# ---- seq_addsub_n ----
seq_addsub_n/port_trees.png
The bar under the picture is 20 microns long.
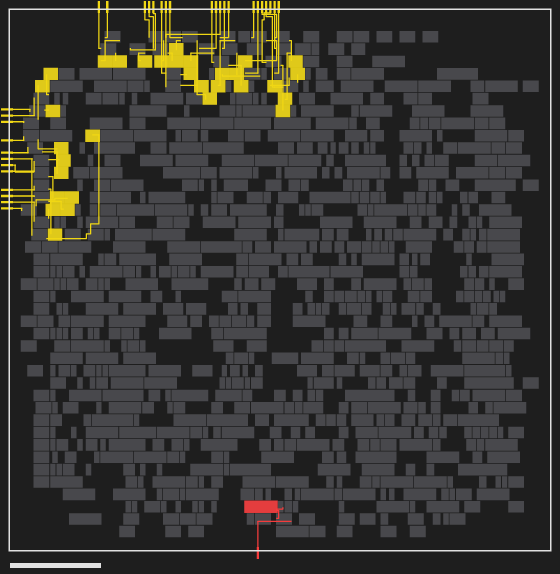

$ cat config.mk
export PLATFORM = sky130hd
export DESIGN_NAME = seq_addsub_n
export DESIGN_NICKNAME = d
export VERILOG_FILES = /design/src/rtl/seq_addsub_n.sv
export SDC_FILE = /design/constraint.sdc
export NUM_CORES = 1
export LEC_CHECK = 0
export CORE_MARGIN = 2
export CORE_UTILIZATION = 50
export CTS_CLUSTER_DIAMETER = 40
export DETAILED_ROUTE_END_ITERATION = 8
export PLACE_DENSITY_LB_ADDON = 0.2
export SETUP_SLACK_MARGIN = 0.4
export SLEW_MARGIN = 40
export SYNTH_ARGS = -nofsm -noshare
export SYNTH_HDL_FRONTEND = slang
export SYNTH_SLANG_ARGS = --single-unit
$ cat constraint.sdc
create_clock -name clk -period 7.3 [get_ports clk]
set_input_delay 1.095 -clock clk [delete_from_list [all_inputs] [get_ports clk]]
set_output_delay 1.095 -clock clk [all_outputs]
set_load 0.03 [all_outputs]
$ cat src/rtl/seq_addsub_n.sv
// seq_addsub_n: multi-cycle ripple adder/subtractor.
// Operands are latched on accept and summed CHUNK bits per clock, LSB chunk first.
// Results and flags appear together with a one-cycle done pulse and hold until the
// next completion or reset. Subtraction is A + ~B + 1, so c_out=1 means no borrow.
module seq_addsub_n #(
  parameter int WIDTH = 32,
  parameter int CHUNK = 8
) (
  input  logic             clk,
  input  logic             rst_n,
  input  logic             start,
  input  logic             mode,
  input  logic [WIDTH-1:0] IN1,
  input  logic [WIDTH-1:0] IN2,
  input  logic             c_in,
  output logic [WIDTH-1:0] S,
  output logic             c_out,
  output logic             ovf,
  output logic             zero,
  output logic             busy,
  output logic             done
);

  localparam int NCHUNK = WIDTH / CHUNK;
  localparam int IDXW   = (NCHUNK > 1) ? $clog2(NCHUNK) : 1;
  localparam logic [IDXW-1:0] IDX_LAST = IDXW'(NCHUNK - 1);

  generate
    if ((WIDTH < 1) || (CHUNK < 1) || ((WIDTH % CHUNK) != 0)) begin : g_bad_params
      $error("seq_addsub_n: WIDTH must be a positive integer multiple of CHUNK");
    end
  endgenerate

  typedef enum logic {
    ST_IDLE = 1'b0,
    ST_RUN  = 1'b1
  } state_t;

  state_t           state_r;
  state_t           state_next_s;
  logic [WIDTH-1:0] a_r;
  logic [WIDTH-1:0] b_r;
  logic [WIDTH-1:0] sum_r;
  logic             carry_r;
  logic [IDXW-1:0]  idx_r;

  int               chunk_lo_s;
  logic [CHUNK-1:0] a_chunk_s;
  logic [CHUNK-1:0] b_chunk_s;
  logic [CHUNK:0]   chunk_sum_s;
  logic             msb_carry_in_s;
  logic [WIDTH-1:0] sum_next_s;

  // State register: IDLE/RUN.
  always_ff @(posedge clk) begin
    if (!rst_n) begin
      state_r <= ST_IDLE;
    end else begin
      state_r <= state_next_s;
    end
  end

  // Next-state logic: accept in IDLE, return to IDLE after the last chunk.
  always_comb begin
    state_next_s = state_r;
    case (state_r)
      ST_IDLE: begin
        if (start) begin
          state_next_s = ST_RUN;
        end else begin
          state_next_s = ST_IDLE;
        end
      end
      ST_RUN: begin
        if (idx_r == IDX_LAST) begin
          state_next_s = ST_IDLE;
        end else begin
          state_next_s = ST_RUN;
        end
      end
      default: state_next_s = ST_IDLE;
    endcase
  end

  // One chunk of ripple addition plus the partial-sum merge for the current index.
  always_comb begin
    chunk_lo_s  = int'(idx_r) * CHUNK;
    a_chunk_s   = a_r[chunk_lo_s +: CHUNK];
    b_chunk_s   = b_r[chunk_lo_s +: CHUNK];
    chunk_sum_s = {1'b0, a_chunk_s} + {1'b0, b_chunk_s} + {{CHUNK{1'b0}}, carry_r};
    // Carry into the top bit of this chunk, recovered from the sum bit; only the
    // value seen on the last chunk (carry into the MSB) is used, for overflow.
    msb_carry_in_s = a_chunk_s[CHUNK-1] ^ b_chunk_s[CHUNK-1] ^ chunk_sum_s[CHUNK-1];
    sum_next_s = sum_r;
    sum_next_s[chunk_lo_s +: CHUNK] = chunk_sum_s[CHUNK-1:0];
  end

  // Operand/partial-sum datapath and registered results, flags and handshake.
  always_ff @(posedge clk) begin
    if (!rst_n) begin
      a_r     <= '0;
      b_r     <= '0;
      sum_r   <= '0;
      carry_r <= 1'b0;
      idx_r   <= '0;
      S       <= '0;
      c_out   <= 1'b0;
      ovf     <= 1'b0;
      zero    <= 1'b0;
      busy    <= 1'b0;
      done    <= 1'b0;
    end else begin
      done <= 1'b0;
      busy <= (state_next_s == ST_RUN);
      if (state_r == ST_IDLE) begin
        if (start) begin
          a_r     <= IN1;
          b_r     <= mode ? ~IN2 : IN2;
          carry_r <= mode ? 1'b1 : c_in;
          idx_r   <= '0;
          sum_r   <= '0;
        end else begin
          a_r     <= a_r;
        end
      end else begin
        sum_r   <= sum_next_s;
        carry_r <= chunk_sum_s[CHUNK];
        if (idx_r == IDX_LAST) begin
          idx_r <= '0;
          S     <= sum_next_s;
          c_out <= chunk_sum_s[CHUNK];
          ovf   <= msb_carry_in_s ^ chunk_sum_s[CHUNK];
          zero  <= (sum_next_s == '0);
          done  <= 1'b1;
        end else begin
          idx_r <= idx_r + IDXW'(1);
        end
      end
    end
  end

endmodule

# ---- ifetch ----
===== src/rtl/ifetch.sv =====
// ifetch: single-issue instruction fetch front end.
//
// Issues one 16-bit byte address per cycle to a memory that returns a 24-bit
// window (three consecutive bytes, lowest address in [7:0]) one cycle later.
// The returned window is handed to the decoder unchanged. The decoder
// consumes 1..3 bytes per accept, and the next address is computed
// combinationally so that back-to-back instructions stream at one per cycle.
//
// Ports:
//   clk          clock; all state changes on the rising edge
//   reset_n      synchronous active-low reset
//   iread_addr   read address to memory (combinational)
//   iread_data   window returned for the previous cycle's address
//   iread_valid  iread_data valid this cycle
//   redirect     flush and restart fetch at redirect_pc
//   redirect_pc  restart address, used only while redirect=1
//   halt         freeze fetch while high
//   insn_data    instruction window to the decoder
//   insn_pc      address of insn_data[7:0]
//   insn_valid   insn_data / insn_pc valid
//   insn_ready   decoder accepts the window this cycle
//   insn_len     bytes consumed on accept (0 is treated as 1)
//   fetch_count  saturating count of accepted instructions

module ifetch #(
    parameter logic [15:0] ROMBASE = 16'h4000
) (
    input  logic        clk,
    input  logic        reset_n,
    output logic [15:0] iread_addr,
    input  logic [23:0] iread_data,
    input  logic        iread_valid,
    input  logic        redirect,
    input  logic [15:0] redirect_pc,
    input  logic        halt,
    output logic [23:0] insn_data,
    output logic [15:0] insn_pc,
    output logic        insn_valid,
    input  logic        insn_ready,
    input  logic [1:0]  insn_len,
    output logic [15:0] fetch_count
);

    // START: reset/redirect address issued, nothing returned yet.
    // RUN:   a read is in flight and its data may be presented.
    // HALTED: frozen; the held address stays in flight.
    localparam logic [1:0] START  = 2'd0;
    localparam logic [1:0] RUN    = 2'd1;
    localparam logic [1:0] HALTED = 2'd2;

    logic [1:0]  state_q, state_d;
    logic [15:0] req_pc_q;
    logic [15:0] fetch_count_q;
    logic [15:0] eff_len;
    logic        accept;

    always_comb begin
        eff_len = (insn_len == 2'd0) ? 16'd1 : {14'd0, insn_len};
    end

    // Gated by reset_n so a window in flight when reset asserts is dropped
    // in the reset cycle itself.
    always_comb begin
        insn_valid = reset_n & (state_q == RUN) & iread_valid & ~redirect & ~halt;
        accept     = insn_valid & insn_ready;
    end

    always_comb begin
        insn_data   = iread_data;
        insn_pc     = req_pc_q;
        fetch_count = fetch_count_q;
    end

    // accept already implies !halt, so a halted cycle simply re-issues req_pc.
    // Re-issuing req_pc on a stall makes memory return the same window again.
    always_comb begin
        if (!reset_n) begin
            iread_addr = ROMBASE;
        end else if (redirect) begin
            iread_addr = redirect_pc;
        end else if (accept) begin
            iread_addr = req_pc_q + eff_len;
        end else begin
            iread_addr = req_pc_q;
        end
    end

    always_comb begin
        state_d = state_q;
        case (state_q)
            START: begin
                if (halt) begin
                    state_d = HALTED;
                end else if (redirect) begin
                    // Redirect address was just issued; its data is not back yet.
                    state_d = START;
                end else begin
                    state_d = RUN;
                end
            end
            RUN: begin
                // A redirect stays in RUN: the new address is in flight and
                // its data is presented next cycle with no extra bubble.
                if (halt) begin
                    state_d = HALTED;
                end
            end
            HALTED: begin
                // The held address is re-issued every halted cycle, so data
                // for it is already back when RUN is entered.
                if (!halt) begin
                    state_d = RUN;
                end
            end
            default: state_d = START;
        endcase
    end

    always_ff @(posedge clk) begin
        if (!reset_n) begin
            state_q       <= START;
            req_pc_q      <= ROMBASE;
            fetch_count_q <= 16'd0;
        end else begin
            state_q  <= state_d;
            req_pc_q <= iread_addr;
            if (accept && (fetch_count_q != 16'hFFFF)) begin
                fetch_count_q <= fetch_count_q + 16'd1;
            end
        end
    end

endmodule


===== config.mk =====
export PLATFORM = sky130hd
export DESIGN_NAME = ifetch
export DESIGN_NICKNAME = d
export VERILOG_FILES = /design/src/rtl/ifetch.sv
export SDC_FILE = /design/constraint.sdc
export NUM_CORES = 1
export LEC_CHECK = 0
export ABC_CLOCK_PERIOD_IN_PS = 3350
export CORE_MARGIN = 2
export CORE_UTILIZATION = 40
export CTS_BUF_LIST = sky130_fd_sc_hd__clkbuf_4
export CTS_CLUSTER_DIAMETER = 30
export DETAILED_ROUTE_END_ITERATION = 10
export GPL_TIMING_DRIVEN = 1
export PLACE_DENSITY = 0.87
export SLEW_MARGIN = 20
export SYNTH_ARGS = -nofsm -noshare
export SYNTH_HDL_FRONTEND = slang
export SYNTH_SLANG_ARGS = --single-unit

===== constraint.sdc =====
create_clock -name clk -period 3.35 [get_ports clk]
set_input_delay 0.5025 -clock clk [delete_from_list [all_inputs] [get_ports clk]]
set_output_delay 0.5025 -clock clk [all_outputs]
set_load 0.03 [all_outputs]

# ---- exit_gate_ctrl ----
--- config.mk ---
export PLATFORM = sky130hd
export DESIGN_NAME = exit_gate_ctrl
export DESIGN_NICKNAME = d
export VERILOG_FILES = /design/src/rtl/park_pkg.sv /design/src/rtl/occupancy_counter.sv /design/src/rtl/exit_gate_ctrl.sv
export SDC_FILE = /design/constraint.sdc
export NUM_CORES = 1
export LEC_CHECK = 0
export CORE_UTILIZATION = 51
export DETAILED_ROUTE_END_ITERATION = 12
export GPL_ROUTABILITY_DRIVEN = 1
export GPL_TIMING_DRIVEN = 0
export PLACE_DENSITY = 0.77
export SYNTH_ARGS = -nofsm -noshare
export SYNTH_HDL_FRONTEND = slang
export SYNTH_SLANG_ARGS = --single-unit
--- constraint.sdc ---
create_clock -name clk -period 2 [get_ports clk]
set_input_delay 0.4 -clock clk [delete_from_list [all_inputs] [get_ports clk]]
set_output_delay 0.4 -clock clk [all_outputs]
set_load 0.005 [all_outputs]
--- src/rtl/park_pkg.sv ---
// Shared definitions for the car-park exit gate: FSM state encoding,
// default sizing and a small helper for timer width calculation.
package park_pkg;

    localparam int CNT_W          = 4;
    localparam int DEF_CAPACITY   = 12;
    localparam int DEF_PAY_TICKS  = 16;
    localparam int DEF_GATE_TICKS = 8;

    typedef enum logic [1:0] {
        ST_IDLE     = 2'd0,
        ST_WAIT_PAY = 2'd1,
        ST_OPEN     = 2'd2
    } gate_state_e;

    function automatic int max_int(input int a, input int b);
        return (a > b) ? a : b;
    endfunction

endpackage

--- src/rtl/occupancy_counter.sv ---
// Saturating occupancy counter. A simultaneous inc/dec cancels out, so a car
// entering while another leaves at full is not flagged as an overflow.
module occupancy_counter
    import park_pkg::*;
#(
    parameter int CAPACITY = DEF_CAPACITY
) (
    input  logic             clk,
    input  logic             rst,
    input  logic             inc,
    input  logic             dec,
    output logic [CNT_W-1:0] count,
    output logic             empty,
    output logic             full,
    output logic             overflow
);

    localparam logic [CNT_W-1:0] CAP = CNT_W'(CAPACITY);

    logic [CNT_W-1:0] count_q, count_d;
    logic             empty_q, full_q;

    always_comb begin
        count_d = count_q;
        if (inc && !dec) begin
            if (count_q != CAP) count_d = count_q + CNT_W'(1);
        end else if (dec && !inc) begin
            if (count_q != '0) count_d = count_q - CNT_W'(1);
        end
    end

    always_ff @(posedge clk) begin
        if (rst) begin
            count_q <= '0;
            empty_q <= 1'b1;
            full_q  <= 1'b0;
        end else begin
            count_q <= count_d;
            empty_q <= (count_d == '0);
            full_q  <= (count_d == CAP);
        end
    end

    assign count    = count_q;
    assign empty    = empty_q;
    assign full     = full_q;
    assign overflow = inc && !dec && full_q;

endmodule

--- src/rtl/exit_gate_ctrl.sv ---
// Exit barrier controller: waits for payment while a car is at the exit,
// raises the gate on acceptance and decrements occupancy once the car clears.
module exit_gate_ctrl
    import park_pkg::*;
#(
    parameter int CAPACITY   = DEF_CAPACITY,
    parameter int PAY_TICKS  = DEF_PAY_TICKS,
    parameter int GATE_TICKS = DEF_GATE_TICKS
) (
    input  logic             clk,
    input  logic             rst,
    input  logic             entry_pulse,
    input  logic             exit_sense,
    input  logic             pay_valid,
    input  logic             pay_ok,
    input  logic             exit_clear,
    output logic             gate_open,
    output logic [CNT_W-1:0] occupancy,
    output logic             empty,
    output logic             full,
    output logic             pay_reject,
    output logic             timeout,
    output logic             alarm
);

    localparam int TMR_W = $clog2(max_int(PAY_TICKS, GATE_TICKS) + 1);
    localparam logic [TMR_W-1:0] PAY_LAST  = TMR_W'(PAY_TICKS - 1);
    localparam logic [TMR_W-1:0] GATE_LAST = TMR_W'(GATE_TICKS - 1);

    gate_state_e      state_q, state_d;
    logic [TMR_W-1:0] timer_q, timer_d;
    logic             sense_prev_q;
    logic             gate_open_q, gate_open_d;
    logic             pay_reject_q, pay_reject_d;
    logic             timeout_q, timeout_d;
    logic             alarm_q, alarm_d;
    logic             dec, overflow;

    occupancy_counter #(.CAPACITY(CAPACITY)) u_occ (
        .clk      (clk),
        .rst      (rst),
        .inc      (entry_pulse),
        .dec      (dec),
        .count    (occupancy),
        .empty    (empty),
        .full     (full),
        .overflow (overflow)
    );

    always_comb begin
        state_d      = state_q;
        timer_d      = timer_q + TMR_W'(1);
        dec          = 1'b0;
        pay_reject_d = 1'b0;
        timeout_d    = 1'b0;
        alarm_d      = overflow;
        case (state_q)
            ST_IDLE: begin
                timer_d = '0;
                if (exit_sense && !empty) begin
                    state_d = ST_WAIT_PAY;
                end else if (exit_sense && !sense_prev_q && empty) begin
                    alarm_d = 1'b1;
                end
            end
            ST_WAIT_PAY: begin
                // Accept beats reject beats timeout beats the car backing away.
                if (pay_valid && pay_ok) begin
                    state_d = ST_OPEN;
                    timer_d = '0;
                end else if (pay_valid) begin
                    pay_reject_d = 1'b1;
                    timer_d      = '0;
                end else if (timer_q == PAY_LAST) begin
                    timeout_d = 1'b1;
                    state_d   = ST_IDLE;
                    timer_d   = '0;
                end else if (!exit_sense) begin
                    state_d = ST_IDLE;
                    timer_d = '0;
                end
            end
            ST_OPEN: begin
                if (exit_clear) begin
                    dec     = 1'b1;
                    state_d = ST_IDLE;
                    timer_d = '0;
                end else if (timer_q == GATE_LAST) begin
                    timeout_d = 1'b1;
                    state_d   = ST_IDLE;
                    timer_d   = '0;
                end
            end
            default: begin
                state_d = ST_IDLE;
                timer_d = '0;
            end
        endcase
        gate_open_d = (state_d == ST_OPEN);
    end

    always_ff @(posedge clk) begin
        if (rst) begin
            state_q      <= ST_IDLE;
            timer_q      <= '0;
            sense_prev_q <= 1'b0;
            gate_open_q  <= 1'b0;
            pay_reject_q <= 1'b0;
            timeout_q    <= 1'b0;
            alarm_q      <= 1'b0;
        end else begin
            state_q      <= state_d;
            timer_q      <= timer_d;
            sense_prev_q <= exit_sense;
            gate_open_q  <= gate_open_d;
            pay_reject_q <= pay_reject_d;
            timeout_q    <= timeout_d;
            alarm_q      <= alarm_d;
        end
    end

    assign gate_open  = gate_open_q;
    assign pay_reject = pay_reject_q;
    assign timeout    = timeout_q;
    assign alarm      = alarm_q;

endmodule

# ---- crc3_serial_tx ----
===== src/rtl/crc3_serial_tx.sv =====
// Serial CRC-3 (G = x^3+x+1) frame transmitter: message MSB first, then remainder Q2,Q1,Q0.
// Optional CRC3_TX_INJECT_ERR_EN adds inject_err, which inverts the final CRC bit of a frame.
module crc3_serial_tx #(
    parameter int unsigned MSG_WIDTH = 8
) (
    input  logic                 GCLK,
    input  logic                 CLEAR_bar,
    input  logic                 start,
    input  logic [MSG_WIDTH-1:0] msg_in,
`ifdef CRC3_TX_INJECT_ERR_EN
    input  logic                 inject_err,
`endif
    output logic                 ready,
    output logic                 serial_out,
    output logic                 frame_valid,
    output logic                 done,
    output logic [2:0]           crc_out
);

    localparam int unsigned CNT_W = ($clog2(MSG_WIDTH) < 2) ? 2 : $clog2(MSG_WIDTH);

    localparam logic [1:0] IDLE = 2'd0;
    localparam logic [1:0] DATA = 2'd1;
    localparam logic [1:0] CRC  = 2'd2;
    localparam logic [1:0] DONE = 2'd3;

    logic [1:0]           state_q, state_n;
    logic [MSG_WIDTH-1:0] shift_q, shift_n;
    logic [CNT_W-1:0]     cnt_q, cnt_n;
    logic [2:0]           lfsr_q, lfsr_n;
    logic [2:0]           lfsr_step;
    logic                 inj_q, inj_n;
    logic                 fb;
    logic                 ready_n, serial_n, frame_valid_n, done_n;
    logic [2:0]           crc_n;

    // State and datapath registers; outputs are registered copies of next-state decodes.
    always_ff @(posedge GCLK or negedge CLEAR_bar) begin
        if (!CLEAR_bar) begin
            state_q     <= IDLE;
            shift_q     <= '0;
            cnt_q       <= '0;
            lfsr_q      <= '0;
            inj_q       <= 1'b0;
            ready       <= 1'b1;
            serial_out  <= 1'b0;
            frame_valid <= 1'b0;
            done        <= 1'b0;
            crc_out     <= 3'b000;
        end else begin
            state_q     <= state_n;
            shift_q     <= shift_n;
            cnt_q       <= cnt_n;
            lfsr_q      <= lfsr_n;
            inj_q       <= inj_n;
            ready       <= ready_n;
            serial_out  <= serial_n;
            frame_valid <= frame_valid_n;
            done        <= done_n;
            crc_out     <= crc_n;
        end
    end

    // Next-state, datapath and output decode.
    always_comb begin
        state_n   = state_q;
        shift_n   = shift_q;
        cnt_n     = cnt_q;
        lfsr_n    = lfsr_q;
        inj_n     = inj_q;
        crc_n     = crc_out;
        fb        = shift_q[MSG_WIDTH-1] ^ lfsr_q[2];
        lfsr_step = {lfsr_q[1], lfsr_q[0] ^ fb, fb};

        case (state_q)
            IDLE: begin
                if (start) begin
                    shift_n = msg_in;
                    lfsr_n  = 3'b000;
                    cnt_n   = CNT_W'(MSG_WIDTH - 1);
`ifdef CRC3_TX_INJECT_ERR_EN
                    inj_n   = inject_err;
`else
                    inj_n   = 1'b0;
`endif
                    state_n = DATA;
                end
            end
            DATA: begin
                lfsr_n  = lfsr_step;
                shift_n = shift_q << 1;
                if (cnt_q == '0) begin
                    cnt_n   = CNT_W'(2);
                    crc_n   = lfsr_step;
                    state_n = CRC;
                end else begin
                    cnt_n = cnt_q - CNT_W'(1);
                end
            end
            CRC: begin
                // Flush the remainder out of Q2 with no feedback.
                lfsr_n = {lfsr_q[1:0], 1'b0};
                if (cnt_q == '0) begin
                    state_n = DONE;
                end else begin
                    cnt_n = cnt_q - CNT_W'(1);
                end
            end
            DONE: begin
                state_n = IDLE;
            end
            default: begin
                state_n = IDLE;
            end
        endcase

        ready_n       = (state_n == IDLE);
        frame_valid_n = (state_n == DATA) || (state_n == CRC);
        done_n        = (state_n == DONE);
        serial_n      = 1'b0;
        if (state_n == DATA) begin
            serial_n = shift_n[MSG_WIDTH-1];
        end else if (state_n == CRC) begin
            // The Q0 slot is the one with the counter at zero.
            serial_n = lfsr_n[2] ^ (inj_n && (cnt_n == '0));
        end
    end

endmodule


===== config.mk =====
export PLATFORM = sky130hd
export DESIGN_NAME = crc3_serial_tx
export DESIGN_NICKNAME = d
export VERILOG_FILES = /design/src/rtl/crc3_serial_tx.sv
export SDC_FILE = /design/constraint.sdc
export NUM_CORES = 1
export LEC_CHECK = 0
export CAP_MARGIN = 40
export CORE_MARGIN = 2
export CORE_UTILIZATION = 35
export DETAILED_ROUTE_END_ITERATION = 12
export HOLD_SLACK_MARGIN = 0.03
export PLACE_DENSITY = 0.64
export SYNTH_ARGS = -nofsm -noshare
export SYNTH_HDL_FRONTEND = slang
export SYNTH_SLANG_ARGS = --single-unit

===== constraint.sdc =====
create_clock -name GCLK -period 4.2 [get_ports GCLK]
set_clock_uncertainty 0.05 [all_clocks]
set_input_delay 0.42 -clock GCLK [delete_from_list [all_inputs] [get_ports GCLK]]
set_output_delay 0.42 -clock GCLK [all_outputs]
set_load 0.05 [all_outputs]

# ---- oh_rstgen ----
**src/rtl/oh_rstgen_pkg.sv**
```systemverilog
// Shared types and sizing helpers for the oh_rstgen reset sequencer.
// Provides the FSM state encoding and the timer/index width functions.
package oh_rstgen_pkg;

    typedef enum logic [1:0] {
        ST_IDLE    = 2'd0,
        ST_HOLD    = 2'd1,
        ST_RELEASE = 2'd2,
        ST_RUN     = 2'd3
    } state_t;

    function automatic int cnt_width(input int hold, input int gap);
        int m;
        m = (hold > gap) ? hold : gap;
        return $clog2(m + 1);
    endfunction

    function automatic int idx_width(input int n);
        return (n > 1) ? $clog2(n) : 1;
    endfunction

endpackage

```
**src/rtl/oh_rstgen_timer.sv**
```systemverilog
// Loadable down-counter that saturates at zero, with terminal-count flag.
// Ports: clk, nrst_in (async low), load, load_val[W-1:0], tc.
module oh_rstgen_timer
    import oh_rstgen_pkg::*;
#(
    parameter int W = 5
) (
    input  logic         clk,
    input  logic         nrst_in,
    input  logic         load,
    input  logic [W-1:0] load_val,
    output logic         tc
);

    logic [W-1:0] cnt;

    always_ff @(posedge clk or negedge nrst_in) begin
        if (!nrst_in) begin
            cnt <= '0;
        end else if (load) begin
            cnt <= load_val;
        end else if (cnt != '0) begin
            cnt <= cnt - 1'b1;
        end
    end

    assign tc = (cnt == '0);

endmodule

```
**src/rtl/oh_rstgen.sv**
```systemverilog
// Reset generator: synchronizes nrst_in, holds, then releases N resets.
// Ports: clk, nrst_in, sw_rst in; nrst_out[N-1:0], busy, done out.
module oh_rstgen
    import oh_rstgen_pkg::*;
#(
    parameter int PS   = 2,
    parameter int N    = 4,
    parameter int HOLD = 16,
    parameter int GAP  = 4
) (
    input  logic         clk,
    input  logic         nrst_in,
    input  logic         sw_rst,
    output logic [N-1:0] nrst_out,
    output logic         busy,
    output logic         done
);

    localparam int CW = cnt_width(HOLD, GAP);
    localparam int IW = idx_width(N);

    logic [PS-1:0] sync;
    logic          rst_ok;
    logic          rst_rise;
    state_t        state;
    logic [IW-1:0] idx;
    logic          last;
    logic          t_load;
    logic [CW-1:0] t_val;
    logic          tc;

    always_ff @(posedge clk or negedge nrst_in) begin
        if (!nrst_in) begin
            sync <= '0;
        end else begin
            sync <= {sync[PS-2:0], 1'b1};
        end
    end

    assign rst_ok = sync[PS-1];
    // HOLD is entered on the same edge that rst_ok rises, so the
    // FSM looks at the value being shifted into the last stage.
    assign rst_rise = sync[PS-2] | rst_ok;
    assign last = (idx == IW'(N - 1));

    always_comb begin
        t_load = 1'b0;
        t_val  = CW'(HOLD - 1);
        if (state == ST_IDLE) begin
            t_load = rst_rise;
        end else if (sw_rst) begin
            t_load = 1'b1;
        end else if (tc && (state == ST_HOLD ||
                            (state == ST_RELEASE && !last))) begin
            t_load = 1'b1;
            t_val  = CW'(GAP - 1);
        end
    end

    oh_rstgen_timer #(.W(CW)) u_timer (
        .clk      (clk),
        .nrst_in  (nrst_in),
        .load     (t_load),
        .load_val (t_val),
        .tc       (tc)
    );

    always_ff @(posedge clk or negedge nrst_in) begin
        if (!nrst_in) begin
            state    <= ST_IDLE;
            nrst_out <= '0;
            busy     <= 1'b1;
            done     <= 1'b0;
            idx      <= '0;
        end else if (state == ST_IDLE) begin
            if (rst_rise) begin
                state <= ST_HOLD;
            end
        end else if (sw_rst) begin
            state    <= ST_HOLD;
            nrst_out <= '0;
            busy     <= 1'b1;
            done     <= 1'b0;
            idx      <= '0;
        end else begin
            unique case (state)
                ST_HOLD: begin
                    if (tc) begin
                        nrst_out[0] <= 1'b1;
                        if (N == 1) begin
                            state <= ST_RUN;
                            busy  <= 1'b0;
                            done  <= 1'b1;
                        end else begin
                            state <= ST_RELEASE;
                            idx   <= IW'(1);
                        end
                    end
                end
                ST_RELEASE: begin
                    if (tc) begin
                        nrst_out[idx] <= 1'b1;
                        if (last) begin
                            state <= ST_RUN;
                            busy  <= 1'b0;
                            done  <= 1'b1;
                        end else begin
                            idx <= idx + 1'b1;
                        end
                    end
                end
                default: begin
                end
            endcase
        end
    end

endmodule

```
**config.mk**
```make
export PLATFORM = sky130hd
export DESIGN_NAME = oh_rstgen
export DESIGN_NICKNAME = d
export VERILOG_FILES = /design/src/rtl/oh_rstgen_pkg.sv /design/src/rtl/oh_rstgen_timer.sv /design/src/rtl/oh_rstgen.sv
export SDC_FILE = /design/constraint.sdc
export NUM_CORES = 1
export LEC_CHECK = 0
export CAP_MARGIN = 20
export CORE_MARGIN = 5
export CORE_UTILIZATION = 54
export CTS_CLUSTER_SIZE = 20
export DETAILED_ROUTE_END_ITERATION = 7
export PLACE_DENSITY = 0.76
export REMOVE_ABC_BUFFERS = 1
export SLEW_MARGIN = 20
export SYNTH_ARGS = -nofsm -noshare
export SYNTH_HDL_FRONTEND = slang
export SYNTH_HIERARCHICAL = 1
export SYNTH_SLANG_ARGS = --single-unit
```
**constraint.sdc**
```tcl
create_clock -name clk -period 2.63 [get_ports clk]
set_input_delay 0.789 -clock clk [delete_from_list [all_inputs] [get_ports clk]]
set_output_delay 0.789 -clock clk [all_outputs]
set_load 0.005 [all_outputs]
```
ifetch/port_trees.png
The bar under the picture is 20 microns long.
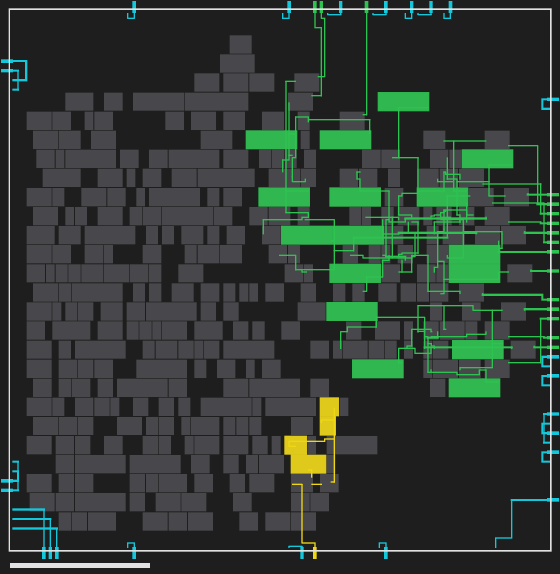
[cyan] insn_data | bits: 24 | direction: output | edge: 7 top, 7 right, 6 bottom, 4 left | end cells: 0 | buffers: 0 | wire: 105 microns
[yellow] halt | bits: 1 | direction: input | edge: bottom | end cells: 4 | buffers: 2 | wire: 36.6 microns
[green] fetch_count | bits: 16 | direction: output | edge: 13 right, 3 top | end cells: 16 | buffers: 16 | wire: 636 microns

==> impl_metrics.ini, ifetch <==
; physical design summary
[outcome]
status = finished, final reports clean

[run]
drv.max_cap_violation_count = 0

[yosys]
yosys.area_share.adder = 0.0270
synthMostInstantiatedCell = dfxtp_1
synth.area.top_cells = dfxtp_1 32%, buf_4 8.5%, or4_1 4.6%
synth-area-yosys_sq_um = 2130
ys_cells = 260
yosys.area_share.aoi = 0.244
netlist_area_sq_um = 2130
synth.top_cells.by_count = 34 x dfxtp_1, 24 x buf_4, 19 x a21oi_1, 17 x o21ai_0, 15 x nand2_1
mux_area_frac = 0.0188

[worst_hold_path]
worst_hold_path_type = reg2reg
hold_end = fetch_count[11]

[worst_setup_path]
rr_startpoint = state_q[1]
worst-path-stages = 9
worst-path-max-fanout = 4
worst-path-buf-inv = 2
ff2ff_path_depth = 5

[detailed_routing]
met2_wirelength_from_detailed_routing_microns = 2980
drc_errors = 0
vias_per_cell = 5.94

[layout]
post-route-util = 0.560
stdcell_area_sq_um = 2880
fill_cells = 504
stdcell_count = 386
multi_input_comb_area_sq_um = 1230
register_area_sq_um = 681
mostFrequentLayoutCell = clkdlybuf4s50_1
drive_above_1_share = 0.165

[die]
fp.coreArea_sq_um = 5140
chip_area_sq_um = 5930

[pwr]
leakage_power_uw = 0.000956
report.power.total_uw = 875

[sta]
maxSlewHeadroom = 0.601
clock-skew-final_ps = 5.72
finalMaxSlewViolations = 0
layout_setup_ws_ps = 125
count_of_endpoints_failing_hold_in_the_final_timing_report = 0
max_clock_freq_mhz = 310
setup_viol_count_final = 0
post-route-period-util = 0.963

[clock_tree]
cts_tree = yes
worst_skew_pair.late_latency_ps = 330
clk_root_buffer_cell = clkbuf_4

[grt]
grt_util_all_layers = 0.192
grt.busiest_layer = met2
grt_max_degree = 48
## ifetch: area by class of cell
class,count,share of cell area
multi-input cells,180,0.429
inverters,8,0.0104
flip-flops and latches,34,0.236
clock buffers,5,0.0130
clock inverters,3,0.00565
well taps,70,0.0304
repair buffers,86,0.276
## ifetch: flip-flops by register name (all words and copies together), names as in the netlist
register and flops:
state_q 2, fetch_count 16, insn_pc 16
## ifetch: power by group
part | switching [uW] | internal [uW] | total, uW
combinational | 120 | 94.6 | 214
clock | 145 | 78.0 | 223
sequential | 19.3 | 419 | 438
total | 284 | 592 | 875
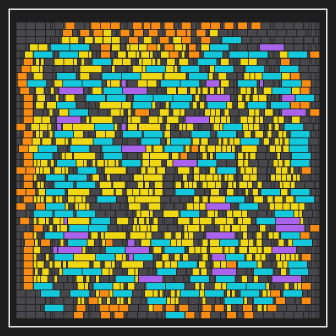
seq_addsub_n/class_map.png
Fill, decap, tap and diode cells in gray.
[cyan] sequential cells | cells: 136 | share of their area: 34%
[purple] clock drivers and dummy loads | cells: 31 | share of their area: 7.4%
[yellow] remaining logic cells | cells: 527 | share of their area: 45%
[orange] remaining buffers and delay cells | cells: 111 | share of their area: 14%
design area: 8290 sq um
num rows: 41

seq_addsub_n/placed.png
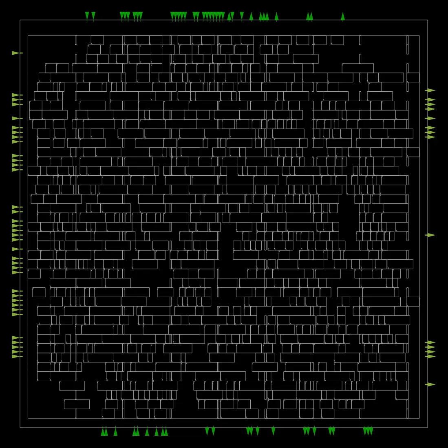
Layout Cells excl Fill: 977
Tap Count: 172
placeable core region: 12,700 sq um
sequential share of cell area: 0.329
number of fillers in the final layout: 1,100

## Picture notes: seq_addsub_n/port_trees.png
[yellow] IN2 | bits: 32 | direction: input | edge: 20 top, 12 left | end cells: 32 | buffers: 32 | wire: 544 microns
[red] c_out | bits: 1 | direction: output | edge: bottom | end cells: 1 | buffers: 1 | wire: 18.0 microns

==> impl_metrics.ini, seq_addsub_n <==
; physical design summary
[outcome]
status = finished, final reports clean

[worst_setup_path]
max_stage_delay_on_crit_path_ps = 590
worstSetupStartpointType = register
cp_slowest_cell = mux4_2

[sta]
timing.final.crit_period_ps = 4030
max_clock_freq_mhz = 248

[yosys]
synth_area_leader_cell = dfxtp_1
synth-seq-area-share = 0.413
yosys-dominant-comb-family = AND-OR/OR-AND gates

[grt]
initial_antenna_violation_count = 0
first_global_vias = 5431

[detailed_routing]
routed_wire_length_per_instance_microns = 16.4
vias_per_cell = 5.66
met2_wirelength_from_detailed_routing_microns = 8330

[pwr]
pg_clk_uw = 865
p_sw_uw = 469
power.largest_group = clock

[layout]
layout.non_clock_inverters = 20
lay_top_cells = 134 x dfxtp_1, 121 x nand2_1, 103 x clkdlybuf4s50_1, 48 x nor2b_1, 37 x a21oi_1

[die]
floorplan.core_util = 0.518

[clock_tree]
post_cts_repair_timing_setup_buffer_count = 0
[seq_addsub_n: metrics by stage]
stage	hold WS (ps)	instances
after floorplan	440	722
after detailed placement	441	946
after CTS	453	977
final	448	977
after global routing	477	977
after global placement	437	945
[seq_addsub_n: cell usage after synthesis, drive strengths merged, types with 13 or more instances]
library cell and n:
a21boi 33, xnor2 35, a21oi 37, dfxtp 136, nand2 121, nor3 18
clkbuf 47, o21ai 28, mux4 16, inv 20, ha 13, nor2b 49
o211a 32, a22o 14
[seq_addsub_n: worst min-delay path: stages (launching register included)]
cell and delay (ps):
dfxtp_1 320, nand2_1 50, o21ai_0 50
exit_gate_ctrl/sizing.png
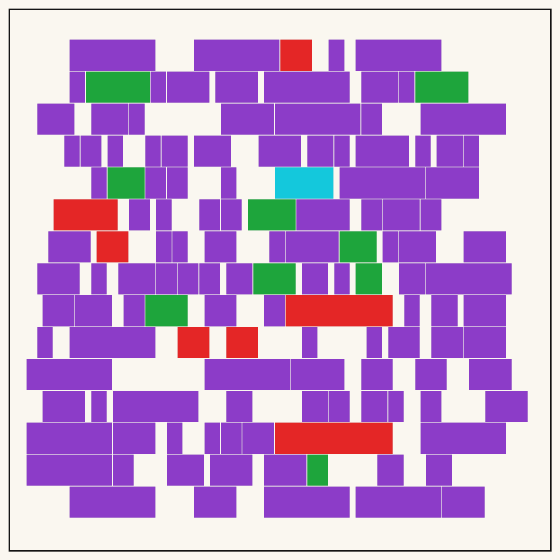
[cyan] x6 and larger | cells: 1 | share: 0.76% | most used: clkbuf_8
[green] x2 | cells: 9 | share: 6.8%
[purple] x1 and smaller | cells: 115 | share: 87% | most used: dfxtp_1
[red] x3 and x4 | cells: 7 | share: 5.3% | most used: clkbuf_4

exit_gate_ctrl/placed.png
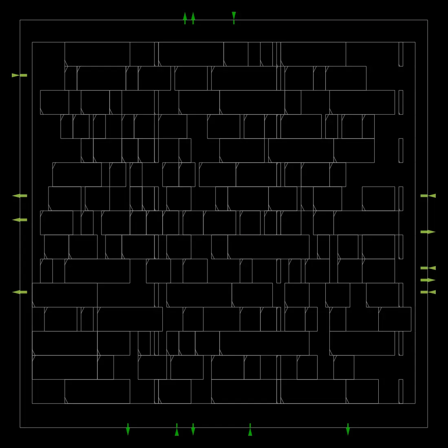
number of fillers in the final layout: 164
sequential share of cell area: 0.292

==> impl_metrics.ini, exit_gate_ctrl <==
; physical design summary
[detailed_routing]
drt-pass1-iter-count = 5
drc_errors = 0
drt_first_iter_violations = 13
antenna_left = 0
vias_per_cell = 5.39

[worst_setup_path]
max_stage_delay_on_crit_path_ps = 560
worst-r2r-setup-slack_ps = 130
timing.critical_path.max_delay_family = simple AND/OR/NAND/NOR gates
worstPathCellList = clkdlybuf4s50_1 > nand2_1 > or4_1 > a31oi_1 > o21ai_1 > a31o_1
worst-path-stages = 6

[die]
ios = 17
tapCellCount = 25

[grt]
grt_first_pass_wirelength_microns = 3200
grt_max_degree = 11
first_global_vias = 741
met3_usage = 0.0357
grt_util_all_layers = 0.213

[clock_tree]
numClockSinks = 18
h-tree-depth = 1

[yosys]
syn_area_per_cell_sq_um = 8.83
simple_gate_area_share = 0.235
mux_area_frac = 0.0152

[pwr]
peak_supply_drop_mv = 0.625
power_frac_seq = 0.512
p_sw_uw = 194
comb_power_share = 0.196
intPower_uw = 559

[layout]
register_area_sq_um = 360
logic_gate_fraction_of_the_total_cell_area = 0.486

[outcome]
status = finished, final reports clean

[sta]
grt_setup_unrepaired = no
exit_gate_ctrl: cell usage in the layout, fill, tap and decap left out, drive strengths merged, types with 4 or more instances in the layout:
cell	n
nand2	9
clkdlybuf4s50	16
nor2	11
o21ai	10
inv	9
ha	8
dfxtp	18
clkbuf	4
nand3	4
nor2b	7
exit_gate_ctrl: repair_timing:
action / CTS / global route
hold buffers: 0 / 0
gates resized: 0 / 4
setup endpoints to repair: 0 / 2
oh_rstgen/layers.png
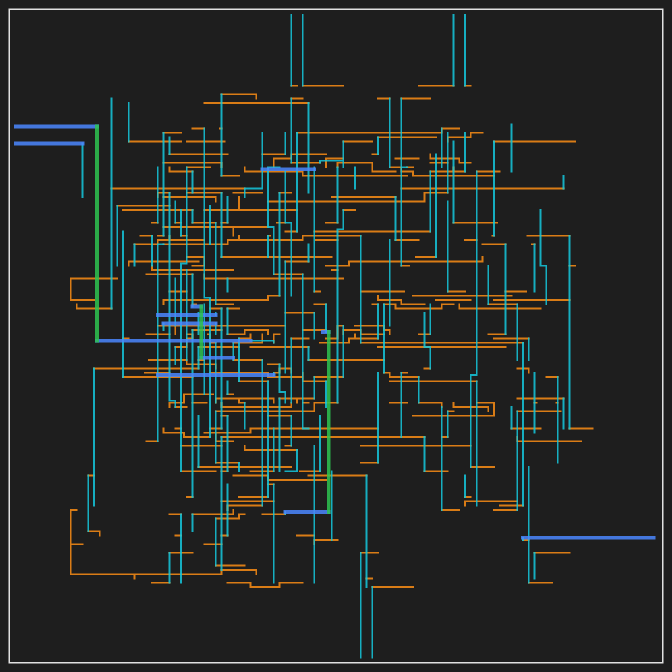
[blue] M3 | wire length: 63.2 microns
[cyan] M2 | wire length: 800 microns
[orange] M1 | wire length: 781 microns
[green] M4 | wire length: 35.4 microns

==> impl_metrics.ini, oh_rstgen <==
; physical design summary
[yosys]
synth-seq-area-share = 0.453
synth.area.top_cells = dfrtp_1 43%, ha_1 6.6%, inv_1 3.6%
synth-edff-count = 0
synth-area-yosys_sq_um = 941
netlist_area_sq_um = 941
synthMostInstantiatedCell = dfrtp_1
async_flop_share = 1.00
syn-instance-count = 94

[pwr]
power_per_cell_area_nw_per_um2 = 526
power_frac_seq = 0.548
pg_clk_uw = 134

[placed_design]
detailedPlacementHpwl_microns = 1260
dpl-instance-area_sq_um = 1050

[clock_tree]
clk_root_buffer_cell = clkbuf_4
post_cts_resized = 0
post_cts_repair_timing_setup_buffer_count = 0
h-tree-depth = 1

[worst_setup_path]
cp_slowest_cell = a21oi_1
critPathCapture = u_timer/cnt[4]
rr_startpoint = u_timer/cnt[0]
crit_type = reg2reg
ff2ff_path_depth = 7

[layout]
stdcell_area_sq_um = 1070
register_area_sq_um = 427
num_antenna_cells = 0
final_layout_net_count = 116
multi_input_comb_area_sq_um = 463

[grt]
grt_util_all_layers = 0.162
grt_first_pass_wirelength_microns = 3160
globalRouteOverflowTotal = 0

[outcome]
status = finished, final reports clean

[die]
chip_area_sq_um = 2680

[run]
drv.max_cap_violation_count = 0

[sta]
max_clock_freq_mhz = 462
[oh_rstgen: cells by family (layout without fill, tap and decap cells)]
kind of cell             Yosys count  in the layout
AND-OR/OR-AND                     26             26
buffers and inverters             13             24
AND/OR/NAND/NOR                   26             26
multiplexers                       2              2
adder cells (fa/ha/maj)            5              5
flip-flops                        17             17
other                              2              4
XOR/XNOR                           3              3
[oh_rstgen: layout make-up]
type                    instances  area share
clock buffers                   4      0.0245
repair buffers                 11      0.0956
multi-input cells              66       0.431
well taps                      17      0.0198
inverters                       9      0.0315
flip-flops and latches         17       0.397
crc3_serial_tx/layers.png
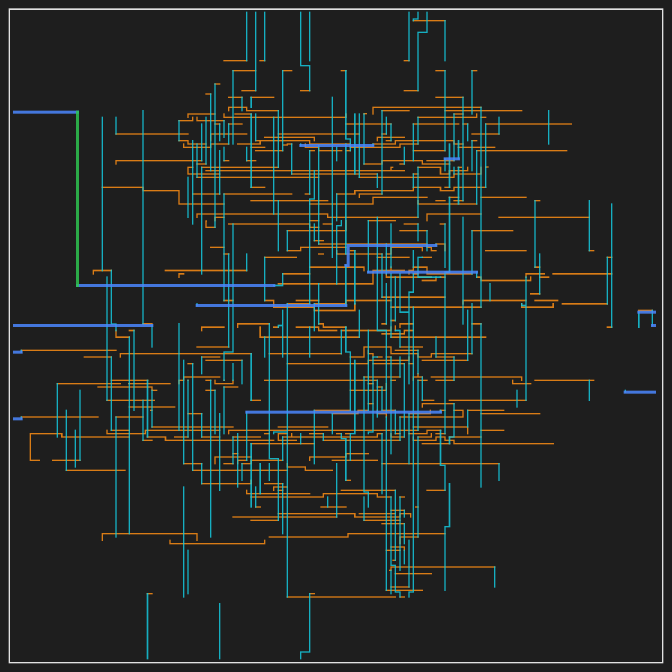
[orange] M1 | wire length: 1,270 microns
[cyan] M2 | wire length: 1,280 microns
[blue] M3 | wire length: 113 microns
[green] M4 | wire length: 17.7 microns

==> impl_metrics.ini, crc3_serial_tx <==
; physical design summary
[detailed_routing]
antenna_left = 0
topRoutingLayerUsed = met4
route.final.wire_length_microns = 2680

[die]
ios = 18

[placed_design]
dpl-instance-area_sq_um = 1600
gp_congestion = 0.748
number_of_buffers_inserted_by_port_buffering = 17

[yosys]
flop_cell = dfrtp_1
mux_area_frac = 0.0247
synthMostInstantiatedCell = dfrtp_1
synth.top_cells.by_count = 23 x dfrtp_1, 13 x nand2_1, 12 x o21ai_0, 10 x a21oi_1, 8 x a22oi_1

[worst_setup_path]
worst-path-stages = 8
crit_type = in2reg
worst-path-buf-inv = 2

[layout]
num_antenna_cells = 0

[clock_tree]
cts_tree = yes
numCtsBuffers = 3

[outcome]
status = finished, final reports clean
==> crc3_serial_tx: final cells by class <==
class	instances	area [sq um]	share of cell area
Inverter	7	26.3	0.0159
Multi-Input combinational cell	96	698	0.422
Clock buffer	4	55.1	0.0333
Sequential cell	24	602	0.364
Tap cell	48	60.1	0.0363
Timing Repair Buffer	19	213	0.129
==> crc3_serial_tx: flip-flops by register name (all words and copies together) (netlist names) <==
name,count
cnt_q,3
crc_out,3
done,1
frame_valid,1
inj_q,1
lfsr_q,3
ready,1
serial_out,1
shift_q,8
state_q,2

# ---- ledsbin_ctrl ----
ledsbin_ctrl/port_trees.png
The bar under the picture is 20 microns long.
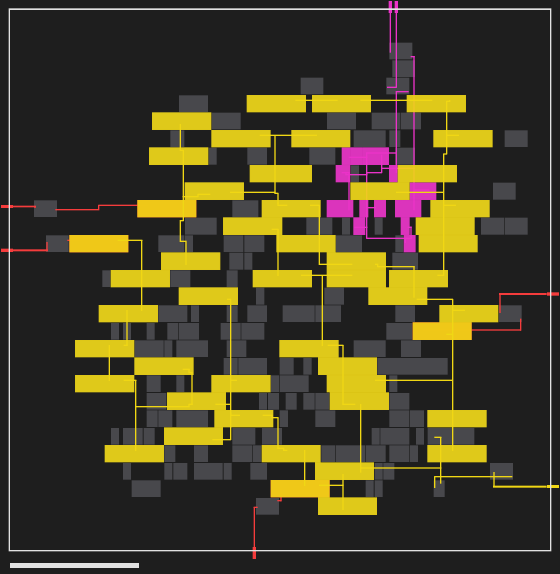

<file path="config.mk">
export PLATFORM = sky130hd
export DESIGN_NAME = ledsbin_ctrl
export DESIGN_NICKNAME = d
export VERILOG_FILES = /design/src/rtl/ledsbin_ctrl.sv
export SDC_FILE = /design/constraint.sdc
export NUM_CORES = 1
export LEC_CHECK = 0
export CORE_MARGIN = 3
export CORE_UTILIZATION = 33
export DETAILED_ROUTE_END_ITERATION = 12
export REMOVE_ABC_BUFFERS = 1
export SYNTH_ARGS = -nofsm -noshare
export SYNTH_HDL_FRONTEND = slang
export SYNTH_SLANG_ARGS = --single-unit
</file>
<file path="constraint.sdc">
create_clock -name clk -period 2.3 [get_ports clk]
set_input_delay 0.23 -clock clk [delete_from_list [all_inputs] [get_ports clk]]
set_output_delay 0.23 -clock clk [all_outputs]
set_load 0.05 [all_outputs]
</file>
<file path="src/rtl/ledsbin_ctrl.sv">
// ledsbin_ctrl
//   Clocked, glitch-free switch-to-LED path. Each switch passes through a
//   two-flop synchroniser and a per-channel debouncer, then one of four
//   display modes drives the registered LED outputs.
//
// Ports
//   clk      in   system clock (single domain)
//   rst_n    in   asynchronous, active-low reset
//   sw       in   N raw switch inputs, asynchronous to clk
//   mode     in   display mode: 00 LIVE, 01 HOLD, 10 BLINK, 11 COUNT
//   load     in   level; high on an edge captures debounced switches into hold
//   led      out  N registered LED drive
//   changed  out  one-cycle pulse when any debounced bit changes
//   stable   out  high when every debounce counter is idle (zero)
//
// Handshake note: there is no valid/ready flow here. load is a plain level
// sampled on every edge, and changed is a single-cycle strobe that needs no
// acknowledgement.
module ledsbin_ctrl #(
  parameter int N               = 4,
  parameter int DEBOUNCE_CYCLES = 16,
  parameter int BLINK_DIV       = 8
) (
  input  logic         clk,
  input  logic         rst_n,
  input  logic [N-1:0] sw,
  input  logic [1:0]   mode,
  input  logic         load,
  output logic [N-1:0] led,
  output logic         changed,
  output logic         stable
);

  localparam logic [1:0] MODE_LIVE  = 2'b00;
  localparam logic [1:0] MODE_HOLD  = 2'b01;
  localparam logic [1:0] MODE_BLINK = 2'b10;
  localparam logic [1:0] MODE_COUNT = 2'b11;

  localparam int CW = $clog2(DEBOUNCE_CYCLES + 1);
  localparam logic [CW-1:0] CNT_MAX = CW'(DEBOUNCE_CYCLES - 1);

  // A one-cycle blink period still needs a 1-bit counter to be legal.
  localparam int BW = (BLINK_DIV > 1) ? $clog2(BLINK_DIV) : 1;
  localparam logic [BW-1:0] BLINK_MAX = BW'(BLINK_DIV - 1);

  logic [N-1:0]  sync1_q, sync1_d;
  logic [N-1:0]  sync2_q, sync2_d;
  logic [N-1:0]  deb_q, deb_d;
  logic [CW-1:0] cnt_q [N];
  logic [CW-1:0] cnt_d [N];
  logic          changed_q, changed_d;
  logic [N-1:0]  hold_q, hold_d;
  logic [BW-1:0] bcnt_q, bcnt_d;
  logic          phase_q, phase_d;
  logic [N-1:0]  chg_q, chg_d;
  logic [N-1:0]  led_q, led_d;

  // Synchroniser and debounce. A channel's counter only advances while its
  // synchronised input disagrees with the accepted value; any agreement
  // restarts it, so a glitch shorter than DEBOUNCE_CYCLES is never accepted.
  always_comb begin
    sync1_d = sw;
    sync2_d = sync1_q;
    deb_d   = deb_q;
    for (int i = 0; i < N; i++) begin
      cnt_d[i] = '0;
      if (sync2_q[i] != deb_q[i]) begin
        if (cnt_q[i] == CNT_MAX) begin
          deb_d[i] = sync2_q[i];
        end else begin
          cnt_d[i] = cnt_q[i] + 1'b1;
        end
      end
    end
    // One pulse regardless of how many channels flip on the same edge.
    changed_d = (deb_d != deb_q);
  end

  always_comb begin
    stable = 1'b1;
    for (int i = 0; i < N; i++) begin
      if (cnt_q[i] != '0) stable = 1'b0;
    end
  end

  // Hold, blink phase and change counter run in every mode, so switching
  // modes never shows a stale or half-updated value.
  always_comb begin
    hold_d  = load ? deb_q : hold_q;
    chg_d   = chg_q + N'(changed_q);
    bcnt_d  = bcnt_q + 1'b1;
    phase_d = phase_q;
    if (bcnt_q == BLINK_MAX) begin
      bcnt_d  = '0;
      phase_d = ~phase_q;
    end
  end

  always_comb begin
    led_d = deb_q;
    case (mode)
      MODE_LIVE:  led_d = deb_q;
      MODE_HOLD:  led_d = hold_q;
      MODE_BLINK: led_d = deb_q & {N{phase_q}};
      MODE_COUNT: led_d = chg_q;
      default:    led_d = deb_q;
    endcase
  end

  always_ff @(posedge clk or negedge rst_n) begin
    if (!rst_n) begin
      sync1_q   <= '0;
      sync2_q   <= '0;
      deb_q     <= '0;
      for (int i = 0; i < N; i++) cnt_q[i] <= '0;
      changed_q <= 1'b0;
      hold_q    <= '0;
      bcnt_q    <= '0;
      phase_q   <= 1'b1;
      chg_q     <= '0;
      led_q     <= '0;
    end else begin
      sync1_q   <= sync1_d;
      sync2_q   <= sync2_d;
      deb_q     <= deb_d;
      for (int i = 0; i < N; i++) cnt_q[i] <= cnt_d[i];
      changed_q <= changed_d;
      hold_q    <= hold_d;
      bcnt_q    <= bcnt_d;
      phase_q   <= phase_d;
      chg_q     <= chg_d;
      led_q     <= led_d;
    end
  end

  assign led     = led_q;
  assign changed = changed_q;

endmodule

</file>
# ---- control_sequencer ----
## config.mk

```make
export PLATFORM = sky130hd
export DESIGN_NAME = control_sequencer
export DESIGN_NICKNAME = d
export VERILOG_FILES = /design/src/rtl/cpu_ctrl_pkg.sv /design/src/rtl/reg_field_decode.sv /design/src/rtl/control_sequencer.sv
export SDC_FILE = /design/constraint.sdc
export NUM_CORES = 1
export LEC_CHECK = 0
export CORE_UTILIZATION = 39
export DETAILED_ROUTE_END_ITERATION = 7
export PLACE_DENSITY = 0.95
export SLEW_MARGIN = 20
export SYNTH_ARGS = -nofsm -noshare
export SYNTH_HDL_FRONTEND = slang
export SYNTH_SLANG_ARGS = --single-unit
```

## constraint.sdc

```tcl
create_clock -name i_clock -period 7.9 [get_ports i_clock]
set_clock_uncertainty 0.05 [all_clocks]
set_input_delay 1.58 -clock i_clock [delete_from_list [all_inputs] [get_ports i_clock]]
set_output_delay 1.58 -clock i_clock [all_outputs]
set_load 0.01 [all_outputs]
```

## src/rtl/cpu_ctrl_pkg.sv

```systemverilog
// Shared control definitions: opcodes, IR field positions, sequencer states, ALU strobe indices.
package cpu_ctrl_pkg;

  localparam int unsigned OpW     = 5;
  localparam int unsigned RegW    = 4;
  localparam int unsigned NumRegs = 16;
  localparam int unsigned AluW    = 13;
  localparam int unsigned IrW     = 32;

  // IR field positions (LSB of each field)
  localparam int unsigned IrOpLsb = 27;
  localparam int unsigned IrRaLsb = 23;
  localparam int unsigned IrRbLsb = 19;
  localparam int unsigned IrRcLsb = 15;

  typedef logic [OpW-1:0] opcode_t;

  localparam opcode_t OpAdd  = 5'b00011;
  localparam opcode_t OpSub  = 5'b00100;
  localparam opcode_t OpShr  = 5'b00101;
  localparam opcode_t OpShra = 5'b00110;
  localparam opcode_t OpShl  = 5'b00111;
  localparam opcode_t OpRor  = 5'b01000;
  localparam opcode_t OpRol  = 5'b01001;
  localparam opcode_t OpAnd  = 5'b01010;
  localparam opcode_t OpOr   = 5'b01011;
  localparam opcode_t OpMul  = 5'b01111;
  localparam opcode_t OpDiv  = 5'b10000;
  localparam opcode_t OpNeg  = 5'b10001;
  localparam opcode_t OpNot  = 5'b10010;
  localparam opcode_t OpHalt = 5'b11011;

  // alu_op is {ADD,SUB,MUL,DIV,AND,OR,SHR,SHRA,SHL,ROR,ROL,NEG,NOT}, ADD in the MSB
  localparam int unsigned AluAdd  = 12;
  localparam int unsigned AluSub  = 11;
  localparam int unsigned AluMul  = 10;
  localparam int unsigned AluDiv  = 9;
  localparam int unsigned AluAnd  = 8;
  localparam int unsigned AluOr   = 7;
  localparam int unsigned AluShr  = 6;
  localparam int unsigned AluShra = 5;
  localparam int unsigned AluShl  = 4;
  localparam int unsigned AluRor  = 3;
  localparam int unsigned AluRol  = 2;
  localparam int unsigned AluNeg  = 1;
  localparam int unsigned AluNot  = 0;

  typedef enum logic [3:0] {
    StIdle,
    StT0,
    StT1,
    StT2,
    StT3,
    StT4,
    StT5,
    StT6,
    StHalt
  } state_e;

  typedef enum logic [2:0] {
    ClsTwoOp,
    ClsMulDiv,
    ClsUnary,
    ClsHalt,
    ClsIllegal
  } op_class_e;

  function automatic op_class_e op_class(opcode_t op);
    op_class_e cls;
    case (op)
      OpAdd, OpSub, OpShr, OpShra, OpShl,
      OpRor, OpRol, OpAnd, OpOr:           cls = ClsTwoOp;
      OpMul, OpDiv:                        cls = ClsMulDiv;
      OpNeg, OpNot:                        cls = ClsUnary;
      OpHalt:                              cls = ClsHalt;
      default:                             cls = ClsIllegal;
    endcase
    return cls;
  endfunction

  function automatic logic [AluW-1:0] alu_onehot(opcode_t op);
    logic [AluW-1:0] v;
    v = '0;
    case (op)
      OpAdd:   v[AluAdd]  = 1'b1;
      OpSub:   v[AluSub]  = 1'b1;
      OpMul:   v[AluMul]  = 1'b1;
      OpDiv:   v[AluDiv]  = 1'b1;
      OpAnd:   v[AluAnd]  = 1'b1;
      OpOr:    v[AluOr]   = 1'b1;
      OpShr:   v[AluShr]  = 1'b1;
      OpShra:  v[AluShra] = 1'b1;
      OpShl:   v[AluShl]  = 1'b1;
      OpRor:   v[AluRor]  = 1'b1;
      OpRol:   v[AluRol]  = 1'b1;
      OpNeg:   v[AluNeg]  = 1'b1;
      OpNot:   v[AluNot]  = 1'b1;
      default: v = '0;
    endcase
    return v;
  endfunction

endpackage

```

## src/rtl/reg_field_decode.sv

```systemverilog
// Register index to one-hot select, all zeros when disabled.
module reg_field_decode #(
  parameter int unsigned IdxW  = 4,
  parameter int unsigned Width = 1 << IdxW
) (
  input  logic             i_en,
  input  logic [IdxW-1:0]  i_idx,
  output logic [Width-1:0] o_onehot
);

  // Single bit set at the selected index when enabled
  always_comb begin
    o_onehot = '0;
    if (i_en) begin
      o_onehot[i_idx] = 1'b1;
    end
  end

endmodule

```

## src/rtl/control_sequencer.sv

```systemverilog
// Hardwired fetch/execute sequencer for register-register ALU instructions.
module control_sequencer
  import cpu_ctrl_pkg::*;
(
  input  logic                 i_clock,
  input  logic                 i_clear,
  input  logic                 i_run,
  input  logic [IrW-1:0]       i_ir,
  output logic [NumRegs-1:0]   o_r_in,
  output logic [NumRegs-1:0]   o_r_out,
  output logic                 o_pc_in,
  output logic                 o_pc_out,
  output logic                 o_inc_pc,
  output logic                 o_mar_in,
  output logic                 o_mdr_in,
  output logic                 o_mdr_out,
  output logic                 o_md_mux_read,
  output logic                 o_ir_in,
  output logic                 o_y_in,
  output logic                 o_z_low_in,
  output logic                 o_z_high_in,
  output logic                 o_z_low_out,
  output logic                 o_z_high_out,
  output logic                 o_hi_in,
  output logic                 o_lo_in,
  output logic [AluW-1:0]      o_alu_op,
  output logic                 o_halted,
  output logic                 o_illegal
);

  state_e          r_state;
  logic            r_illegal;

  opcode_t         w_opcode;
  op_class_e       w_class;
  logic [AluW-1:0] w_alu;
  logic [RegW-1:0] w_ra;
  logic [RegW-1:0] w_rb;
  logic [RegW-1:0] w_rc;
  state_e          w_boundary;
  logic            w_rin_en;
  logic            w_rout_en;
  logic [RegW-1:0] w_rin_idx;
  logic [RegW-1:0] w_rout_idx;
  logic            w_unused_ir;

  assign w_opcode    = i_ir[IrOpLsb +: OpW];
  assign w_ra        = i_ir[IrRaLsb +: RegW];
  assign w_rb        = i_ir[IrRbLsb +: RegW];
  assign w_rc        = i_ir[IrRcLsb +: RegW];
  assign w_class     = op_class(w_opcode);
  assign w_alu       = alu_onehot(w_opcode);
  assign w_unused_ir = ^i_ir[IrRcLsb-1:0];

  // Instruction boundary: keep going while run is high, otherwise park in IDLE
  assign w_boundary = i_run ? StT0 : StIdle;

  // State register and sticky illegal flag
  always_ff @(posedge i_clock) begin
    if (i_clear) begin
      r_state   <= StIdle;
      r_illegal <= 1'b0;
    end else begin
      unique case (r_state)
        StIdle: if (i_run) r_state <= StT0;
        StT0:   r_state <= StT1;
        StT1:   r_state <= StT2;
        StT2:   r_state <= StT3;
        StT3: begin
          unique case (w_class)
            ClsHalt:    r_state <= StHalt;
            ClsIllegal: begin
              r_state   <= StHalt;
              r_illegal <= 1'b1;
            end
            default:    r_state <= StT4;
          endcase
        end
        StT4:   r_state <= (w_class == ClsUnary) ? w_boundary : StT5;
        StT5:   r_state <= (w_class == ClsMulDiv) ? StT6 : w_boundary;
        StT6:   r_state <= w_boundary;
        StHalt: r_state <= StHalt;
        default: r_state <= StIdle;
      endcase
    end
  end

  // Datapath strobes decoded from state and the IR fields
  always_comb begin
    o_pc_in       = 1'b0;
    o_pc_out      = 1'b0;
    o_inc_pc      = 1'b0;
    o_mar_in      = 1'b0;
    o_mdr_in      = 1'b0;
    o_mdr_out     = 1'b0;
    o_md_mux_read = 1'b0;
    o_ir_in       = 1'b0;
    o_y_in        = 1'b0;
    o_z_low_in    = 1'b0;
    o_z_high_in   = 1'b0;
    o_z_low_out   = 1'b0;
    o_z_high_out  = 1'b0;
    o_hi_in       = 1'b0;
    o_lo_in       = 1'b0;
    o_alu_op      = '0;
    o_halted      = 1'b0;
    o_illegal     = r_illegal;
    w_rin_en      = 1'b0;
    w_rout_en     = 1'b0;
    w_rin_idx     = w_ra;
    w_rout_idx    = w_rb;

    unique case (r_state)
      StT0: begin
        o_pc_out   = 1'b1;
        o_mar_in   = 1'b1;
        o_inc_pc   = 1'b1;
        o_z_low_in = 1'b1;
      end
      StT1: begin
        o_z_low_out   = 1'b1;
        o_pc_in       = 1'b1;
        o_md_mux_read = 1'b1;
        o_mdr_in      = 1'b1;
      end
      StT2: begin
        o_mdr_out = 1'b1;
        o_ir_in   = 1'b1;
      end
      StT3: begin
        unique case (w_class)
          ClsTwoOp: begin
            w_rout_en = 1'b1;
            o_y_in    = 1'b1;
          end
          ClsMulDiv: begin
            w_rout_en  = 1'b1;
            w_rout_idx = w_ra;
            o_y_in     = 1'b1;
          end
          ClsUnary: begin
            w_rout_en  = 1'b1;
            o_alu_op   = w_alu;
            o_z_low_in = 1'b1;
          end
          default: ;
        endcase
      end
      StT4: begin
        unique case (w_class)
          ClsTwoOp: begin
            w_rout_en  = 1'b1;
            w_rout_idx = w_rc;
            o_alu_op   = w_alu;
            o_z_low_in = 1'b1;
          end
          ClsMulDiv: begin
            w_rout_en   = 1'b1;
            o_alu_op    = w_alu;
            o_z_low_in  = 1'b1;
            o_z_high_in = 1'b1;
          end
          ClsUnary: begin
            o_z_low_out = 1'b1;
            w_rin_en    = 1'b1;
          end
          default: ;
        endcase
      end
      StT5: begin
        if (w_class == ClsTwoOp) begin
          o_z_low_out = 1'b1;
          w_rin_en    = 1'b1;
        end else if (w_class == ClsMulDiv) begin
          o_z_low_out = 1'b1;
          o_lo_in     = 1'b1;
        end
      end
      StT6: begin
        if (w_class == ClsMulDiv) begin
          o_z_high_out = 1'b1;
          o_hi_in      = 1'b1;
        end
      end
      StHalt:  o_halted = 1'b1;
      default: ;
    endcase
  end

  reg_field_decode #(
    .IdxW (RegW)
  ) u_r_in_dec (
    .i_en     (w_rin_en),
    .i_idx    (w_rin_idx),
    .o_onehot (o_r_in)
  );

  reg_field_decode #(
    .IdxW (RegW)
  ) u_r_out_dec (
    .i_en     (w_rout_en),
    .i_idx    (w_rout_idx),
    .o_onehot (o_r_out)
  );

endmodule
```

# ---- ehgu_fifo_wr_arbiter ----
## src/rtl/ehgu_fifo_wr_arbiter.sv

```systemverilog
// ehgu_fifo_wr_arbiter: round-robin write-port arbiter and occupancy tracker for a single-clock FIFO.
// Revision 1.0
`default_nettype none

module ehgu_fifo_wr_arbiter #(
  parameter  int NREQ   = 4,
  parameter  int WIDTH  = 8,
  parameter  int DEPTH  = 128,
  localparam int CWIDTH = $clog2(DEPTH + 1),
  localparam int IWIDTH = (NREQ > 1) ? $clog2(NREQ) : 1
) (
  input  logic                    clk,
  input  logic                    rst,
  input  logic                    en,
  input  logic [NREQ-1:0]         req_valid,
  input  logic [NREQ*WIDTH-1:0]   req_data,
  output logic [NREQ-1:0]         req_ready,
  output logic                    fifo_din_valid,
  output logic [WIDTH-1:0]        fifo_din,
  output logic [IWIDTH-1:0]       fifo_grant_id,
  input  logic                    fifo_pop,
  output logic [CWIDTH-1:0]       occupancy,
  output logic                    full,
  output logic                    empty,
  output logic                    drained,
  output logic                    underflow_err
);

  localparam logic [1:0] S_IDLE  = 2'd0;
  localparam logic [1:0] S_RUN   = 2'd1;
  localparam logic [1:0] S_DRAIN = 2'd2;

  logic [1:0]        state, state_nxt;
  logic              run;
  logic [IWIDTH-1:0] rr_ptr;
  logic [NREQ-1:0]   rot;
  logic              found;
  logic [IWIDTH:0]   off, sum;
  logic [IWIDTH-1:0] winner;
  logic [WIDTH-1:0]  sel_data;
  logic              accept, pop_eff;
  logic [CWIDTH-1:0] occ_nxt;

  // State register
  always_ff @(posedge clk or posedge rst) begin
    if (rst) state <= S_IDLE;
    else     state <= state_nxt;
  end

  // Next-state logic
  always_comb begin
    state_nxt = state;
    case (state)
      S_IDLE:  if (en) state_nxt = S_RUN;
      S_RUN:   if (!en) state_nxt = S_DRAIN;
      S_DRAIN: begin
        if (en)                   state_nxt = S_RUN;
        else if (occupancy == '0) state_nxt = S_IDLE;
      end
      default: state_nxt = S_IDLE;
    endcase
  end

  // State-decoded outputs
  always_comb begin
    run     = (state == S_RUN);
    drained = (state == S_IDLE) && (occupancy == '0);
  end

  // Rotate valids so bit 0 is rr_ptr, pick the lowest set bit, rotate back.
  always_comb begin
    rot   = NREQ'({req_valid, req_valid} >> rr_ptr);
    found = 1'b0;
    off   = '0;
    for (int p = NREQ - 1; p >= 0; p--) begin
      if (rot[p]) begin
        found = 1'b1;
        off   = (IWIDTH + 1)'(p);
      end
    end
    sum = {1'b0, rr_ptr} + off;
    if (sum >= (IWIDTH + 1)'(NREQ)) sum = sum - (IWIDTH + 1)'(NREQ);
    winner = sum[IWIDTH-1:0];
  end

  always_comb begin
    sel_data = '0;
    for (int i = 0; i < NREQ; i++) begin
      if (winner == IWIDTH'(i)) sel_data = req_data[i*WIDTH +: WIDTH];
    end
  end

  // Space is judged on registered occupancy only; a same-cycle pop is not bypassed.
  assign req_ready = (run && found && (occupancy < CWIDTH'(DEPTH))) ?
                     (NREQ'(1) << winner) : '0;
  assign accept    = |(req_ready & req_valid);
  assign pop_eff   = fifo_pop && (occupancy != '0);
  assign full      = (occupancy == CWIDTH'(DEPTH));
  assign empty     = (occupancy == '0);

  always_comb begin
    occ_nxt = occupancy;
    case ({accept, pop_eff})
      2'b10:   occ_nxt = occupancy + CWIDTH'(1);
      2'b01:   occ_nxt = occupancy - CWIDTH'(1);
      default: occ_nxt = occupancy;
    endcase
  end

  always_ff @(posedge clk or posedge rst) begin
    if (rst) begin
      rr_ptr         <= '0;
      occupancy      <= '0;
      fifo_din_valid <= 1'b0;
      fifo_din       <= '0;
      fifo_grant_id  <= '0;
      underflow_err  <= 1'b0;
    end else begin
      occupancy      <= occ_nxt;
      fifo_din_valid <= accept;
      if (accept) begin
        fifo_din      <= sel_data;
        fifo_grant_id <= winner;
        rr_ptr        <= (winner == IWIDTH'(NREQ - 1)) ? '0 : winner + IWIDTH'(1);
      end
      if (fifo_pop && (occupancy == '0)) underflow_err <= 1'b1;
    end
  end

endmodule

`default_nettype wire

```

## config.mk

```make
export PLATFORM = sky130hd
export DESIGN_NAME = ehgu_fifo_wr_arbiter
export DESIGN_NICKNAME = d
export VERILOG_FILES = /design/src/rtl/ehgu_fifo_wr_arbiter.sv
export SDC_FILE = /design/constraint.sdc
export NUM_CORES = 1
export LEC_CHECK = 0
export ABC_AREA = 1
export CAP_MARGIN = 20
export CORE_ASPECT_RATIO = 0.75
export CORE_MARGIN = 2
export CORE_UTILIZATION = 45
export CTS_CLUSTER_DIAMETER = 40
export DETAILED_ROUTE_END_ITERATION = 8
export PLACE_DENSITY_LB_ADDON = 0.05
export REMOVE_ABC_BUFFERS = 1
export SYNTH_ARGS = -nofsm -noshare
export SYNTH_HDL_FRONTEND = slang
export SYNTH_SLANG_ARGS = --single-unit
export TNS_END_PERCENT = 100
```

## constraint.sdc

```tcl
create_clock -name clk -period 5.9 [get_ports clk]
set_input_delay 1.18 -clock clk [delete_from_list [all_inputs] [get_ports clk]]
set_output_delay 1.18 -clock clk [all_outputs]
set_load 0.005 [all_outputs]
```

control_sequencer/port_trees.png
The bar under the picture is 20 microns long.
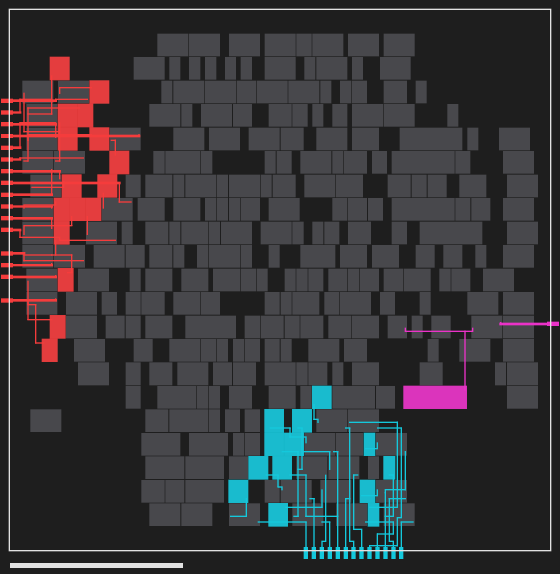
[cyan] o_alu_op | bits: 13 | direction: output | edge: bottom | end cells: 13 | buffers: 13 | wire: 205 microns
[red] o_r_out | bits: 16 | direction: output | edge: left | end cells: 16 | buffers: 16 | wire: 218 microns
[magenta] o_illegal | bits: 1 | direction: output | edge: right | end cells: 1 | buffers: 1 | wire: 20.8 microns
number of buffers inserted by port buffering: 81
top-level port count: 97

==> impl_metrics.ini, control_sequencer <==
; physical design summary
[outcome]
status = finished, final reports clean

[worst_hold_path]
hold_end = o_illegal
worst_hold_path_type = reg2reg

[pwr]
power_frac_seq = 0.220
sequentialPower_uw = 30.5
intPower_uw = 80.3
fraction_of_power_spent_switching_nets = 0.422

[yosys]
top_area_frac = 0.0841
yosys.area_share.adder = 0.0438
count_of_warnings_emitted_by_yosys = 0
syn-instance-count = 223
netlist-cell-type-count = 53
netlist_area_sq_um = 1430
yosys-dominant-comb-family = simple AND/OR/NAND/NOR gates

[detailed_routing]
drt-pass1-iter-count = 5
wl_met1_microns = 1950
drt_first_iter_violations = 127
drc_errors = 0

[run]
number_of_warnings_in_the_stage_logs = 45
drv.max_cap_violation_count = 0

[layout]
num_antenna_cells = 0
stdcell_area_sq_um = 2200
final_layout_net_count = 328

[worst_setup_path]
critPathCapture = o_r_out[10]
max_stage_delay_on_crit_path_ps = 920
ff2ff_path_depth = 4
crit_required_ps = 6270
setup.worst_path.end_class = output port
worstPathCellList = clkdlybuf4s50_1 > nand2b_1 > o32a_1 > a21oi_1 > mux2i_1 > or3b_1 > nor4_1 > clkdlybuf4s50_1
worst-path-stages = 8
worst_setup_path_startpoint = i_ir[31]

[grt]
met3_usage = 0.0219
first_global_vias = 1812
grt_first_pass_wirelength_microns = 7930

[clock_tree]
clk_root_buffer_cell = clkbuf_4
numClockSinks = 5

[die]
rows = 21
control_sequencer: registers in the layout (all words and copies together), names as in the netlist:
signal	count
r_state	4
o_illegal	1
control_sequencer: worst reg2reg max path, cell delays in order (launching register included):
cell     delay (ps)
dfxtp_1         470
or3b_2          590
nor2_1          460
a21oi_1         140
nor2_1          110
control_sequencer: cell type report:
type	count	share of cell area
Sequential cell	5	0.0455
Multi-Input combinational cell	188	0.532
Tap cell	46	0.0262
Inverter	9	0.0154
Timing Repair Buffer	81	0.369
Clock buffer	4	0.0119
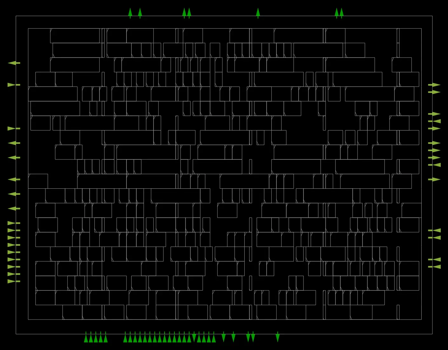
ehgu_fifo_wr_arbiter/placed.png
Layout Cells excl Fill: 383
Flop Count: 24
Post-Route Utilization: 0.653
sequential share of cell area: 0.230
num rows: 20

==> impl_metrics.ini, ehgu_fifo_wr_arbiter <==
; physical design summary
[worst_hold_path]
hold_path_startpoint = underflow_err
hold_end = underflow_err

[grt]
globalRouteMet2Util = 0.353
grt.busiest_layer = met2
met3_usage = 0.0427
grt_util_all_layers = 0.209
globalRouteOverflowTotal = 0

[worst_setup_path]
crit-reg2reg-capture = occupancy[5]
worst-r2r-setup-slack_ps = 1410
crit_type = in2reg
ff2ff_path_depth = 27
worst-path-max-fanout = 13
rr_startpoint = rr_ptr[0]
timing.critical_path.max_delay_family = simple AND/OR/NAND/NOR gates

[die]
floorplan.core_util = 0.461
chipHeight_microns = 59.5
fp.coreArea_sq_um = 4000
floorplan.die.width_microns = 77.9

[placed_design]
detailedPlacementHpwl_microns = 3700
gp_congestion = 0.864

[sta]
totalNegativeSetupSlack_ps = 0
maxSlewHeadroom = 0.423
timing.final.crit_period_ps = 5330
clock-skew-final_ps = 6.14

[outcome]
status = finished, final reports clean

[layout]
register_area_sq_um = 601
stdcell_area_sq_um = 2620
mostFrequentLayoutCell = nand2_1
num_antenna_cells = 0
final_layout_net_count = 381

[yosys]
numSynthFlops = 24
synth_area_leader_cell = dfrtp_1
yosys-dominant-comb-family = simple AND/OR/NAND/NOR gates
synth-seq-area-share = 0.325
syn-instance-count = 265
xor_area_frac = 0.0237
top_area_frac = 0.325
count_of_warnings_emitted_by_yosys = 0
flop_cell = dfrtp_1
synth.top_cells.by_count = 83 x nand2_1, 34 x nand3_1, 32 x inv_1, 24 x dfrtp_1, 17 x o21ai_0
synth.area.top_cells = dfrtp_1 33%, nand2_1 17%, nand3_1 9.2%
yosys.area_share.aoi = 0.119
synth-area-yosys_sq_um = 1850
syn_area_per_cell_sq_um = 6.96

[detailed_routing]
vias_per_cell = 4.96
met2_wirelength_from_detailed_routing_microns = 2060
routed_wire_length_per_instance_microns = 12.1
route.final.wire_length_microns = 4640

[clock_tree]
post_cts_resized = 0
worst_skew_pair.late_latency_ps = 270
h-tree-depth = 1
cts_tree = yes

[pwr]
p_clk_frac = 0.090
p_sw_uw = 792
comb_power_share = 0.717
leakage_power_uw = 0.00129
sequentialPower_uw = 310
p_comb_uw = 1150
fraction_of_power_spent_switching_nets = 0.492
ehgu_fifo_wr_arbiter: flip-flops by register name (all words and copies together) (netlist names):
| name | flops |
|---|---|
| fifo_grant_id | 2 |
| fifo_din_valid | 1 |
| fifo_din | 8 |
| occupancy | 8 |
| rr_ptr | 2 |
| underflow_err | 1 |
| state | 2 |
ehgu_fifo_wr_arbiter: area by class of cell:
cell class	count	share of cell area
Clock buffer	3	0.0158
Clock inverter	1	0.0115
Inverter	34	0.0488
Multi-Input combinational cell	197	0.407
Sequential cell	24	0.230
Tap cell	55	0.0263
Timing Repair Buffer	69	0.261
ledsbin_ctrl/placed.png
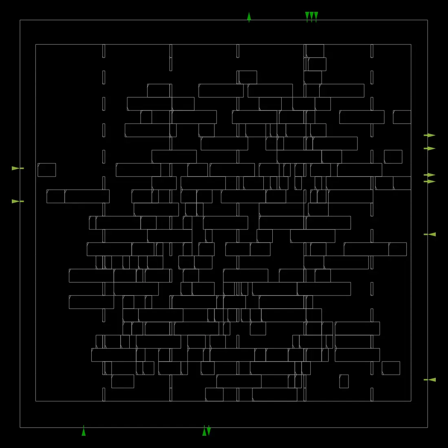
num rows: 27
number of fillers in the final layout: 546
Post-Route Utilization: 0.418

ledsbin_ctrl/class_map.png
Fill, decap, tap and diode cells in gray.
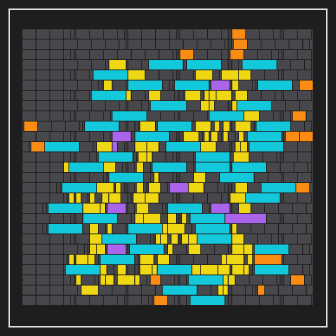
[purple] clock drivers and dummy loads | cells: 8 | share of their area: 5.1%
[cyan] sequential cells | cells: 49 | share of their area: 54%
[orange] remaining buffers and delay cells | cells: 16 | share of their area: 7.1%
[yellow] remaining logic cells | cells: 109 | share of their area: 34%
design area: 2370 sq um
placeable core region: 5680 sq um

## Picture notes: ledsbin_ctrl/port_trees.png
[magenta] mode | bits: 2 | direction: input | edge: top | end cells: 13 | buffers: 2 | wire: 115 microns
[red] sw | bits: 4 | direction: input | edge: 2 left, 1 right, 1 bottom | end cells: 4 | buffers: 4 | wire: 62.7 microns
[yellow] rst_n | bits: 1 | direction: input | edge: right | end cells: 49 | buffers: 3 | wire: 388 microns

==> impl_metrics.ini, ledsbin_ctrl <==
; physical design summary
[die]
chipHeight_microns = 83.9
ios = 15

[yosys]
xor_area_frac = 0.0743
synth-area-yosys_sq_um = 2000
syn-instance-count = 158
netlist_area_sq_um = 2000
syn_area_per_cell_sq_um = 12.7
mux_area_frac = 0.0675
synth_area_leader_cell = dfrtp_1
synth.area.top_cells = dfrtp_1 60%, ha_1 7.5%, xor2_1 5.2%
numSynthFlops = 49

[pwr]
fraction_of_power_spent_switching_nets = 0.216
power_frac_seq = 0.552
sequentialPower_uw = 906
p_comb_uw = 105

[sta]
maxSlewHeadroom = 0.638
fin_worst_hold_slack_ps = 353
finalMaxSlewViolations = 0
grt_setup_unrepaired = no
actual_transition_at_the_worst_max_transition_pin_ps = 543

[detailed_routing]
met2_wirelength_from_detailed_routing_microns = 1450
antenna_left = 0
wl_met1_microns = 1530
topRoutingLayerUsed = met4
vias_per_cell = 4.59

[layout]
num_antenna_cells = 0
mostFrequentLayoutCell = dfrtp_1
multi_input_comb_area_sq_um = 742
multi_input_combinational_gate_total = 100
stdcell_count = 254

[outcome]
status = finished, final reports clean

[placed_design]
detailedPlacementHpwl_microns = 2350

[clock_tree]
worst_setup_hold_path_clk_slew_ps = 80
numClockSinks = 49
worst_skew_pair.late_latency_ps = 300
clockBufferDepth = 2

[worst_setup_path]
max_stage_delay_on_crit_path_ps = 410
worst-path-max-fanout = 4
worstPathCellList = inv_1 > ha_1 > nor4b_1 > and4_1 > buf_4

[run]
drv.max_cap_violation_count = 0

[grt]
grt_util_all_layers = 0.105
==> ledsbin_ctrl: worst paths after layout <==
check	from	to	depth (start not counted)
hold reg to reg	sync1_q[0]	sync2_q[0]	0
setup / recovery	cnt_q[10]	stable	5
hold / removal	sync1_q[0]	sync2_q[0]	0
setup reg to reg	cnt_q[5]	deb_q[2]	4
max in group asynchronous	rst_n	phase_q	3
min in group asynchronous	rst_n	cnt_q[17]	2
==> ledsbin_ctrl: critical path, delay by kind of cell (launching register included) <==
family,cells,cell delay (ps)
flip-flops,1,410
buffers and inverters,2,260
AND/OR/NAND/NOR,2,520
adder cells (fa/ha/maj),1,130

==> layout pictures side by side <==
Signal wires by layer.
image #1
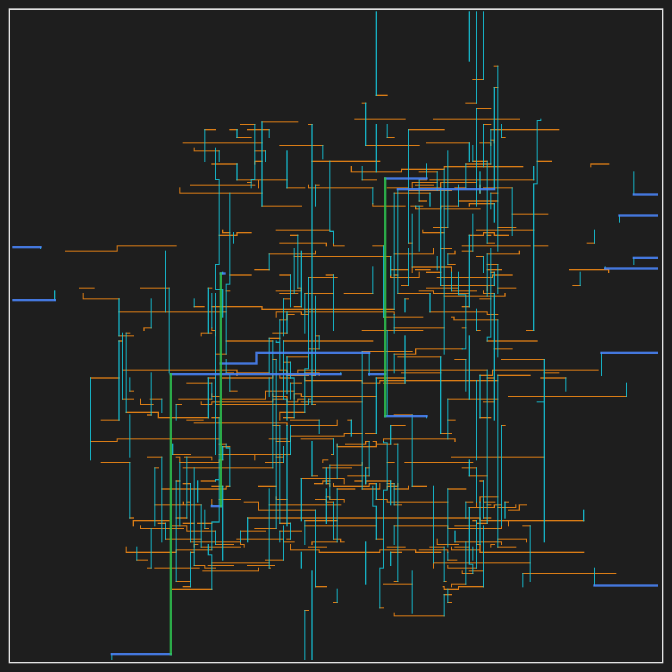
image #2
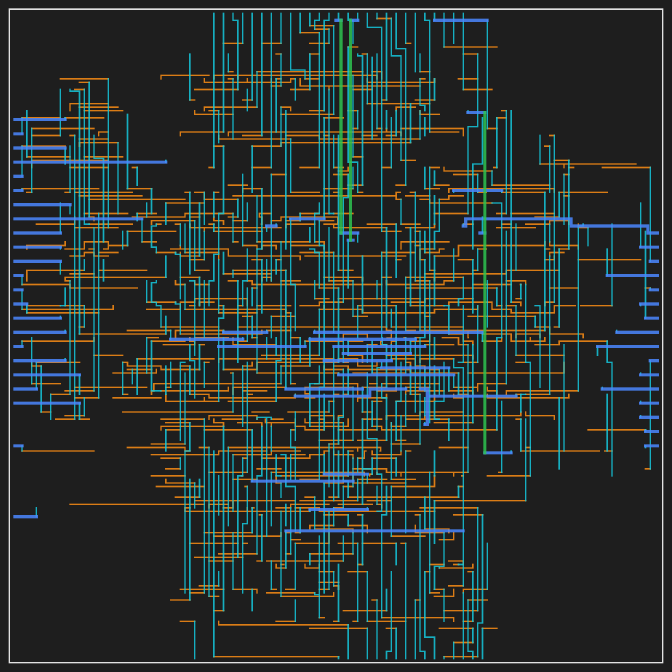
image #3
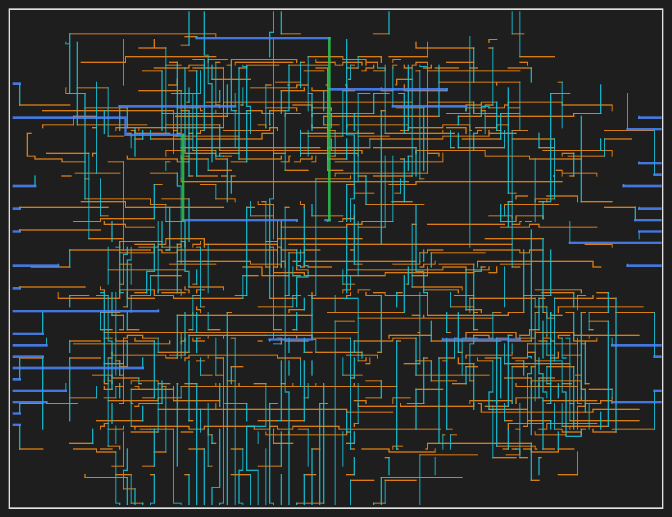
- least wire: image #1
For control_sequencer, see image #2.
For ledsbin_ctrl, see image #1.
For ehgu_fifo_wr_arbiter, see image #3.


# ---- keypad_scanner ----
keypad_scanner/sizing.png
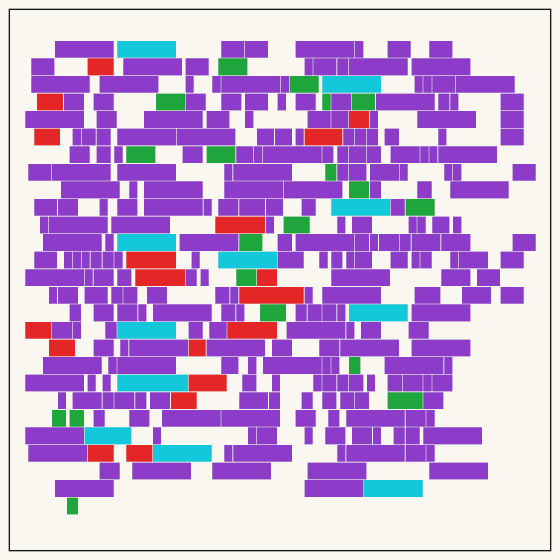

**config.mk**
```make
export PLATFORM = sky130hd
export DESIGN_NAME = keypad_scanner
export DESIGN_NICKNAME = d
export VERILOG_FILES = /design/src/rtl/keypad_scanner.sv
export SDC_FILE = /design/constraint.sdc
export NUM_CORES = 1
export LEC_CHECK = 0
export CORE_MARGIN = 2
export CORE_UTILIZATION = 49
export CTS_BUF_LIST = sky130_fd_sc_hd__clkbuf_16
export CTS_CLUSTER_DIAMETER = 200
export CTS_CLUSTER_SIZE = 10
export DETAILED_ROUTE_END_ITERATION = 8
export PLACE_DENSITY = 0.76
export SYNTH_ARGS = -nofsm -noshare
export SYNTH_HDL_FRONTEND = slang
export SYNTH_SLANG_ARGS = --single-unit
export TNS_END_PERCENT = 10
```
**constraint.sdc**
```tcl
create_clock -name clk -period 2.77 [get_ports clk]
set_input_delay 0.554 -clock clk [delete_from_list [all_inputs] [get_ports clk]]
set_output_delay 0.554 -clock clk [all_outputs]
set_load 0.01 [all_outputs]
```
**src/rtl/keypad_scanner.sv**
```systemverilog
// 4x4 matrix keypad scanner: row scan, press/release debounce, BCD entry.
// Define KEYPAD_AUTOREPEAT_EN to re-accept a held key every REPEAT_CYC clocks.
module keypad_scanner #(
    parameter int SCAN_DIV     = 5000,
    parameter int DEBOUNCE_CYC = 100000,
    parameter int REPEAT_CYC   = 2500000
) (
    input  logic       clk,
    input  logic       rst_n,
    input  logic [3:0] col,
    output logic [3:0] row,
    output logic [3:0] key_code,
    output logic       key_valid,
    output logic       enter,
    output logic [3:0] Ds,
    output logic [3:0] Us
);

    localparam int DW = (SCAN_DIV > 2) ? $clog2(SCAN_DIV) : 1;
    localparam int CW = (DEBOUNCE_CYC > 1) ? $clog2(DEBOUNCE_CYC) : 1;
    localparam logic [DW-1:0] DIV_LAST = DW'(SCAN_DIV - 1);
    localparam logic [CW-1:0] DEB_LAST = CW'(DEBOUNCE_CYC - 1);

    typedef enum logic [1:0] {
        SCAN,
        DEBOUNCE,
        HELD,
        RELEASE
    } state_t;

    state_t        state, state_d;
    logic [3:0]    col_s1, col_q;
    logic [3:0]    col_pat, pat_d;
    logic [1:0]    row_idx, idx_d;
    logic [1:0]    col_idx;
    logic [DW-1:0] div_cnt, div_d;
    logic [CW-1:0] deb_cnt, deb_d;
    logic          accept;
    logic [3:0]    key_sel;

`ifdef KEYPAD_AUTOREPEAT_EN
    localparam int RW = (REPEAT_CYC > 1) ? $clog2(REPEAT_CYC) : 1;
    localparam logic [RW-1:0] REP_LAST = RW'(REPEAT_CYC - 1);
    logic [RW-1:0] rep_cnt, rep_d;
`endif

    generate
        if (SCAN_DIV < 2 || DEBOUNCE_CYC < 1 || REPEAT_CYC < 1) begin : g_bad_cfg
            $error("keypad_scanner: invalid parameter value");
        end
    endgenerate

    function automatic logic [3:0] key_map(input logic [1:0] r, input logic [1:0] c);
        logic [3:0] code;
        code = 4'h0;
        unique case ({r, c})
            4'h0: code = 4'h1;
            4'h1: code = 4'h2;
            4'h2: code = 4'h3;
            4'h3: code = 4'hA;
            4'h4: code = 4'h4;
            4'h5: code = 4'h5;
            4'h6: code = 4'h6;
            4'h7: code = 4'hB;
            4'h8: code = 4'h7;
            4'h9: code = 4'h8;
            4'hA: code = 4'h9;
            4'hB: code = 4'hC;
            4'hC: code = 4'hE;
            4'hD: code = 4'h0;
            4'hE: code = 4'hF;
            4'hF: code = 4'hD;
        endcase
        return code;
    endfunction

    // Lowest set column wins when several are pressed in the driven row
    always_comb begin
        col_idx = 2'd3;
        if (col_pat[0])
            col_idx = 2'd0;
        else if (col_pat[1])
            col_idx = 2'd1;
        else if (col_pat[2])
            col_idx = 2'd2;
    end

    assign key_sel = key_map(row_idx, col_idx);
    assign row     = 4'b0001 << row_idx;

    always_comb begin
        state_d = state;
        idx_d   = row_idx;
        pat_d   = col_pat;
        div_d   = '0;
        deb_d   = '0;
        accept  = 1'b0;
`ifdef KEYPAD_AUTOREPEAT_EN
        rep_d   = '0;
`endif
        unique case (state)
            SCAN: begin
                if (div_cnt == DIV_LAST) begin
                    if (col_q != 4'd0) begin
                        pat_d   = col_q;
                        state_d = DEBOUNCE;
                    end else begin
                        idx_d = row_idx + 2'd1;
                    end
                end else begin
                    div_d = div_cnt + DW'(1);
                end
            end
            DEBOUNCE: begin
                if (col_q != col_pat) begin
                    state_d = SCAN;
                    idx_d   = row_idx + 2'd1;
                end else if (deb_cnt == DEB_LAST) begin
                    accept  = 1'b1;
                    state_d = HELD;
                end else begin
                    deb_d = deb_cnt + CW'(1);
                end
            end
            HELD: begin
                if (col_q == 4'd0) begin
                    state_d = RELEASE;
                end
`ifdef KEYPAD_AUTOREPEAT_EN
                else if (rep_cnt == REP_LAST) begin
                    accept = 1'b1;
                end else begin
                    rep_d = rep_cnt + RW'(1);
                end
`endif
            end
            RELEASE: begin
                if (col_q != 4'd0) begin
                    state_d = HELD;
                end else if (deb_cnt == DEB_LAST) begin
                    state_d = SCAN;
                    idx_d   = row_idx + 2'd1;
                end else begin
                    deb_d = deb_cnt + CW'(1);
                end
            end
        endcase
    end

    always_ff @(posedge clk or negedge rst_n) begin
        if (!rst_n) begin
            state   <= SCAN;
            row_idx <= 2'd0;
            col_pat <= 4'd0;
            div_cnt <= '0;
            deb_cnt <= '0;
`ifdef KEYPAD_AUTOREPEAT_EN
            rep_cnt <= '0;
`endif
        end else begin
            state   <= state_d;
            row_idx <= idx_d;
            col_pat <= pat_d;
            div_cnt <= div_d;
            deb_cnt <= deb_d;
`ifdef KEYPAD_AUTOREPEAT_EN
            rep_cnt <= rep_d;
`endif
        end
    end

    always_ff @(posedge clk or negedge rst_n) begin
        if (!rst_n) begin
            col_s1    <= 4'd0;
            col_q     <= 4'd0;
            key_code  <= 4'd0;
            key_valid <= 1'b0;
            enter     <= 1'b0;
            Ds        <= 4'd0;
            Us        <= 4'd0;
        end else begin
            col_s1    <= col;
            col_q     <= col_s1;
            key_valid <= accept;
            enter     <= accept && (key_sel == 4'hF);
            if (accept) begin
                key_code <= key_sel;
                if (key_sel <= 4'd9) begin
                    Ds <= Us;
                    Us <= key_sel;
                end else if (key_sel == 4'hE) begin
                    Ds <= 4'd0;
                    Us <= 4'd0;
                end
            end
        end
    end

endmodule

```
# ---- data_selector ----
==> config.mk <==
export PLATFORM = sky130hd
export DESIGN_NAME = data_selector
export DESIGN_NICKNAME = d
export VERILOG_FILES = /design/src/rtl/td4_pkg.sv /design/src/rtl/data_selector_mux4.sv /design/src/rtl/data_selector.sv
export SDC_FILE = /design/constraint.sdc
export NUM_CORES = 1
export LEC_CHECK = 0
export CORE_UTILIZATION = 27
export CTS_CLUSTER_DIAMETER = 50
export CTS_CLUSTER_SIZE = 20
export DETAILED_ROUTE_END_ITERATION = 6
export PLACE_DENSITY = 0.71
export SLEW_MARGIN = 20
export SYNTH_ARGS = -nofsm -noshare
export SYNTH_HDL_FRONTEND = slang
export SYNTH_SLANG_ARGS = --single-unit
==> constraint.sdc <==
create_clock -name CLK -period 1 [get_ports CLK]
set_input_delay 0.3 -clock CLK [delete_from_list [all_inputs] [get_ports CLK]]
set_output_delay 0.3 -clock CLK [all_outputs]
set_load 0.01 [all_outputs]
==> src/rtl/td4_pkg.sv <==
// Shared TD4 datapath definitions: select encoding, select type and legal data width range.
package td4_pkg;

   typedef logic [1:0] sel_t;

   localparam sel_t SEL_A = 2'd0;
   localparam sel_t SEL_B = 2'd1;
   localparam sel_t SEL_C = 2'd2;
   localparam sel_t SEL_D = 2'd3;

   localparam int BITWIDTH_MIN = 32'sd1;
   localparam int BITWIDTH_MAX = 32'sd32;

   // True when the requested source differs from the one last captured.
   function automatic logic sel_changed(input sel_t i_new, input sel_t i_old);
      return (i_new != i_old) ? 1'b1 : 1'b0;
   endfunction

endpackage

==> src/rtl/data_selector_mux4.sv <==
// Purely combinational 4:1 source mux for the TD4 operand path.
module data_selector_mux4
   import td4_pkg::*;
#(
   parameter int bitWidth = 4
)
(
   input  logic [bitWidth-1:0] i_a,
   input  logic [bitWidth-1:0] i_b,
   input  logic [bitWidth-1:0] i_c,
   input  logic [bitWidth-1:0] i_d,
   input  sel_t                i_sel,
   output logic [bitWidth-1:0] o_y
);

   // An unknown select propagates as all-X so simulation exposes it.
   always_comb begin
      o_y = {bitWidth{1'bx}};
      case (i_sel)
         SEL_A:   o_y = i_a;
         SEL_B:   o_y = i_b;
         SEL_C:   o_y = i_c;
         SEL_D:   o_y = i_d;
         default: o_y = {bitWidth{1'bx}};
      endcase
   end

endmodule

==> src/rtl/data_selector.sv <==
// TD4 operand selector: combinational Y plus a captured copy (YQ/SELQ).
// Optional SEL_CHG source-switch pulse is enabled by macro DATA_SELECTOR_SELCHG_EN.
module data_selector
   import td4_pkg::*;
#(
   parameter int bitWidth = 4
)
(
   input  logic                CLK,
   input  logic                nRESET,
   input  logic [bitWidth-1:0] A,
   input  logic [bitWidth-1:0] B,
   input  logic [bitWidth-1:0] C,
   input  logic [bitWidth-1:0] D,
   input  logic [1:0]          OE,
   input  logic                EN,
   output logic [bitWidth-1:0] Y,
   output logic [bitWidth-1:0] YQ,
   output logic [1:0]          SELQ
`ifdef DATA_SELECTOR_SELCHG_EN
   ,
   output logic                SEL_CHG
`endif
);

   generate
      if ((bitWidth < BITWIDTH_MIN) || (bitWidth > BITWIDTH_MAX)) begin : g_bad_width
         $error("data_selector: bitWidth %0d outside 1..32", bitWidth);
      end
   endgenerate

   logic [bitWidth-1:0] w_y;
   logic [bitWidth-1:0] r_yq;
   sel_t                r_selq;

   data_selector_mux4 #(
      .bitWidth (bitWidth)
   ) u_mux4 (
      .i_a   (A),
      .i_b   (B),
      .i_c   (C),
      .i_d   (D),
      .i_sel (OE),
      .o_y   (w_y)
   );

   assign Y    = w_y;
   assign YQ   = r_yq;
   assign SELQ = r_selq;

   // Capture stage: async clear, load on EN, otherwise hold.
   always_ff @(posedge CLK or negedge nRESET) begin
      if (!nRESET) begin
         r_yq   <= {bitWidth{1'b0}};
         r_selq <= SEL_A;
      end else if (EN) begin
         r_yq   <= w_y;
         r_selq <= OE;
      end else begin
         r_yq   <= r_yq;
         r_selq <= r_selq;
      end
   end

`ifdef DATA_SELECTOR_SELCHG_EN
   logic r_sel_chg;

   assign SEL_CHG = r_sel_chg;

   // One-cycle pulse when a capture switches to a different source.
   always_ff @(posedge CLK or negedge nRESET) begin
      if (!nRESET) begin
         r_sel_chg <= 1'b0;
      end else if (EN) begin
         r_sel_chg <= sel_changed(OE, r_selq);
      end else begin
         r_sel_chg <= 1'b0;
      end
   end
`endif

endmodule


==> screenshots <==
Placement by cell class.
Fill, decap, tap and diode cells in gray.
shot_01.png
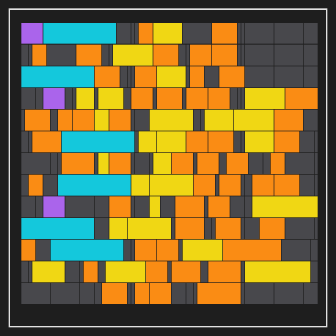
shot_02.png
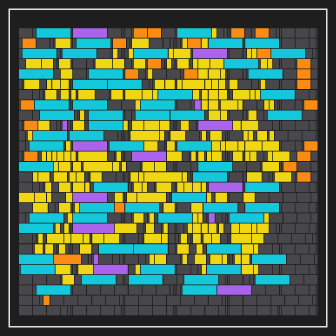
data_selector: shot_01.png
keypad_scanner: shot_02.png

data_selector/layers.png
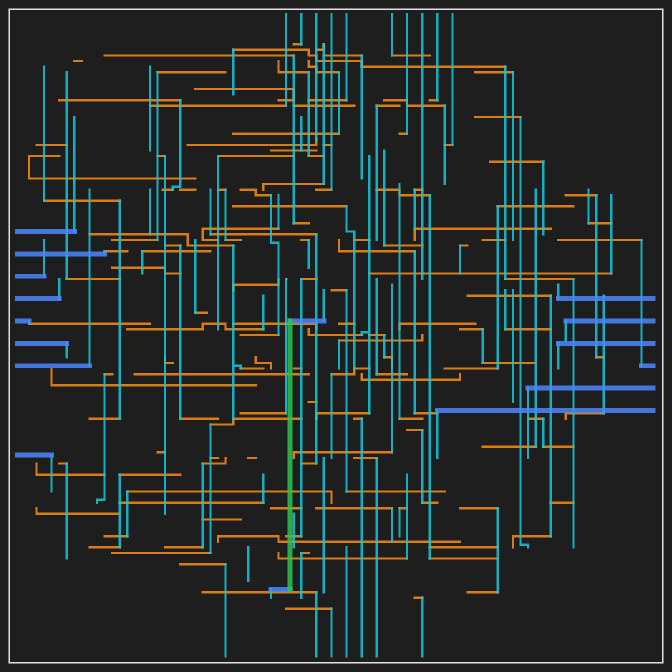
[orange] M1 | wire length: 507 microns
[green] M4 | wire length: 16.3 microns
[cyan] M2 | wire length: 729 microns
[blue] M3 | wire length: 64.4 microns
drt total wl: 1320 microns
post-DR wirelength/cell: 12.8 microns
GRT Total Usage: 0.194
via count: 469

data_selector/port_trees.png
The bar under the picture is 10 microns long.
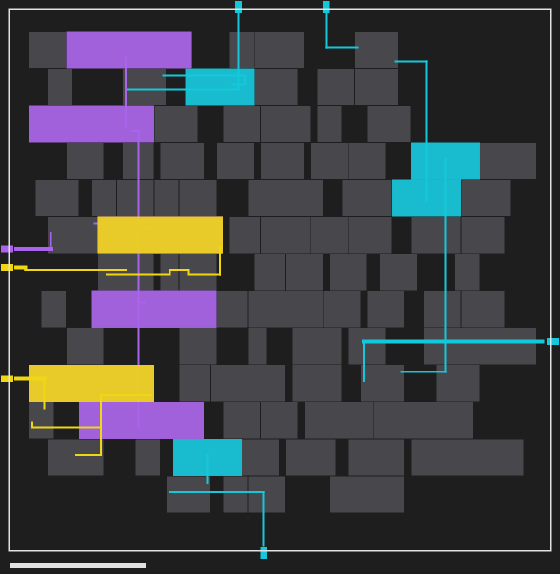
[cyan] A | bits: 4 | direction: input | edge: 2 top, 1 right, 1 bottom | end cells: 4 | buffers: 4 | wire: 86.5 microns
[yellow] SELQ | bits: 2 | direction: output | edge: left | end cells: 2 | buffers: 2 | wire: 38.8 microns
[purple] nRESET | bits: 1 | direction: input | edge: left | end cells: 6 | buffers: 1 | wire: 36.8 microns

==> impl_metrics.ini, data_selector <==
; physical design summary
[outcome]
status = finished, violations left
violations_in_the_final_reports = negative setup slack

[sta]
setup_viol_count_final = 12
clock-skew-final_ps = 0
layout_setup_ws_ps = -303

[worst_hold_path]
worst_hold_path_type = in2async

[grt]
globalRouteOverflowTotal = 0
grt_first_pass_wirelength_microns = 1960

[layout]
buf_share = 0.489
multi_input_comb_area_sq_um = 269
top_area_cell_class = non-clock buffers
ff_count = 6
lay_top_cells = 21 x buf_4, 14 x dlygate4sd2_1, 9 x buf_2, 6 x dfrtp_1

[die]
rows = 13

[placed_design]
dpl_worst_slack_ps = -1090
==> data_selector: cell usage after synthesis <==
cell type  count
inv_1          1
dfrtp_1        6
mux2_2         1
mux2i_1       12
nand2_1        1
o221ai_1       4
nand2b_1       5
o21ai_0        1
buf_6          2
==> data_selector: cell families after synthesis <==
group	after synthesis	synth area share
AND-OR/OR-AND	5	0.105
AND/OR/NAND/NOR	6	0.0915
buffers and inverters	3	0.0686
multiplexers	13	0.343
flip-flops	6	0.392
==> data_selector: registers in the layout, summed over array words and instances (netlist names) <==
signal	count
SELQ	2
YQ	4
keypad_scanner/placed.png
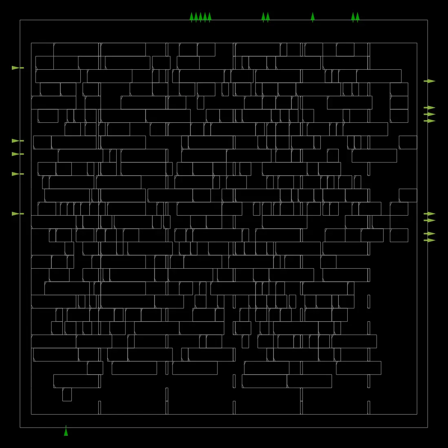
num rows: 28
number of fillers in the final layout: 485
Flop Count: 60
placeable core region: 6030 sq um
Layout Cells excl Fill: 393

keypad_scanner/layers.png
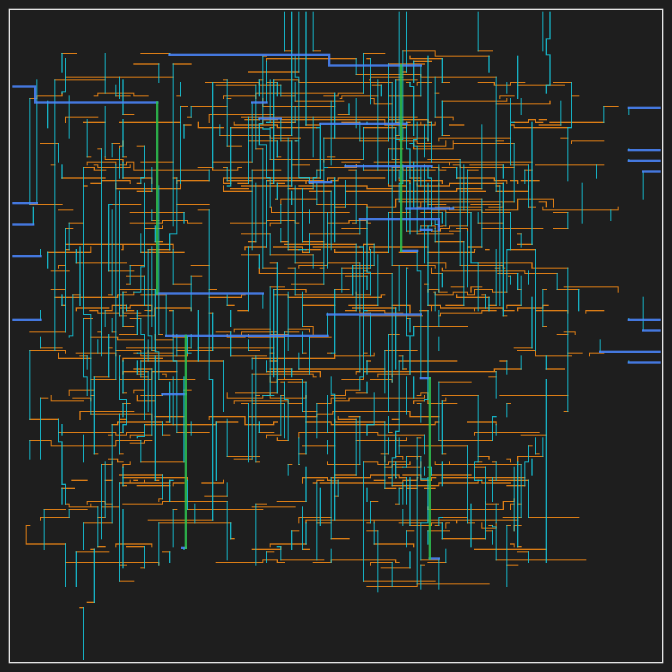
[cyan] M2 | wire length: 2,570 microns
[green] M4 | wire length: 98.6 microns
[orange] M1 | wire length: 2,560 microns
[blue] M3 | wire length: 200 microns

Notes on keypad_scanner/sizing.png above:
[cyan] x6 and larger | cells: 11 | share: 3.5% | most used: clkbuf_16
[green] x2 | cells: 19 | share: 6.0% | most used: o211ai_2
[red] x3 and x4 | cells: 18 | share: 5.7% | most used: nor2_4
[purple] x1 and smaller | cells: 270 | share: 85% | most used: dfrtp_1
crit path setup slack, layout: 339 ps
design area: 3680 sq um
Non-clk bufs: 25

==> impl_metrics.ini, keypad_scanner <==
; physical design summary
[outcome]
status = finished, final reports clean

[layout]
drive_above_1_share = 0.151
multi_input_combinational_gate_total = 204
layout.non_clock_inverters = 15
syn2layout_area_growth_pct = 18.5
mostFrequentLayoutCell = dfrtp_1
top_area_cell_class = registers
multi_input_comb_area_sq_um = 1500
final_layout_net_count = 330
register_area_sq_um = 1500

[worst_setup_path]
worst-path-max-fanout = 8
rr_startpoint = col_pat[1]
crit_required_ps = 2970
worst-path-buf-inv = 1
worst-path-stages = 8
cp_slowest_cell = dfrtp_1

[die]
tapCellCount = 75
chip_area_sq_um = 6990
floorplan.die.width_microns = 83.6
floorplan.core_util = 0.515

[yosys]
synth-area-yosys_sq_um = 3100
synth-seq-area-share = 0.484
numSynthFlops = 60
syn-instance-count = 286
synth.area.top_cells = dfrtp_1 48%, xor2_1 5.1%, nand2_1 3.9%
synth_area_leader_cell = dfrtp_1
netlist_area_sq_um = 3100
yosys.area_share.adder = 0.0363
synthMostInstantiatedCell = dfrtp_1
yosys-dominant-comb-family = simple AND/OR/NAND/NOR gates
netlist-cell-type-count = 53
synth.top_cells.by_count = 60 x dfrtp_1, 32 x nand2_1, 26 x nor2_1, 18 x xor2_1, 16 x nand3_1

[clock_tree]
numClockSinks = 60
numCtsBuffers = 9
post_cts_resized = 0
worst_setup_hold_path_clk_slew_ps = 50

[sta]
finalMaxSlewViolations = 0
max_clock_freq_mhz = 411
count_of_endpoints_failing_hold_in_the_final_timing_report = 0
maxSlewHeadroom = 0.579
grt_setup_unrepaired = no

[placed_design]
dpl-instance-area_sq_um = 3400
dp.cells = 379
dpl_worst_slack_ps = 392
detailedPlacementHpwl_microns = 3820

[pwr]
power_per_cell_area_nw_per_um2 = 528
fraction_of_power_spent_switching_nets = 0.193
p_comb_uw = 32.2
pg_clk_uw = 1020
p_clk_frac = 0.525
peak_supply_drop_mv = 0.374
power.largest_group = clock
intPower_uw = 1570

[detailed_routing]
vias = 2135
drt-pass1-iter-count = 4
antenna_left = 0
drc_errors = 0

[grt]
grt_util_all_layers = 0.177
first_global_vias = 2130
initial_antenna_violation_count = 0
grt_first_pass_wirelength_microns = 10000

[run]
drv.max_cap_violation_count = 0
-- keypad_scanner: state kept, by name, summed over array words and instances, names as in the netlist --
register and flops:
div_cnt 13, deb_cnt 17, row_idx 2, state 2, col_q 4, Us 4
Ds 4, col_pat 4, key_valid 1, col_s1 4, enter 1, key_code 4
-- keypad_scanner: per-layer routing --
layer | vias to the layer above | wire length (microns) | track usage
met5 | - | 0 | 0
met4 | 0 | 98 | 0.0792
met3 | 9 | 199 | 0.0455
met2 | 43 | 2570 | 0.275
met1 | 1032 | 2560 | 0.233
li1 | 1051 | - | -

# ---- ecc_hamming_secded_faulty_memory ----
ecc_hamming_secded_faulty_memory/port_trees.png
The bar under the picture is 50 microns long.
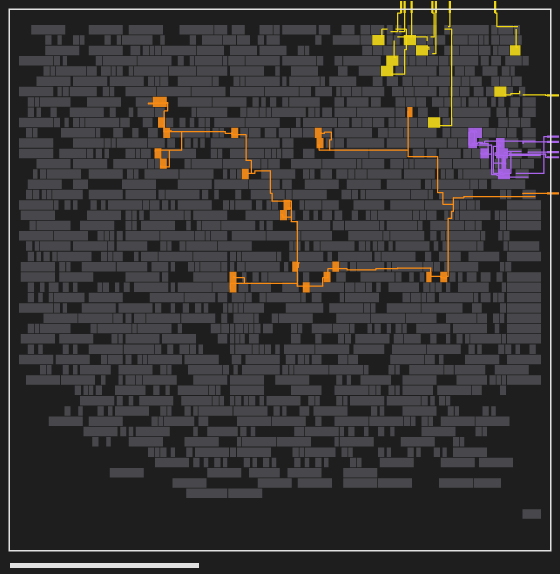

$ cat config.mk
export PLATFORM = sky130hd
export DESIGN_NAME = ecc_hamming_secded_faulty_memory
export DESIGN_NICKNAME = d
export VERILOG_FILES = /design/src/rtl/ecc_hamming_secded_faulty_memory.sv
export SDC_FILE = /design/constraint.sdc
export NUM_CORES = 1
export LEC_CHECK = 0
export CAP_MARGIN = 30
export CORE_MARGIN = 2
export CORE_UTILIZATION = 52
export DETAILED_ROUTE_END_ITERATION = 16
export PLACE_DENSITY = 0.69
export SYNTH_ARGS = -nofsm -noshare
export SYNTH_HDL_FRONTEND = slang
export SYNTH_SLANG_ARGS = --single-unit
$ cat constraint.sdc
create_clock -name clk -period 6.7 [get_ports clk]
set_input_delay 2.01 -clock clk [delete_from_list [all_inputs] [get_ports clk]]
set_output_delay 2.01 -clock clk [all_outputs]
set_load 0.01 [all_outputs]
$ cat src/rtl/ecc_hamming_secded_faulty_memory.sv
// 16 x 8-bit memory stored as extended Hamming (13,8) SECDED codewords, with a
// combinational decode path and a read-side fault injector that never alters storage.
module ecc_hamming_secded_faulty_memory (
  input  logic       clk,
  input  logic       rst,
  input  logic [7:0] input_data,
  input  logic [3:0] input_addr,
  input  logic       wr_en,
  input  logic [3:0] fault_addr1,
  input  logic [3:0] fault_addr2,
  input  logic       fault_enable,
  input  logic       two_bit_fault_enable,
  output logic [7:0] output_data,
  output logic       single_bit_error_corrected,
  output logic       double_bit_error_detected
);

  // Data bits live at codeword positions 3,5,6,7,9,10,11,12; parity at 1,2,4,8; overall at 0.
  function automatic logic [12:0] encode(input logic [7:0] d);
    logic [12:0] c;
    c       = 13'h0000;
    c[3]    = d[0];
    c[5]    = d[1];
    c[6]    = d[2];
    c[7]    = d[3];
    c[9]    = d[4];
    c[10]   = d[5];
    c[11]   = d[6];
    c[12]   = d[7];
    c[1]    = d[0] ^ d[1] ^ d[3] ^ d[4] ^ d[6];
    c[2]    = d[0] ^ d[2] ^ d[3] ^ d[5] ^ d[6];
    c[4]    = d[1] ^ d[2] ^ d[3] ^ d[7];
    c[8]    = d[4] ^ d[5] ^ d[6] ^ d[7];
    c[0]    = ^c[12:1];
    return c;
  endfunction

  function automatic logic [7:0] extract_data(input logic [12:0] c);
    return {c[12], c[11], c[10], c[9], c[7], c[6], c[5], c[3]};
  endfunction

  function automatic logic [3:0] syndrome(input logic [12:0] c);
    logic [3:0] s;
    s = 4'h0;
    for (int i = 1; i < 13; i++) begin
      if (c[i]) begin
        s = s ^ 4'(i);
      end else begin
        s = s;
      end
    end
    return s;
  endfunction

  function automatic logic [12:0] fault_bit(input logic en, input logic [3:0] idx);
    logic [12:0] m;
    if (en && (idx <= 4'd12)) begin
      m = 13'h0001 << idx;
    end else begin
      m = 13'h0000;
    end
    return m;
  endfunction

  logic [12:0] mem_q [16];
  logic [12:0] wr_word_d;
  logic [12:0] fault_mask_d;
  logic [12:0] rx_d;
  logic [12:0] fixed_d;
  logic [3:0]  syn_d;
  logic        par_d;

  assign wr_word_d = encode(input_data);

  // Codeword storage; reset clears every entry to the all-zero valid codeword.
  always_ff @(posedge clk or negedge rst) begin
    if (!rst) begin
      for (int i = 0; i < 16; i++) begin
        mem_q[i] <= 13'h0000;
      end
    end else if (wr_en) begin
      mem_q[input_addr] <= wr_word_d;
    end else begin
      mem_q[input_addr] <= mem_q[input_addr];
    end
  end

  // Read path: apply the injected fault mask, then classify and correct.
  always_comb begin
    fault_mask_d = fault_bit(fault_enable, fault_addr1)
                 | fault_bit(fault_enable & two_bit_fault_enable, fault_addr2);
    rx_d         = mem_q[input_addr] ^ fault_mask_d;
    syn_d        = syndrome(rx_d);
    par_d        = ^rx_d;
    fixed_d      = rx_d;
    single_bit_error_corrected = 1'b0;
    double_bit_error_detected  = 1'b0;
    if (!par_d) begin
      if (syn_d == 4'h0) begin
        fixed_d = rx_d;
      end else begin
        double_bit_error_detected = 1'b1;
      end
    end else begin
      if (syn_d == 4'h0) begin
        single_bit_error_corrected = 1'b1;
      end else if (syn_d <= 4'd12) begin
        fixed_d = rx_d ^ (13'h0001 << syn_d);
        single_bit_error_corrected = 1'b1;
      end else begin
        // A nonexistent position can only come from multiple flips.
        double_bit_error_detected = 1'b1;
      end
    end
    output_data = extract_data(fixed_d);
  end

endmodule

# ---- decoder_n_scan ----
<file path="config.mk">
export PLATFORM = sky130hd
export DESIGN_NAME = decoder_n_scan
export DESIGN_NICKNAME = d
export VERILOG_FILES = /design/src/rtl/decoder_pkg.sv /design/src/rtl/decoder_scan_ctrl.sv /design/src/rtl/decoder_n_scan.sv
export SDC_FILE = /design/constraint.sdc
export NUM_CORES = 1
export LEC_CHECK = 0
export CORE_MARGIN = 2
export CORE_UTILIZATION = 52
export DETAILED_ROUTE_END_ITERATION = 7
export GPL_ROUTABILITY_DRIVEN = 0
export PLACE_DENSITY = 0.78
export SLEW_MARGIN = 20
export SYNTH_ARGS = -nofsm -noshare
export SYNTH_HDL_FRONTEND = slang
export SYNTH_SLANG_ARGS = --single-unit
</file>
<file path="constraint.sdc">
create_clock -name sys_clk -period 1.9 [get_ports sys_clk]
set_input_delay 0.19 -clock sys_clk [delete_from_list [all_inputs] [get_ports sys_clk]]
set_output_delay 0.19 -clock sys_clk [all_outputs]
set_load 0.01 [all_outputs]
</file>
<file path="src/rtl/decoder_pkg.sv">
// Shared mode encoding and one-hot/polarity helpers for decoder_n_scan.
// Helpers work at the widest supported size; callers narrow the result to their own OUT_W.
package decoder_pkg;

  localparam int unsigned MAX_SEL_W = 8;
  localparam int unsigned MAX_OUT_W = 1 << MAX_SEL_W;

  typedef enum logic {
    MODE_DIRECT = 1'b0,
    MODE_SCAN   = 1'b1
  } mode_e;

  typedef logic [MAX_OUT_W-1:0] word_t;

  function automatic word_t onehot(input logic [MAX_SEL_W-1:0] idx);
    word_t w;
    w      = '0;
    w[idx] = 1'b1;
    return w;
  endfunction

  function automatic word_t apply_pol(input word_t word, input logic active_low);
    return active_low ? ~word : word;
  endfunction

endpackage

</file>
<file path="src/rtl/decoder_scan_ctrl.sv">
// Dwell counter and scan index sequencer for decoder_n_scan.
// Build option DECODER_PINGPONG_EN: bounce 0..OUT_W-1..0 instead of wrapping.
module decoder_scan_ctrl
  import decoder_pkg::*;
#(
  parameter int unsigned SEL_W   = 3,
  parameter int unsigned CNT_MAX = 24'd9_999_999
) (
  input  logic             sys_clk,
  input  logic             sys_rst_n,
  input  logic             en,
  input  logic             scan,
  input  logic             entry,
  output logic             step,
  output logic [SEL_W-1:0] idx,
  output logic [SEL_W-1:0] nxt_idx
);

  localparam int unsigned CW = (CNT_MAX == 0) ? 1 : $clog2(CNT_MAX + 1);
  localparam logic [SEL_W-1:0] IDX_LAST = '1;

  logic [CW-1:0] cnt;

  // Entry owns the cycle it occurs in, so a coincident wrap is suppressed.
  assign step = en && scan && !entry && (cnt == CW'(CNT_MAX));

`ifdef DECODER_PINGPONG_EN
  logic dir_down;
  logic dir_nxt;

  always_comb begin
    dir_nxt = dir_down;
    nxt_idx = idx + 1'b1;
    if (dir_down) begin
      if (idx == '0) begin
        dir_nxt = 1'b0;
        nxt_idx = idx + 1'b1;
      end else begin
        nxt_idx = idx - 1'b1;
      end
    end else if (idx == IDX_LAST) begin
      dir_nxt = 1'b1;
      nxt_idx = idx - 1'b1;
    end
  end

  always_ff @(posedge sys_clk or negedge sys_rst_n) begin
    if (!sys_rst_n) begin
      dir_down <= 1'b0;
    end else if (en) begin
      if (!scan || entry) begin
        dir_down <= 1'b0;
      end else if (step) begin
        dir_down <= dir_nxt;
      end
    end
  end
`else
  assign nxt_idx = idx + 1'b1;
`endif

  always_ff @(posedge sys_clk or negedge sys_rst_n) begin
    if (!sys_rst_n) begin
      cnt <= '0;
      idx <= '0;
    end else if (en) begin
      if (!scan || entry) begin
        cnt <= '0;
        idx <= '0;
      end else if (step) begin
        cnt <= '0;
        idx <= nxt_idx;
      end else begin
        cnt <= cnt + 1'b1;
      end
    end
  end

endmodule

</file>
<file path="src/rtl/decoder_n_scan.sv">
// Registered binary-to-one-hot decoder with enable and auto-scan mode.
// Build option DECODER_PINGPONG_EN selects a bouncing scan order (see decoder_scan_ctrl).
module decoder_n_scan
  import decoder_pkg::*;
#(
  parameter int unsigned SEL_W      = 3,
  parameter int unsigned CNT_MAX    = 24'd9_999_999,
  parameter bit          ACTIVE_LOW = 1'b0,
  localparam int unsigned OUT_W     = 1 << SEL_W
) (
  input  logic             sys_clk,
  input  logic             sys_rst_n,
  input  logic             en,
  input  logic             mode,
  input  logic [SEL_W-1:0] in_sel,
  input  logic             in_valid,
  output logic [OUT_W-1:0] out,
  output logic             out_valid,
  output logic [SEL_W-1:0] scan_idx
);

  localparam logic [OUT_W-1:0] INACTIVE = ACTIVE_LOW ? '1 : '0;

  mode_e            mode_d;
  logic             en_d;
  logic             scanning;
  logic             entry;
  logic             step;
  logic [SEL_W-1:0] nxt_idx;

  function automatic logic [OUT_W-1:0] drive(input logic [SEL_W-1:0] idx);
    return OUT_W'(apply_pol(onehot(MAX_SEL_W'(idx)), ACTIVE_LOW));
  endfunction

  assign scanning = (mode_e'(mode) == MODE_SCAN);
  assign entry    = en && scanning && (mode_d == MODE_DIRECT);

  decoder_scan_ctrl #(
    .SEL_W   (SEL_W),
    .CNT_MAX (CNT_MAX)
  ) u_scan_ctrl (
    .sys_clk   (sys_clk),
    .sys_rst_n (sys_rst_n),
    .en        (en),
    .scan      (scanning),
    .entry     (entry),
    .step      (step),
    .idx       (scan_idx),
    .nxt_idx   (nxt_idx)
  );

  // mode_d only tracks while enabled, so a mode change made during en=0 is acted on at re-enable.
  always_ff @(posedge sys_clk or negedge sys_rst_n) begin
    if (!sys_rst_n) begin
      out       <= INACTIVE;
      out_valid <= 1'b0;
      mode_d    <= MODE_DIRECT;
      en_d      <= 1'b0;
    end else begin
      en_d <= en;
      if (!en) begin
        out       <= INACTIVE;
        out_valid <= 1'b0;
      end else begin
        mode_d <= mode_e'(mode);
        if (scanning) begin
          if (entry) begin
            out       <= drive('0);
            out_valid <= 1'b1;
          end else if (step) begin
            out       <= drive(nxt_idx);
            out_valid <= 1'b1;
          end else if (!en_d) begin
            out       <= drive(scan_idx);
            out_valid <= 1'b1;
          end else begin
            out_valid <= 1'b0;
          end
        end else if (in_valid) begin
          out       <= drive(in_sel);
          out_valid <= 1'b1;
        end else begin
          out_valid <= 1'b0;
        end
      end
    end
  end

endmodule

</file>
decoder_n_scan/placed.png
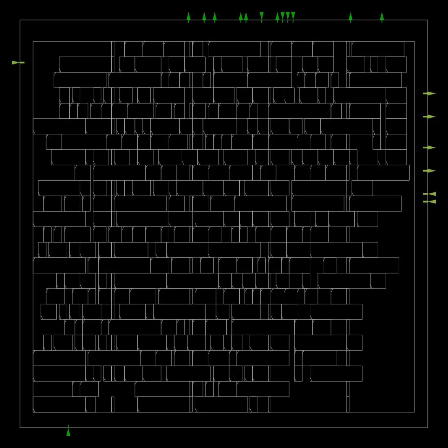
Post-Route Utilization: 0.743
Layout Cells excl Fill: 382

decoder_n_scan/layers.png
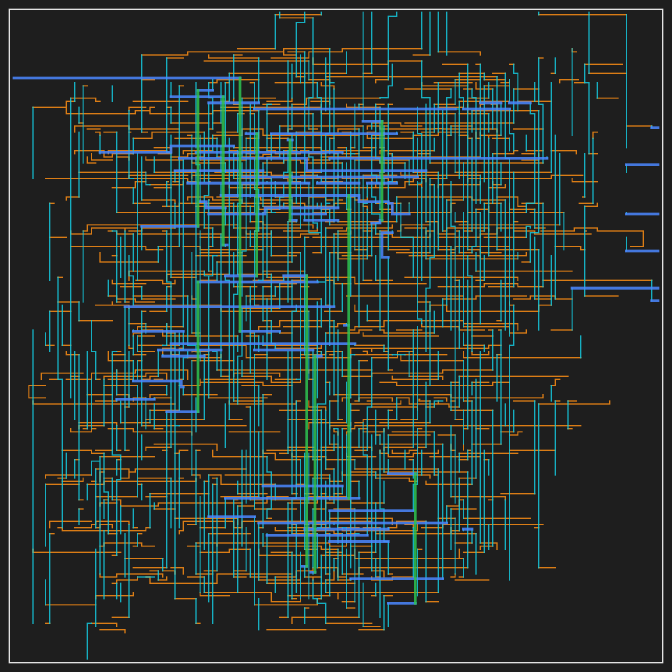
[blue] M3 | wire length: 511 microns
[orange] M1 | wire length: 3,030 microns
[cyan] M2 | wire length: 3,390 microns
[green] M4 | wire length: 212 microns
post-DR wirelength/cell: 18.7 microns
GRT Total Usage: 0.286
drt total wl: 7140 microns
via count: 2,423

==> impl_metrics.ini, decoder_n_scan <==
; physical design summary
[clock_tree]
numClockSinks = 38

[worst_setup_path]
critPathArrivalTime_ps = 2120
cp_slowest_cell = dfrtp_1
critPathCapture = out[3]
timing.critical_path.max_delay_family = simple AND/OR/NAND/NOR gates

[outcome]
violations_in_the_final_reports = negative hold slack
status = finished, violations left

[yosys]
yosys.area_share.aoi = 0.152
xor_area_frac = 0.0660
synth-area-yosys_sq_um = 2390
mux_area_frac = 0
synthMostInstantiatedCell = dfrtp_1

[grt]
first_global_vias = 2368

[sta]
count_of_endpoints_failing_hold_in_the_final_timing_report = 7
fin_worst_hold_slack_ps = -10.2
clock-skew-final_ps = 4.36

[die]
chip_area_sq_um = 5150
floorplan.core_util = 0.545
ios = 20

[pwr]
p_clk_frac = 0.441

[layout]
layout.non_clock_inverters = 14
lay_top_cells = 52 x buf_4, 37 x dfrtp_1, 28 x nor2_1, 19 x nand2_1, 18 x clkdlybuf4s50_1
[decoder_n_scan: what timing repair did]
| item | CTS | global route |
|---|---|---|
| gates resized | 8 | 13 |
| endpoints found under the setup margin | 31 | 33 |
| pin swaps | 2 | 13 |
| setup buffers | 1 | 3 |
| hold buffers | 0 | 0 |
[decoder_n_scan: power by group through the flow]
stage | Combinational [uW] | Sequential (uW) | Clock [uW]
final | 243 | 841 | 856
after global routing | 263 | 843 | 880
after CTS | 228 | 841 | 854
after detailed placement | 223 | 856 | 0
after global placement | 220 | 855 | 0
after floorplan | 97.7 | 857 | 0
ecc_hamming_secded_faulty_memory/placed.png
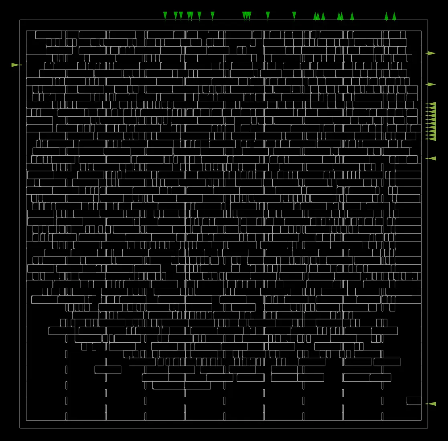
Layout Cells excl Fill: 1,306
Tap Count: 234
Post-Route Utilization: 0.669
sequential share of cell area: 0.414

## Picture notes: ecc_hamming_secded_faulty_memory/port_trees.png
[purple] fault_addr2 | bits: 4 | direction: input | edge: right | end cells: 8 | buffers: 5 | wire: 155 microns
[orange] wr_en | bits: 1 | direction: input | edge: right | end cells: 21 | buffers: 1 | wire: 316 microns
[yellow] output_data | bits: 8 | direction: output | edge: 7 top, 1 right | end cells: 8 | buffers: 8 | wire: 142 microns
top-level port count: 35
number of buffers inserted by port buffering: 34

==> impl_metrics.ini, ecc_hamming_secded_faulty_memory <==
; physical design summary
[outcome]
status = finished, violations left
violations_in_the_final_reports = negative setup slack

[detailed_routing]
antenna_left = 0
routed_wire_length_per_instance_microns = 21.2
vias = 7868
route.final.wire_length_microns = 27700

[layout]
drive_above_1_share = 0.270
multi_input_combinational_gate_total = 672
stdcell_area_sq_um = 12600
fill_cells = 1366
clkbuf_count = 29
syn2layout_area_growth_pct = 25.8
top_register = mem_q
mostFrequentLayoutCell = nand2_1
layout.non_clock_inverters = 3

[pwr]
power_per_cell_area_nw_per_um2 = 374
p_clk_frac = 0.265
leakage_power_uw = 0.00558
sequentialPower_uw = 1710
peak_supply_drop_mv = 0.206
comb_power_share = 0.371

[yosys]
synth_area_leader_cell = dfrtp_1
synth-area-yosys_sq_um = 9990
numSynthFlops = 208
synth-seq-area-share = 0.521
syn_nets = 974
netlist-cell-type-count = 45
syn-instance-count = 949
synth-edff-count = 0
ys_cells = 949

[sta]
setup_viol_count_final = 10
layout_setup_ws_ps = -308
totalNegativeSetupSlack_ps = -2450
fin_worst_hold_slack_ps = 474
max_clock_freq_mhz = 143
actual_transition_at_the_worst_max_transition_pin_ps = 1050
finalMaxSlewViolations = 0
clock-skew-final_ps = 25.9

[worst_setup_path]
ff2ff_path_depth = 6
worstPathCellList = buf_12 > buf_12 > buf_12 > mux4_2 > a22oi_2 > nand2_2 > xor2_2 > xnor2_2 > buf_4 > xnor2_2 > buf_4 > nor4_4 > o21ai_2 > xnor2_1 > buf_2
timing.critical_path.max_delay_family = buffers and inverters
critPathArrivalTime_ps = 5000
worst_path_most_repeated_cell = buf_12
worstSetupStartpointType = input pin
worst-path-stages = 15

[worst_hold_path]
hold_end = mem_q[35]
hold-path-cell-count = 2
hold_path_startpoint = mem_q[35]

[grt]
grt_first_pass_wirelength_microns = 42700
globalRouteOverflowTotal = 0

[placed_design]
gp_congestion = 0.836

[clock_tree]
cts_tree = yes
worst_setup_hold_path_clk_slew_ps = 60

[run]
drv.max_cap_violation_count = 0
ecc_hamming_secded_faulty_memory: cell families (layout without fill, tap and decap cells):
family | after synthesis | after routing | synth area share
muxes | 54 | 54 | 0.121
and+or+nand+nor | 289 | 289 | 0.121
xor gates and xnor gates | 51 | 51 | 0.0573
DFF | 208 | 208 | 0.521
AOI/OAI and AO/OA | 278 | 278 | 0.149
buffers and inverters | 69 | 192 | 0.0308
ecc_hamming_secded_faulty_memory: layer usage:
metal  share of wire  track usage  up-vias
li1                -            -     3549
met1            0.40        0.366     3945
met2            0.50        0.459      286
met3           0.058       0.0404       88
met4           0.040        0.103        0
met5               0            0        -


## Gallery

Signal wires by layer.
panel A
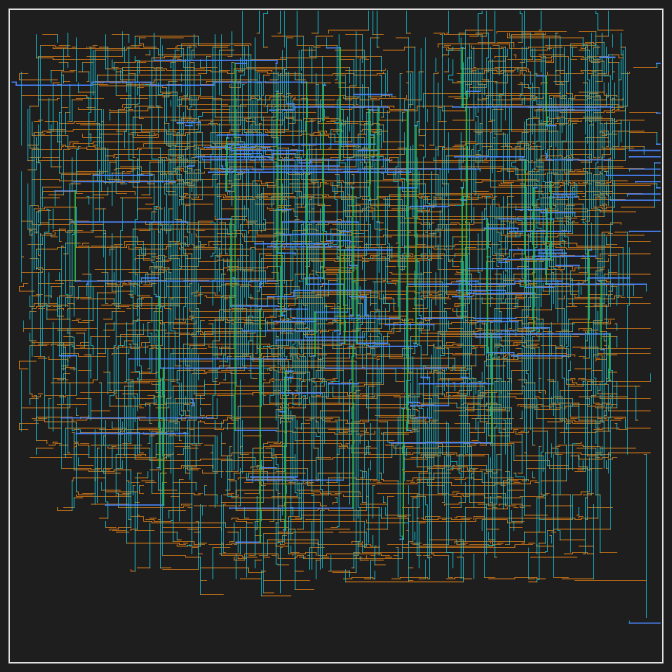
panel B
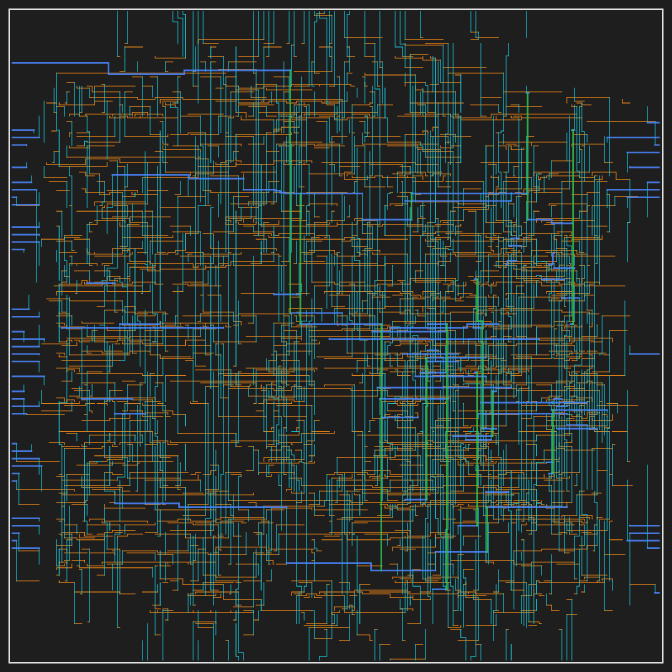
panel C
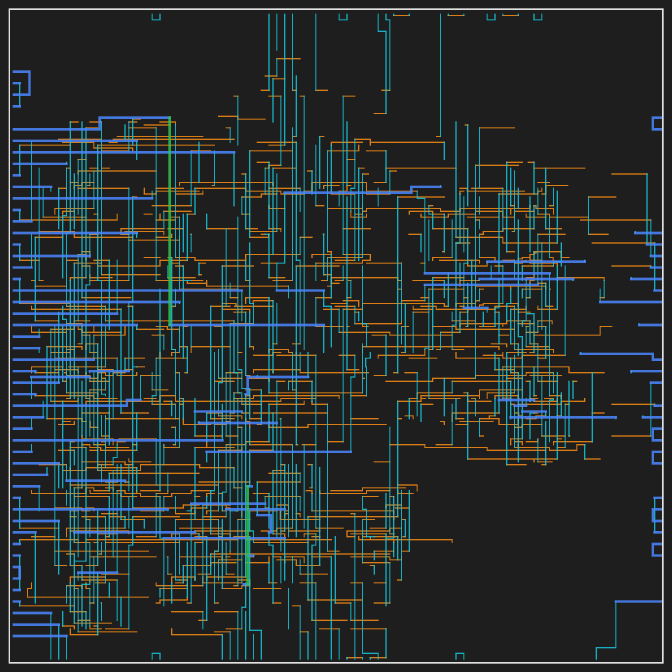
panel D
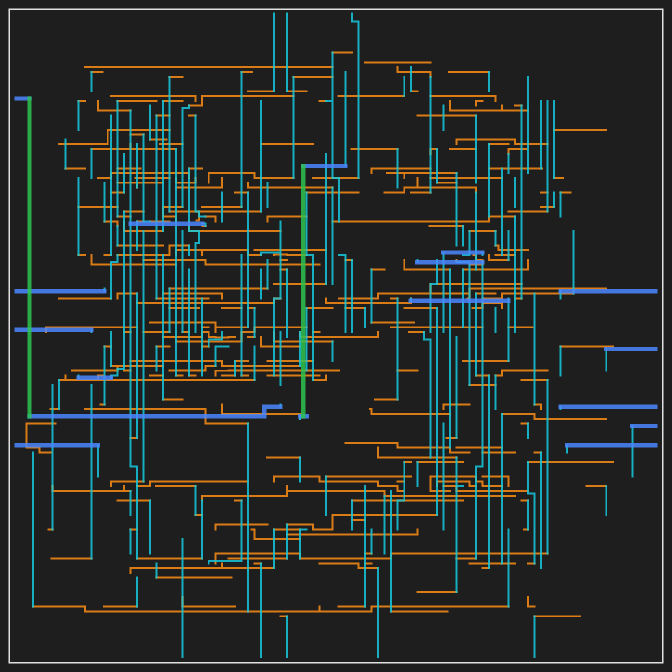
For exit_gate_ctrl, see panel D.
For ifetch, see panel C.
For ecc_hamming_secded_faulty_memory, see panel A.
For seq_addsub_n, see panel B.

Key to panel A:
[orange] M1 | wire length: 11,200 microns
[cyan] M2 | wire length: 13,800 microns
[blue] M3 | wire length: 1,610 microns
[green] M4 | wire length: 1,110 microns


==> notes/layouts.md <==
Pictures saved along the way, in no particular order.

Drive-strength map.
(a)
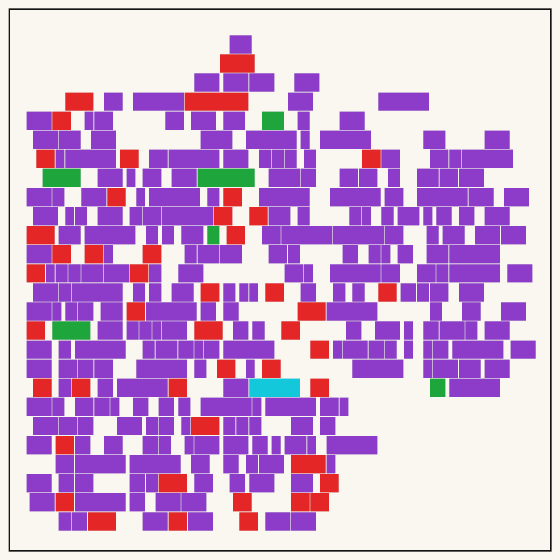
(b)
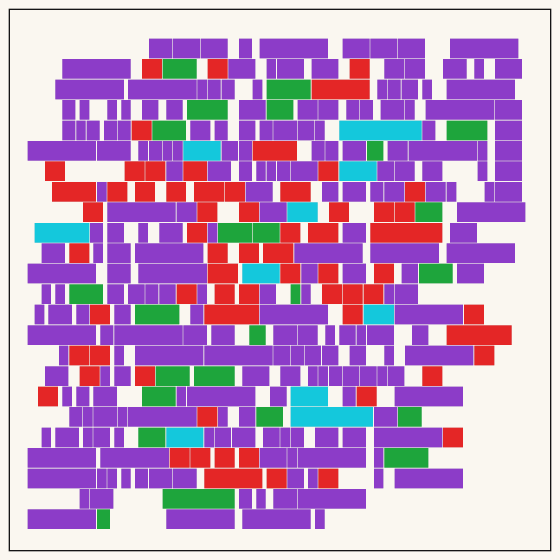
(c)
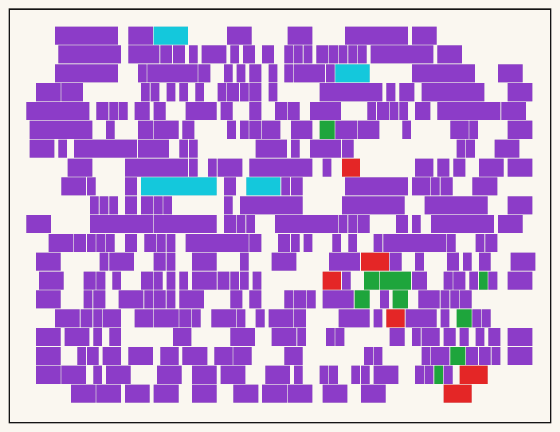
(d)
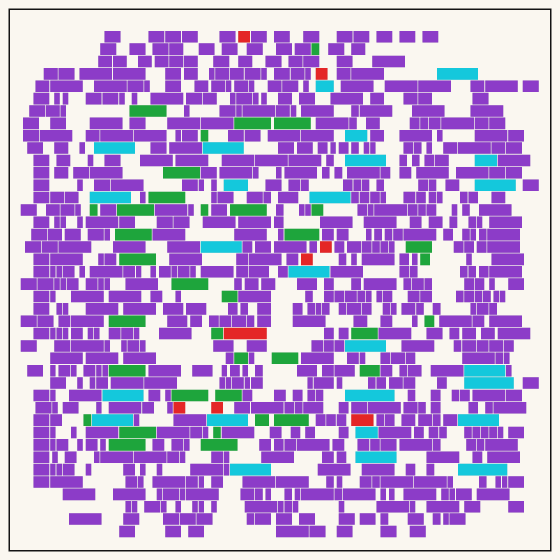
(e)
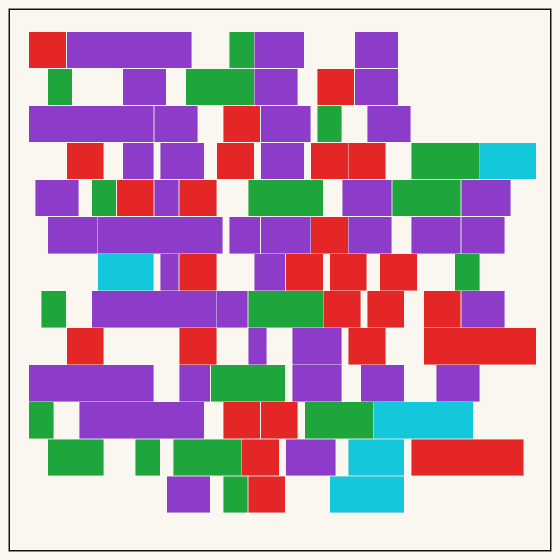
(f)
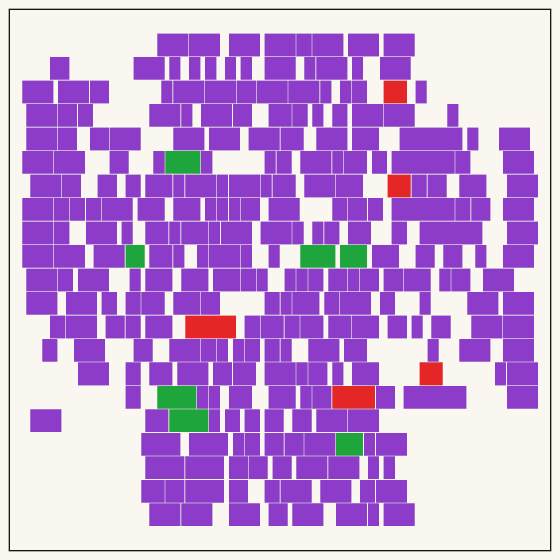
- seq_addsub_n = (d)
- decoder_n_scan = (b)
- ehgu_fifo_wr_arbiter = (c)
- data_selector = (e)
- ifetch = (a)
- control_sequencer = (f)
The one with the fewest cells is (e).

Key to (b):
[red] x3 and x4 | cells: 65 | share: 20% | most used: buf_4
[green] x2 | cells: 24 | share: 7.3%
[purple] x1 and smaller | cells: 231 | share: 70% | most used: dfrtp_1
[cyan] x6 and larger | cells: 10 | share: 3.0% | most used: clkbuf_8

No activity file was given, so power comes from the tool's default toggle rates.
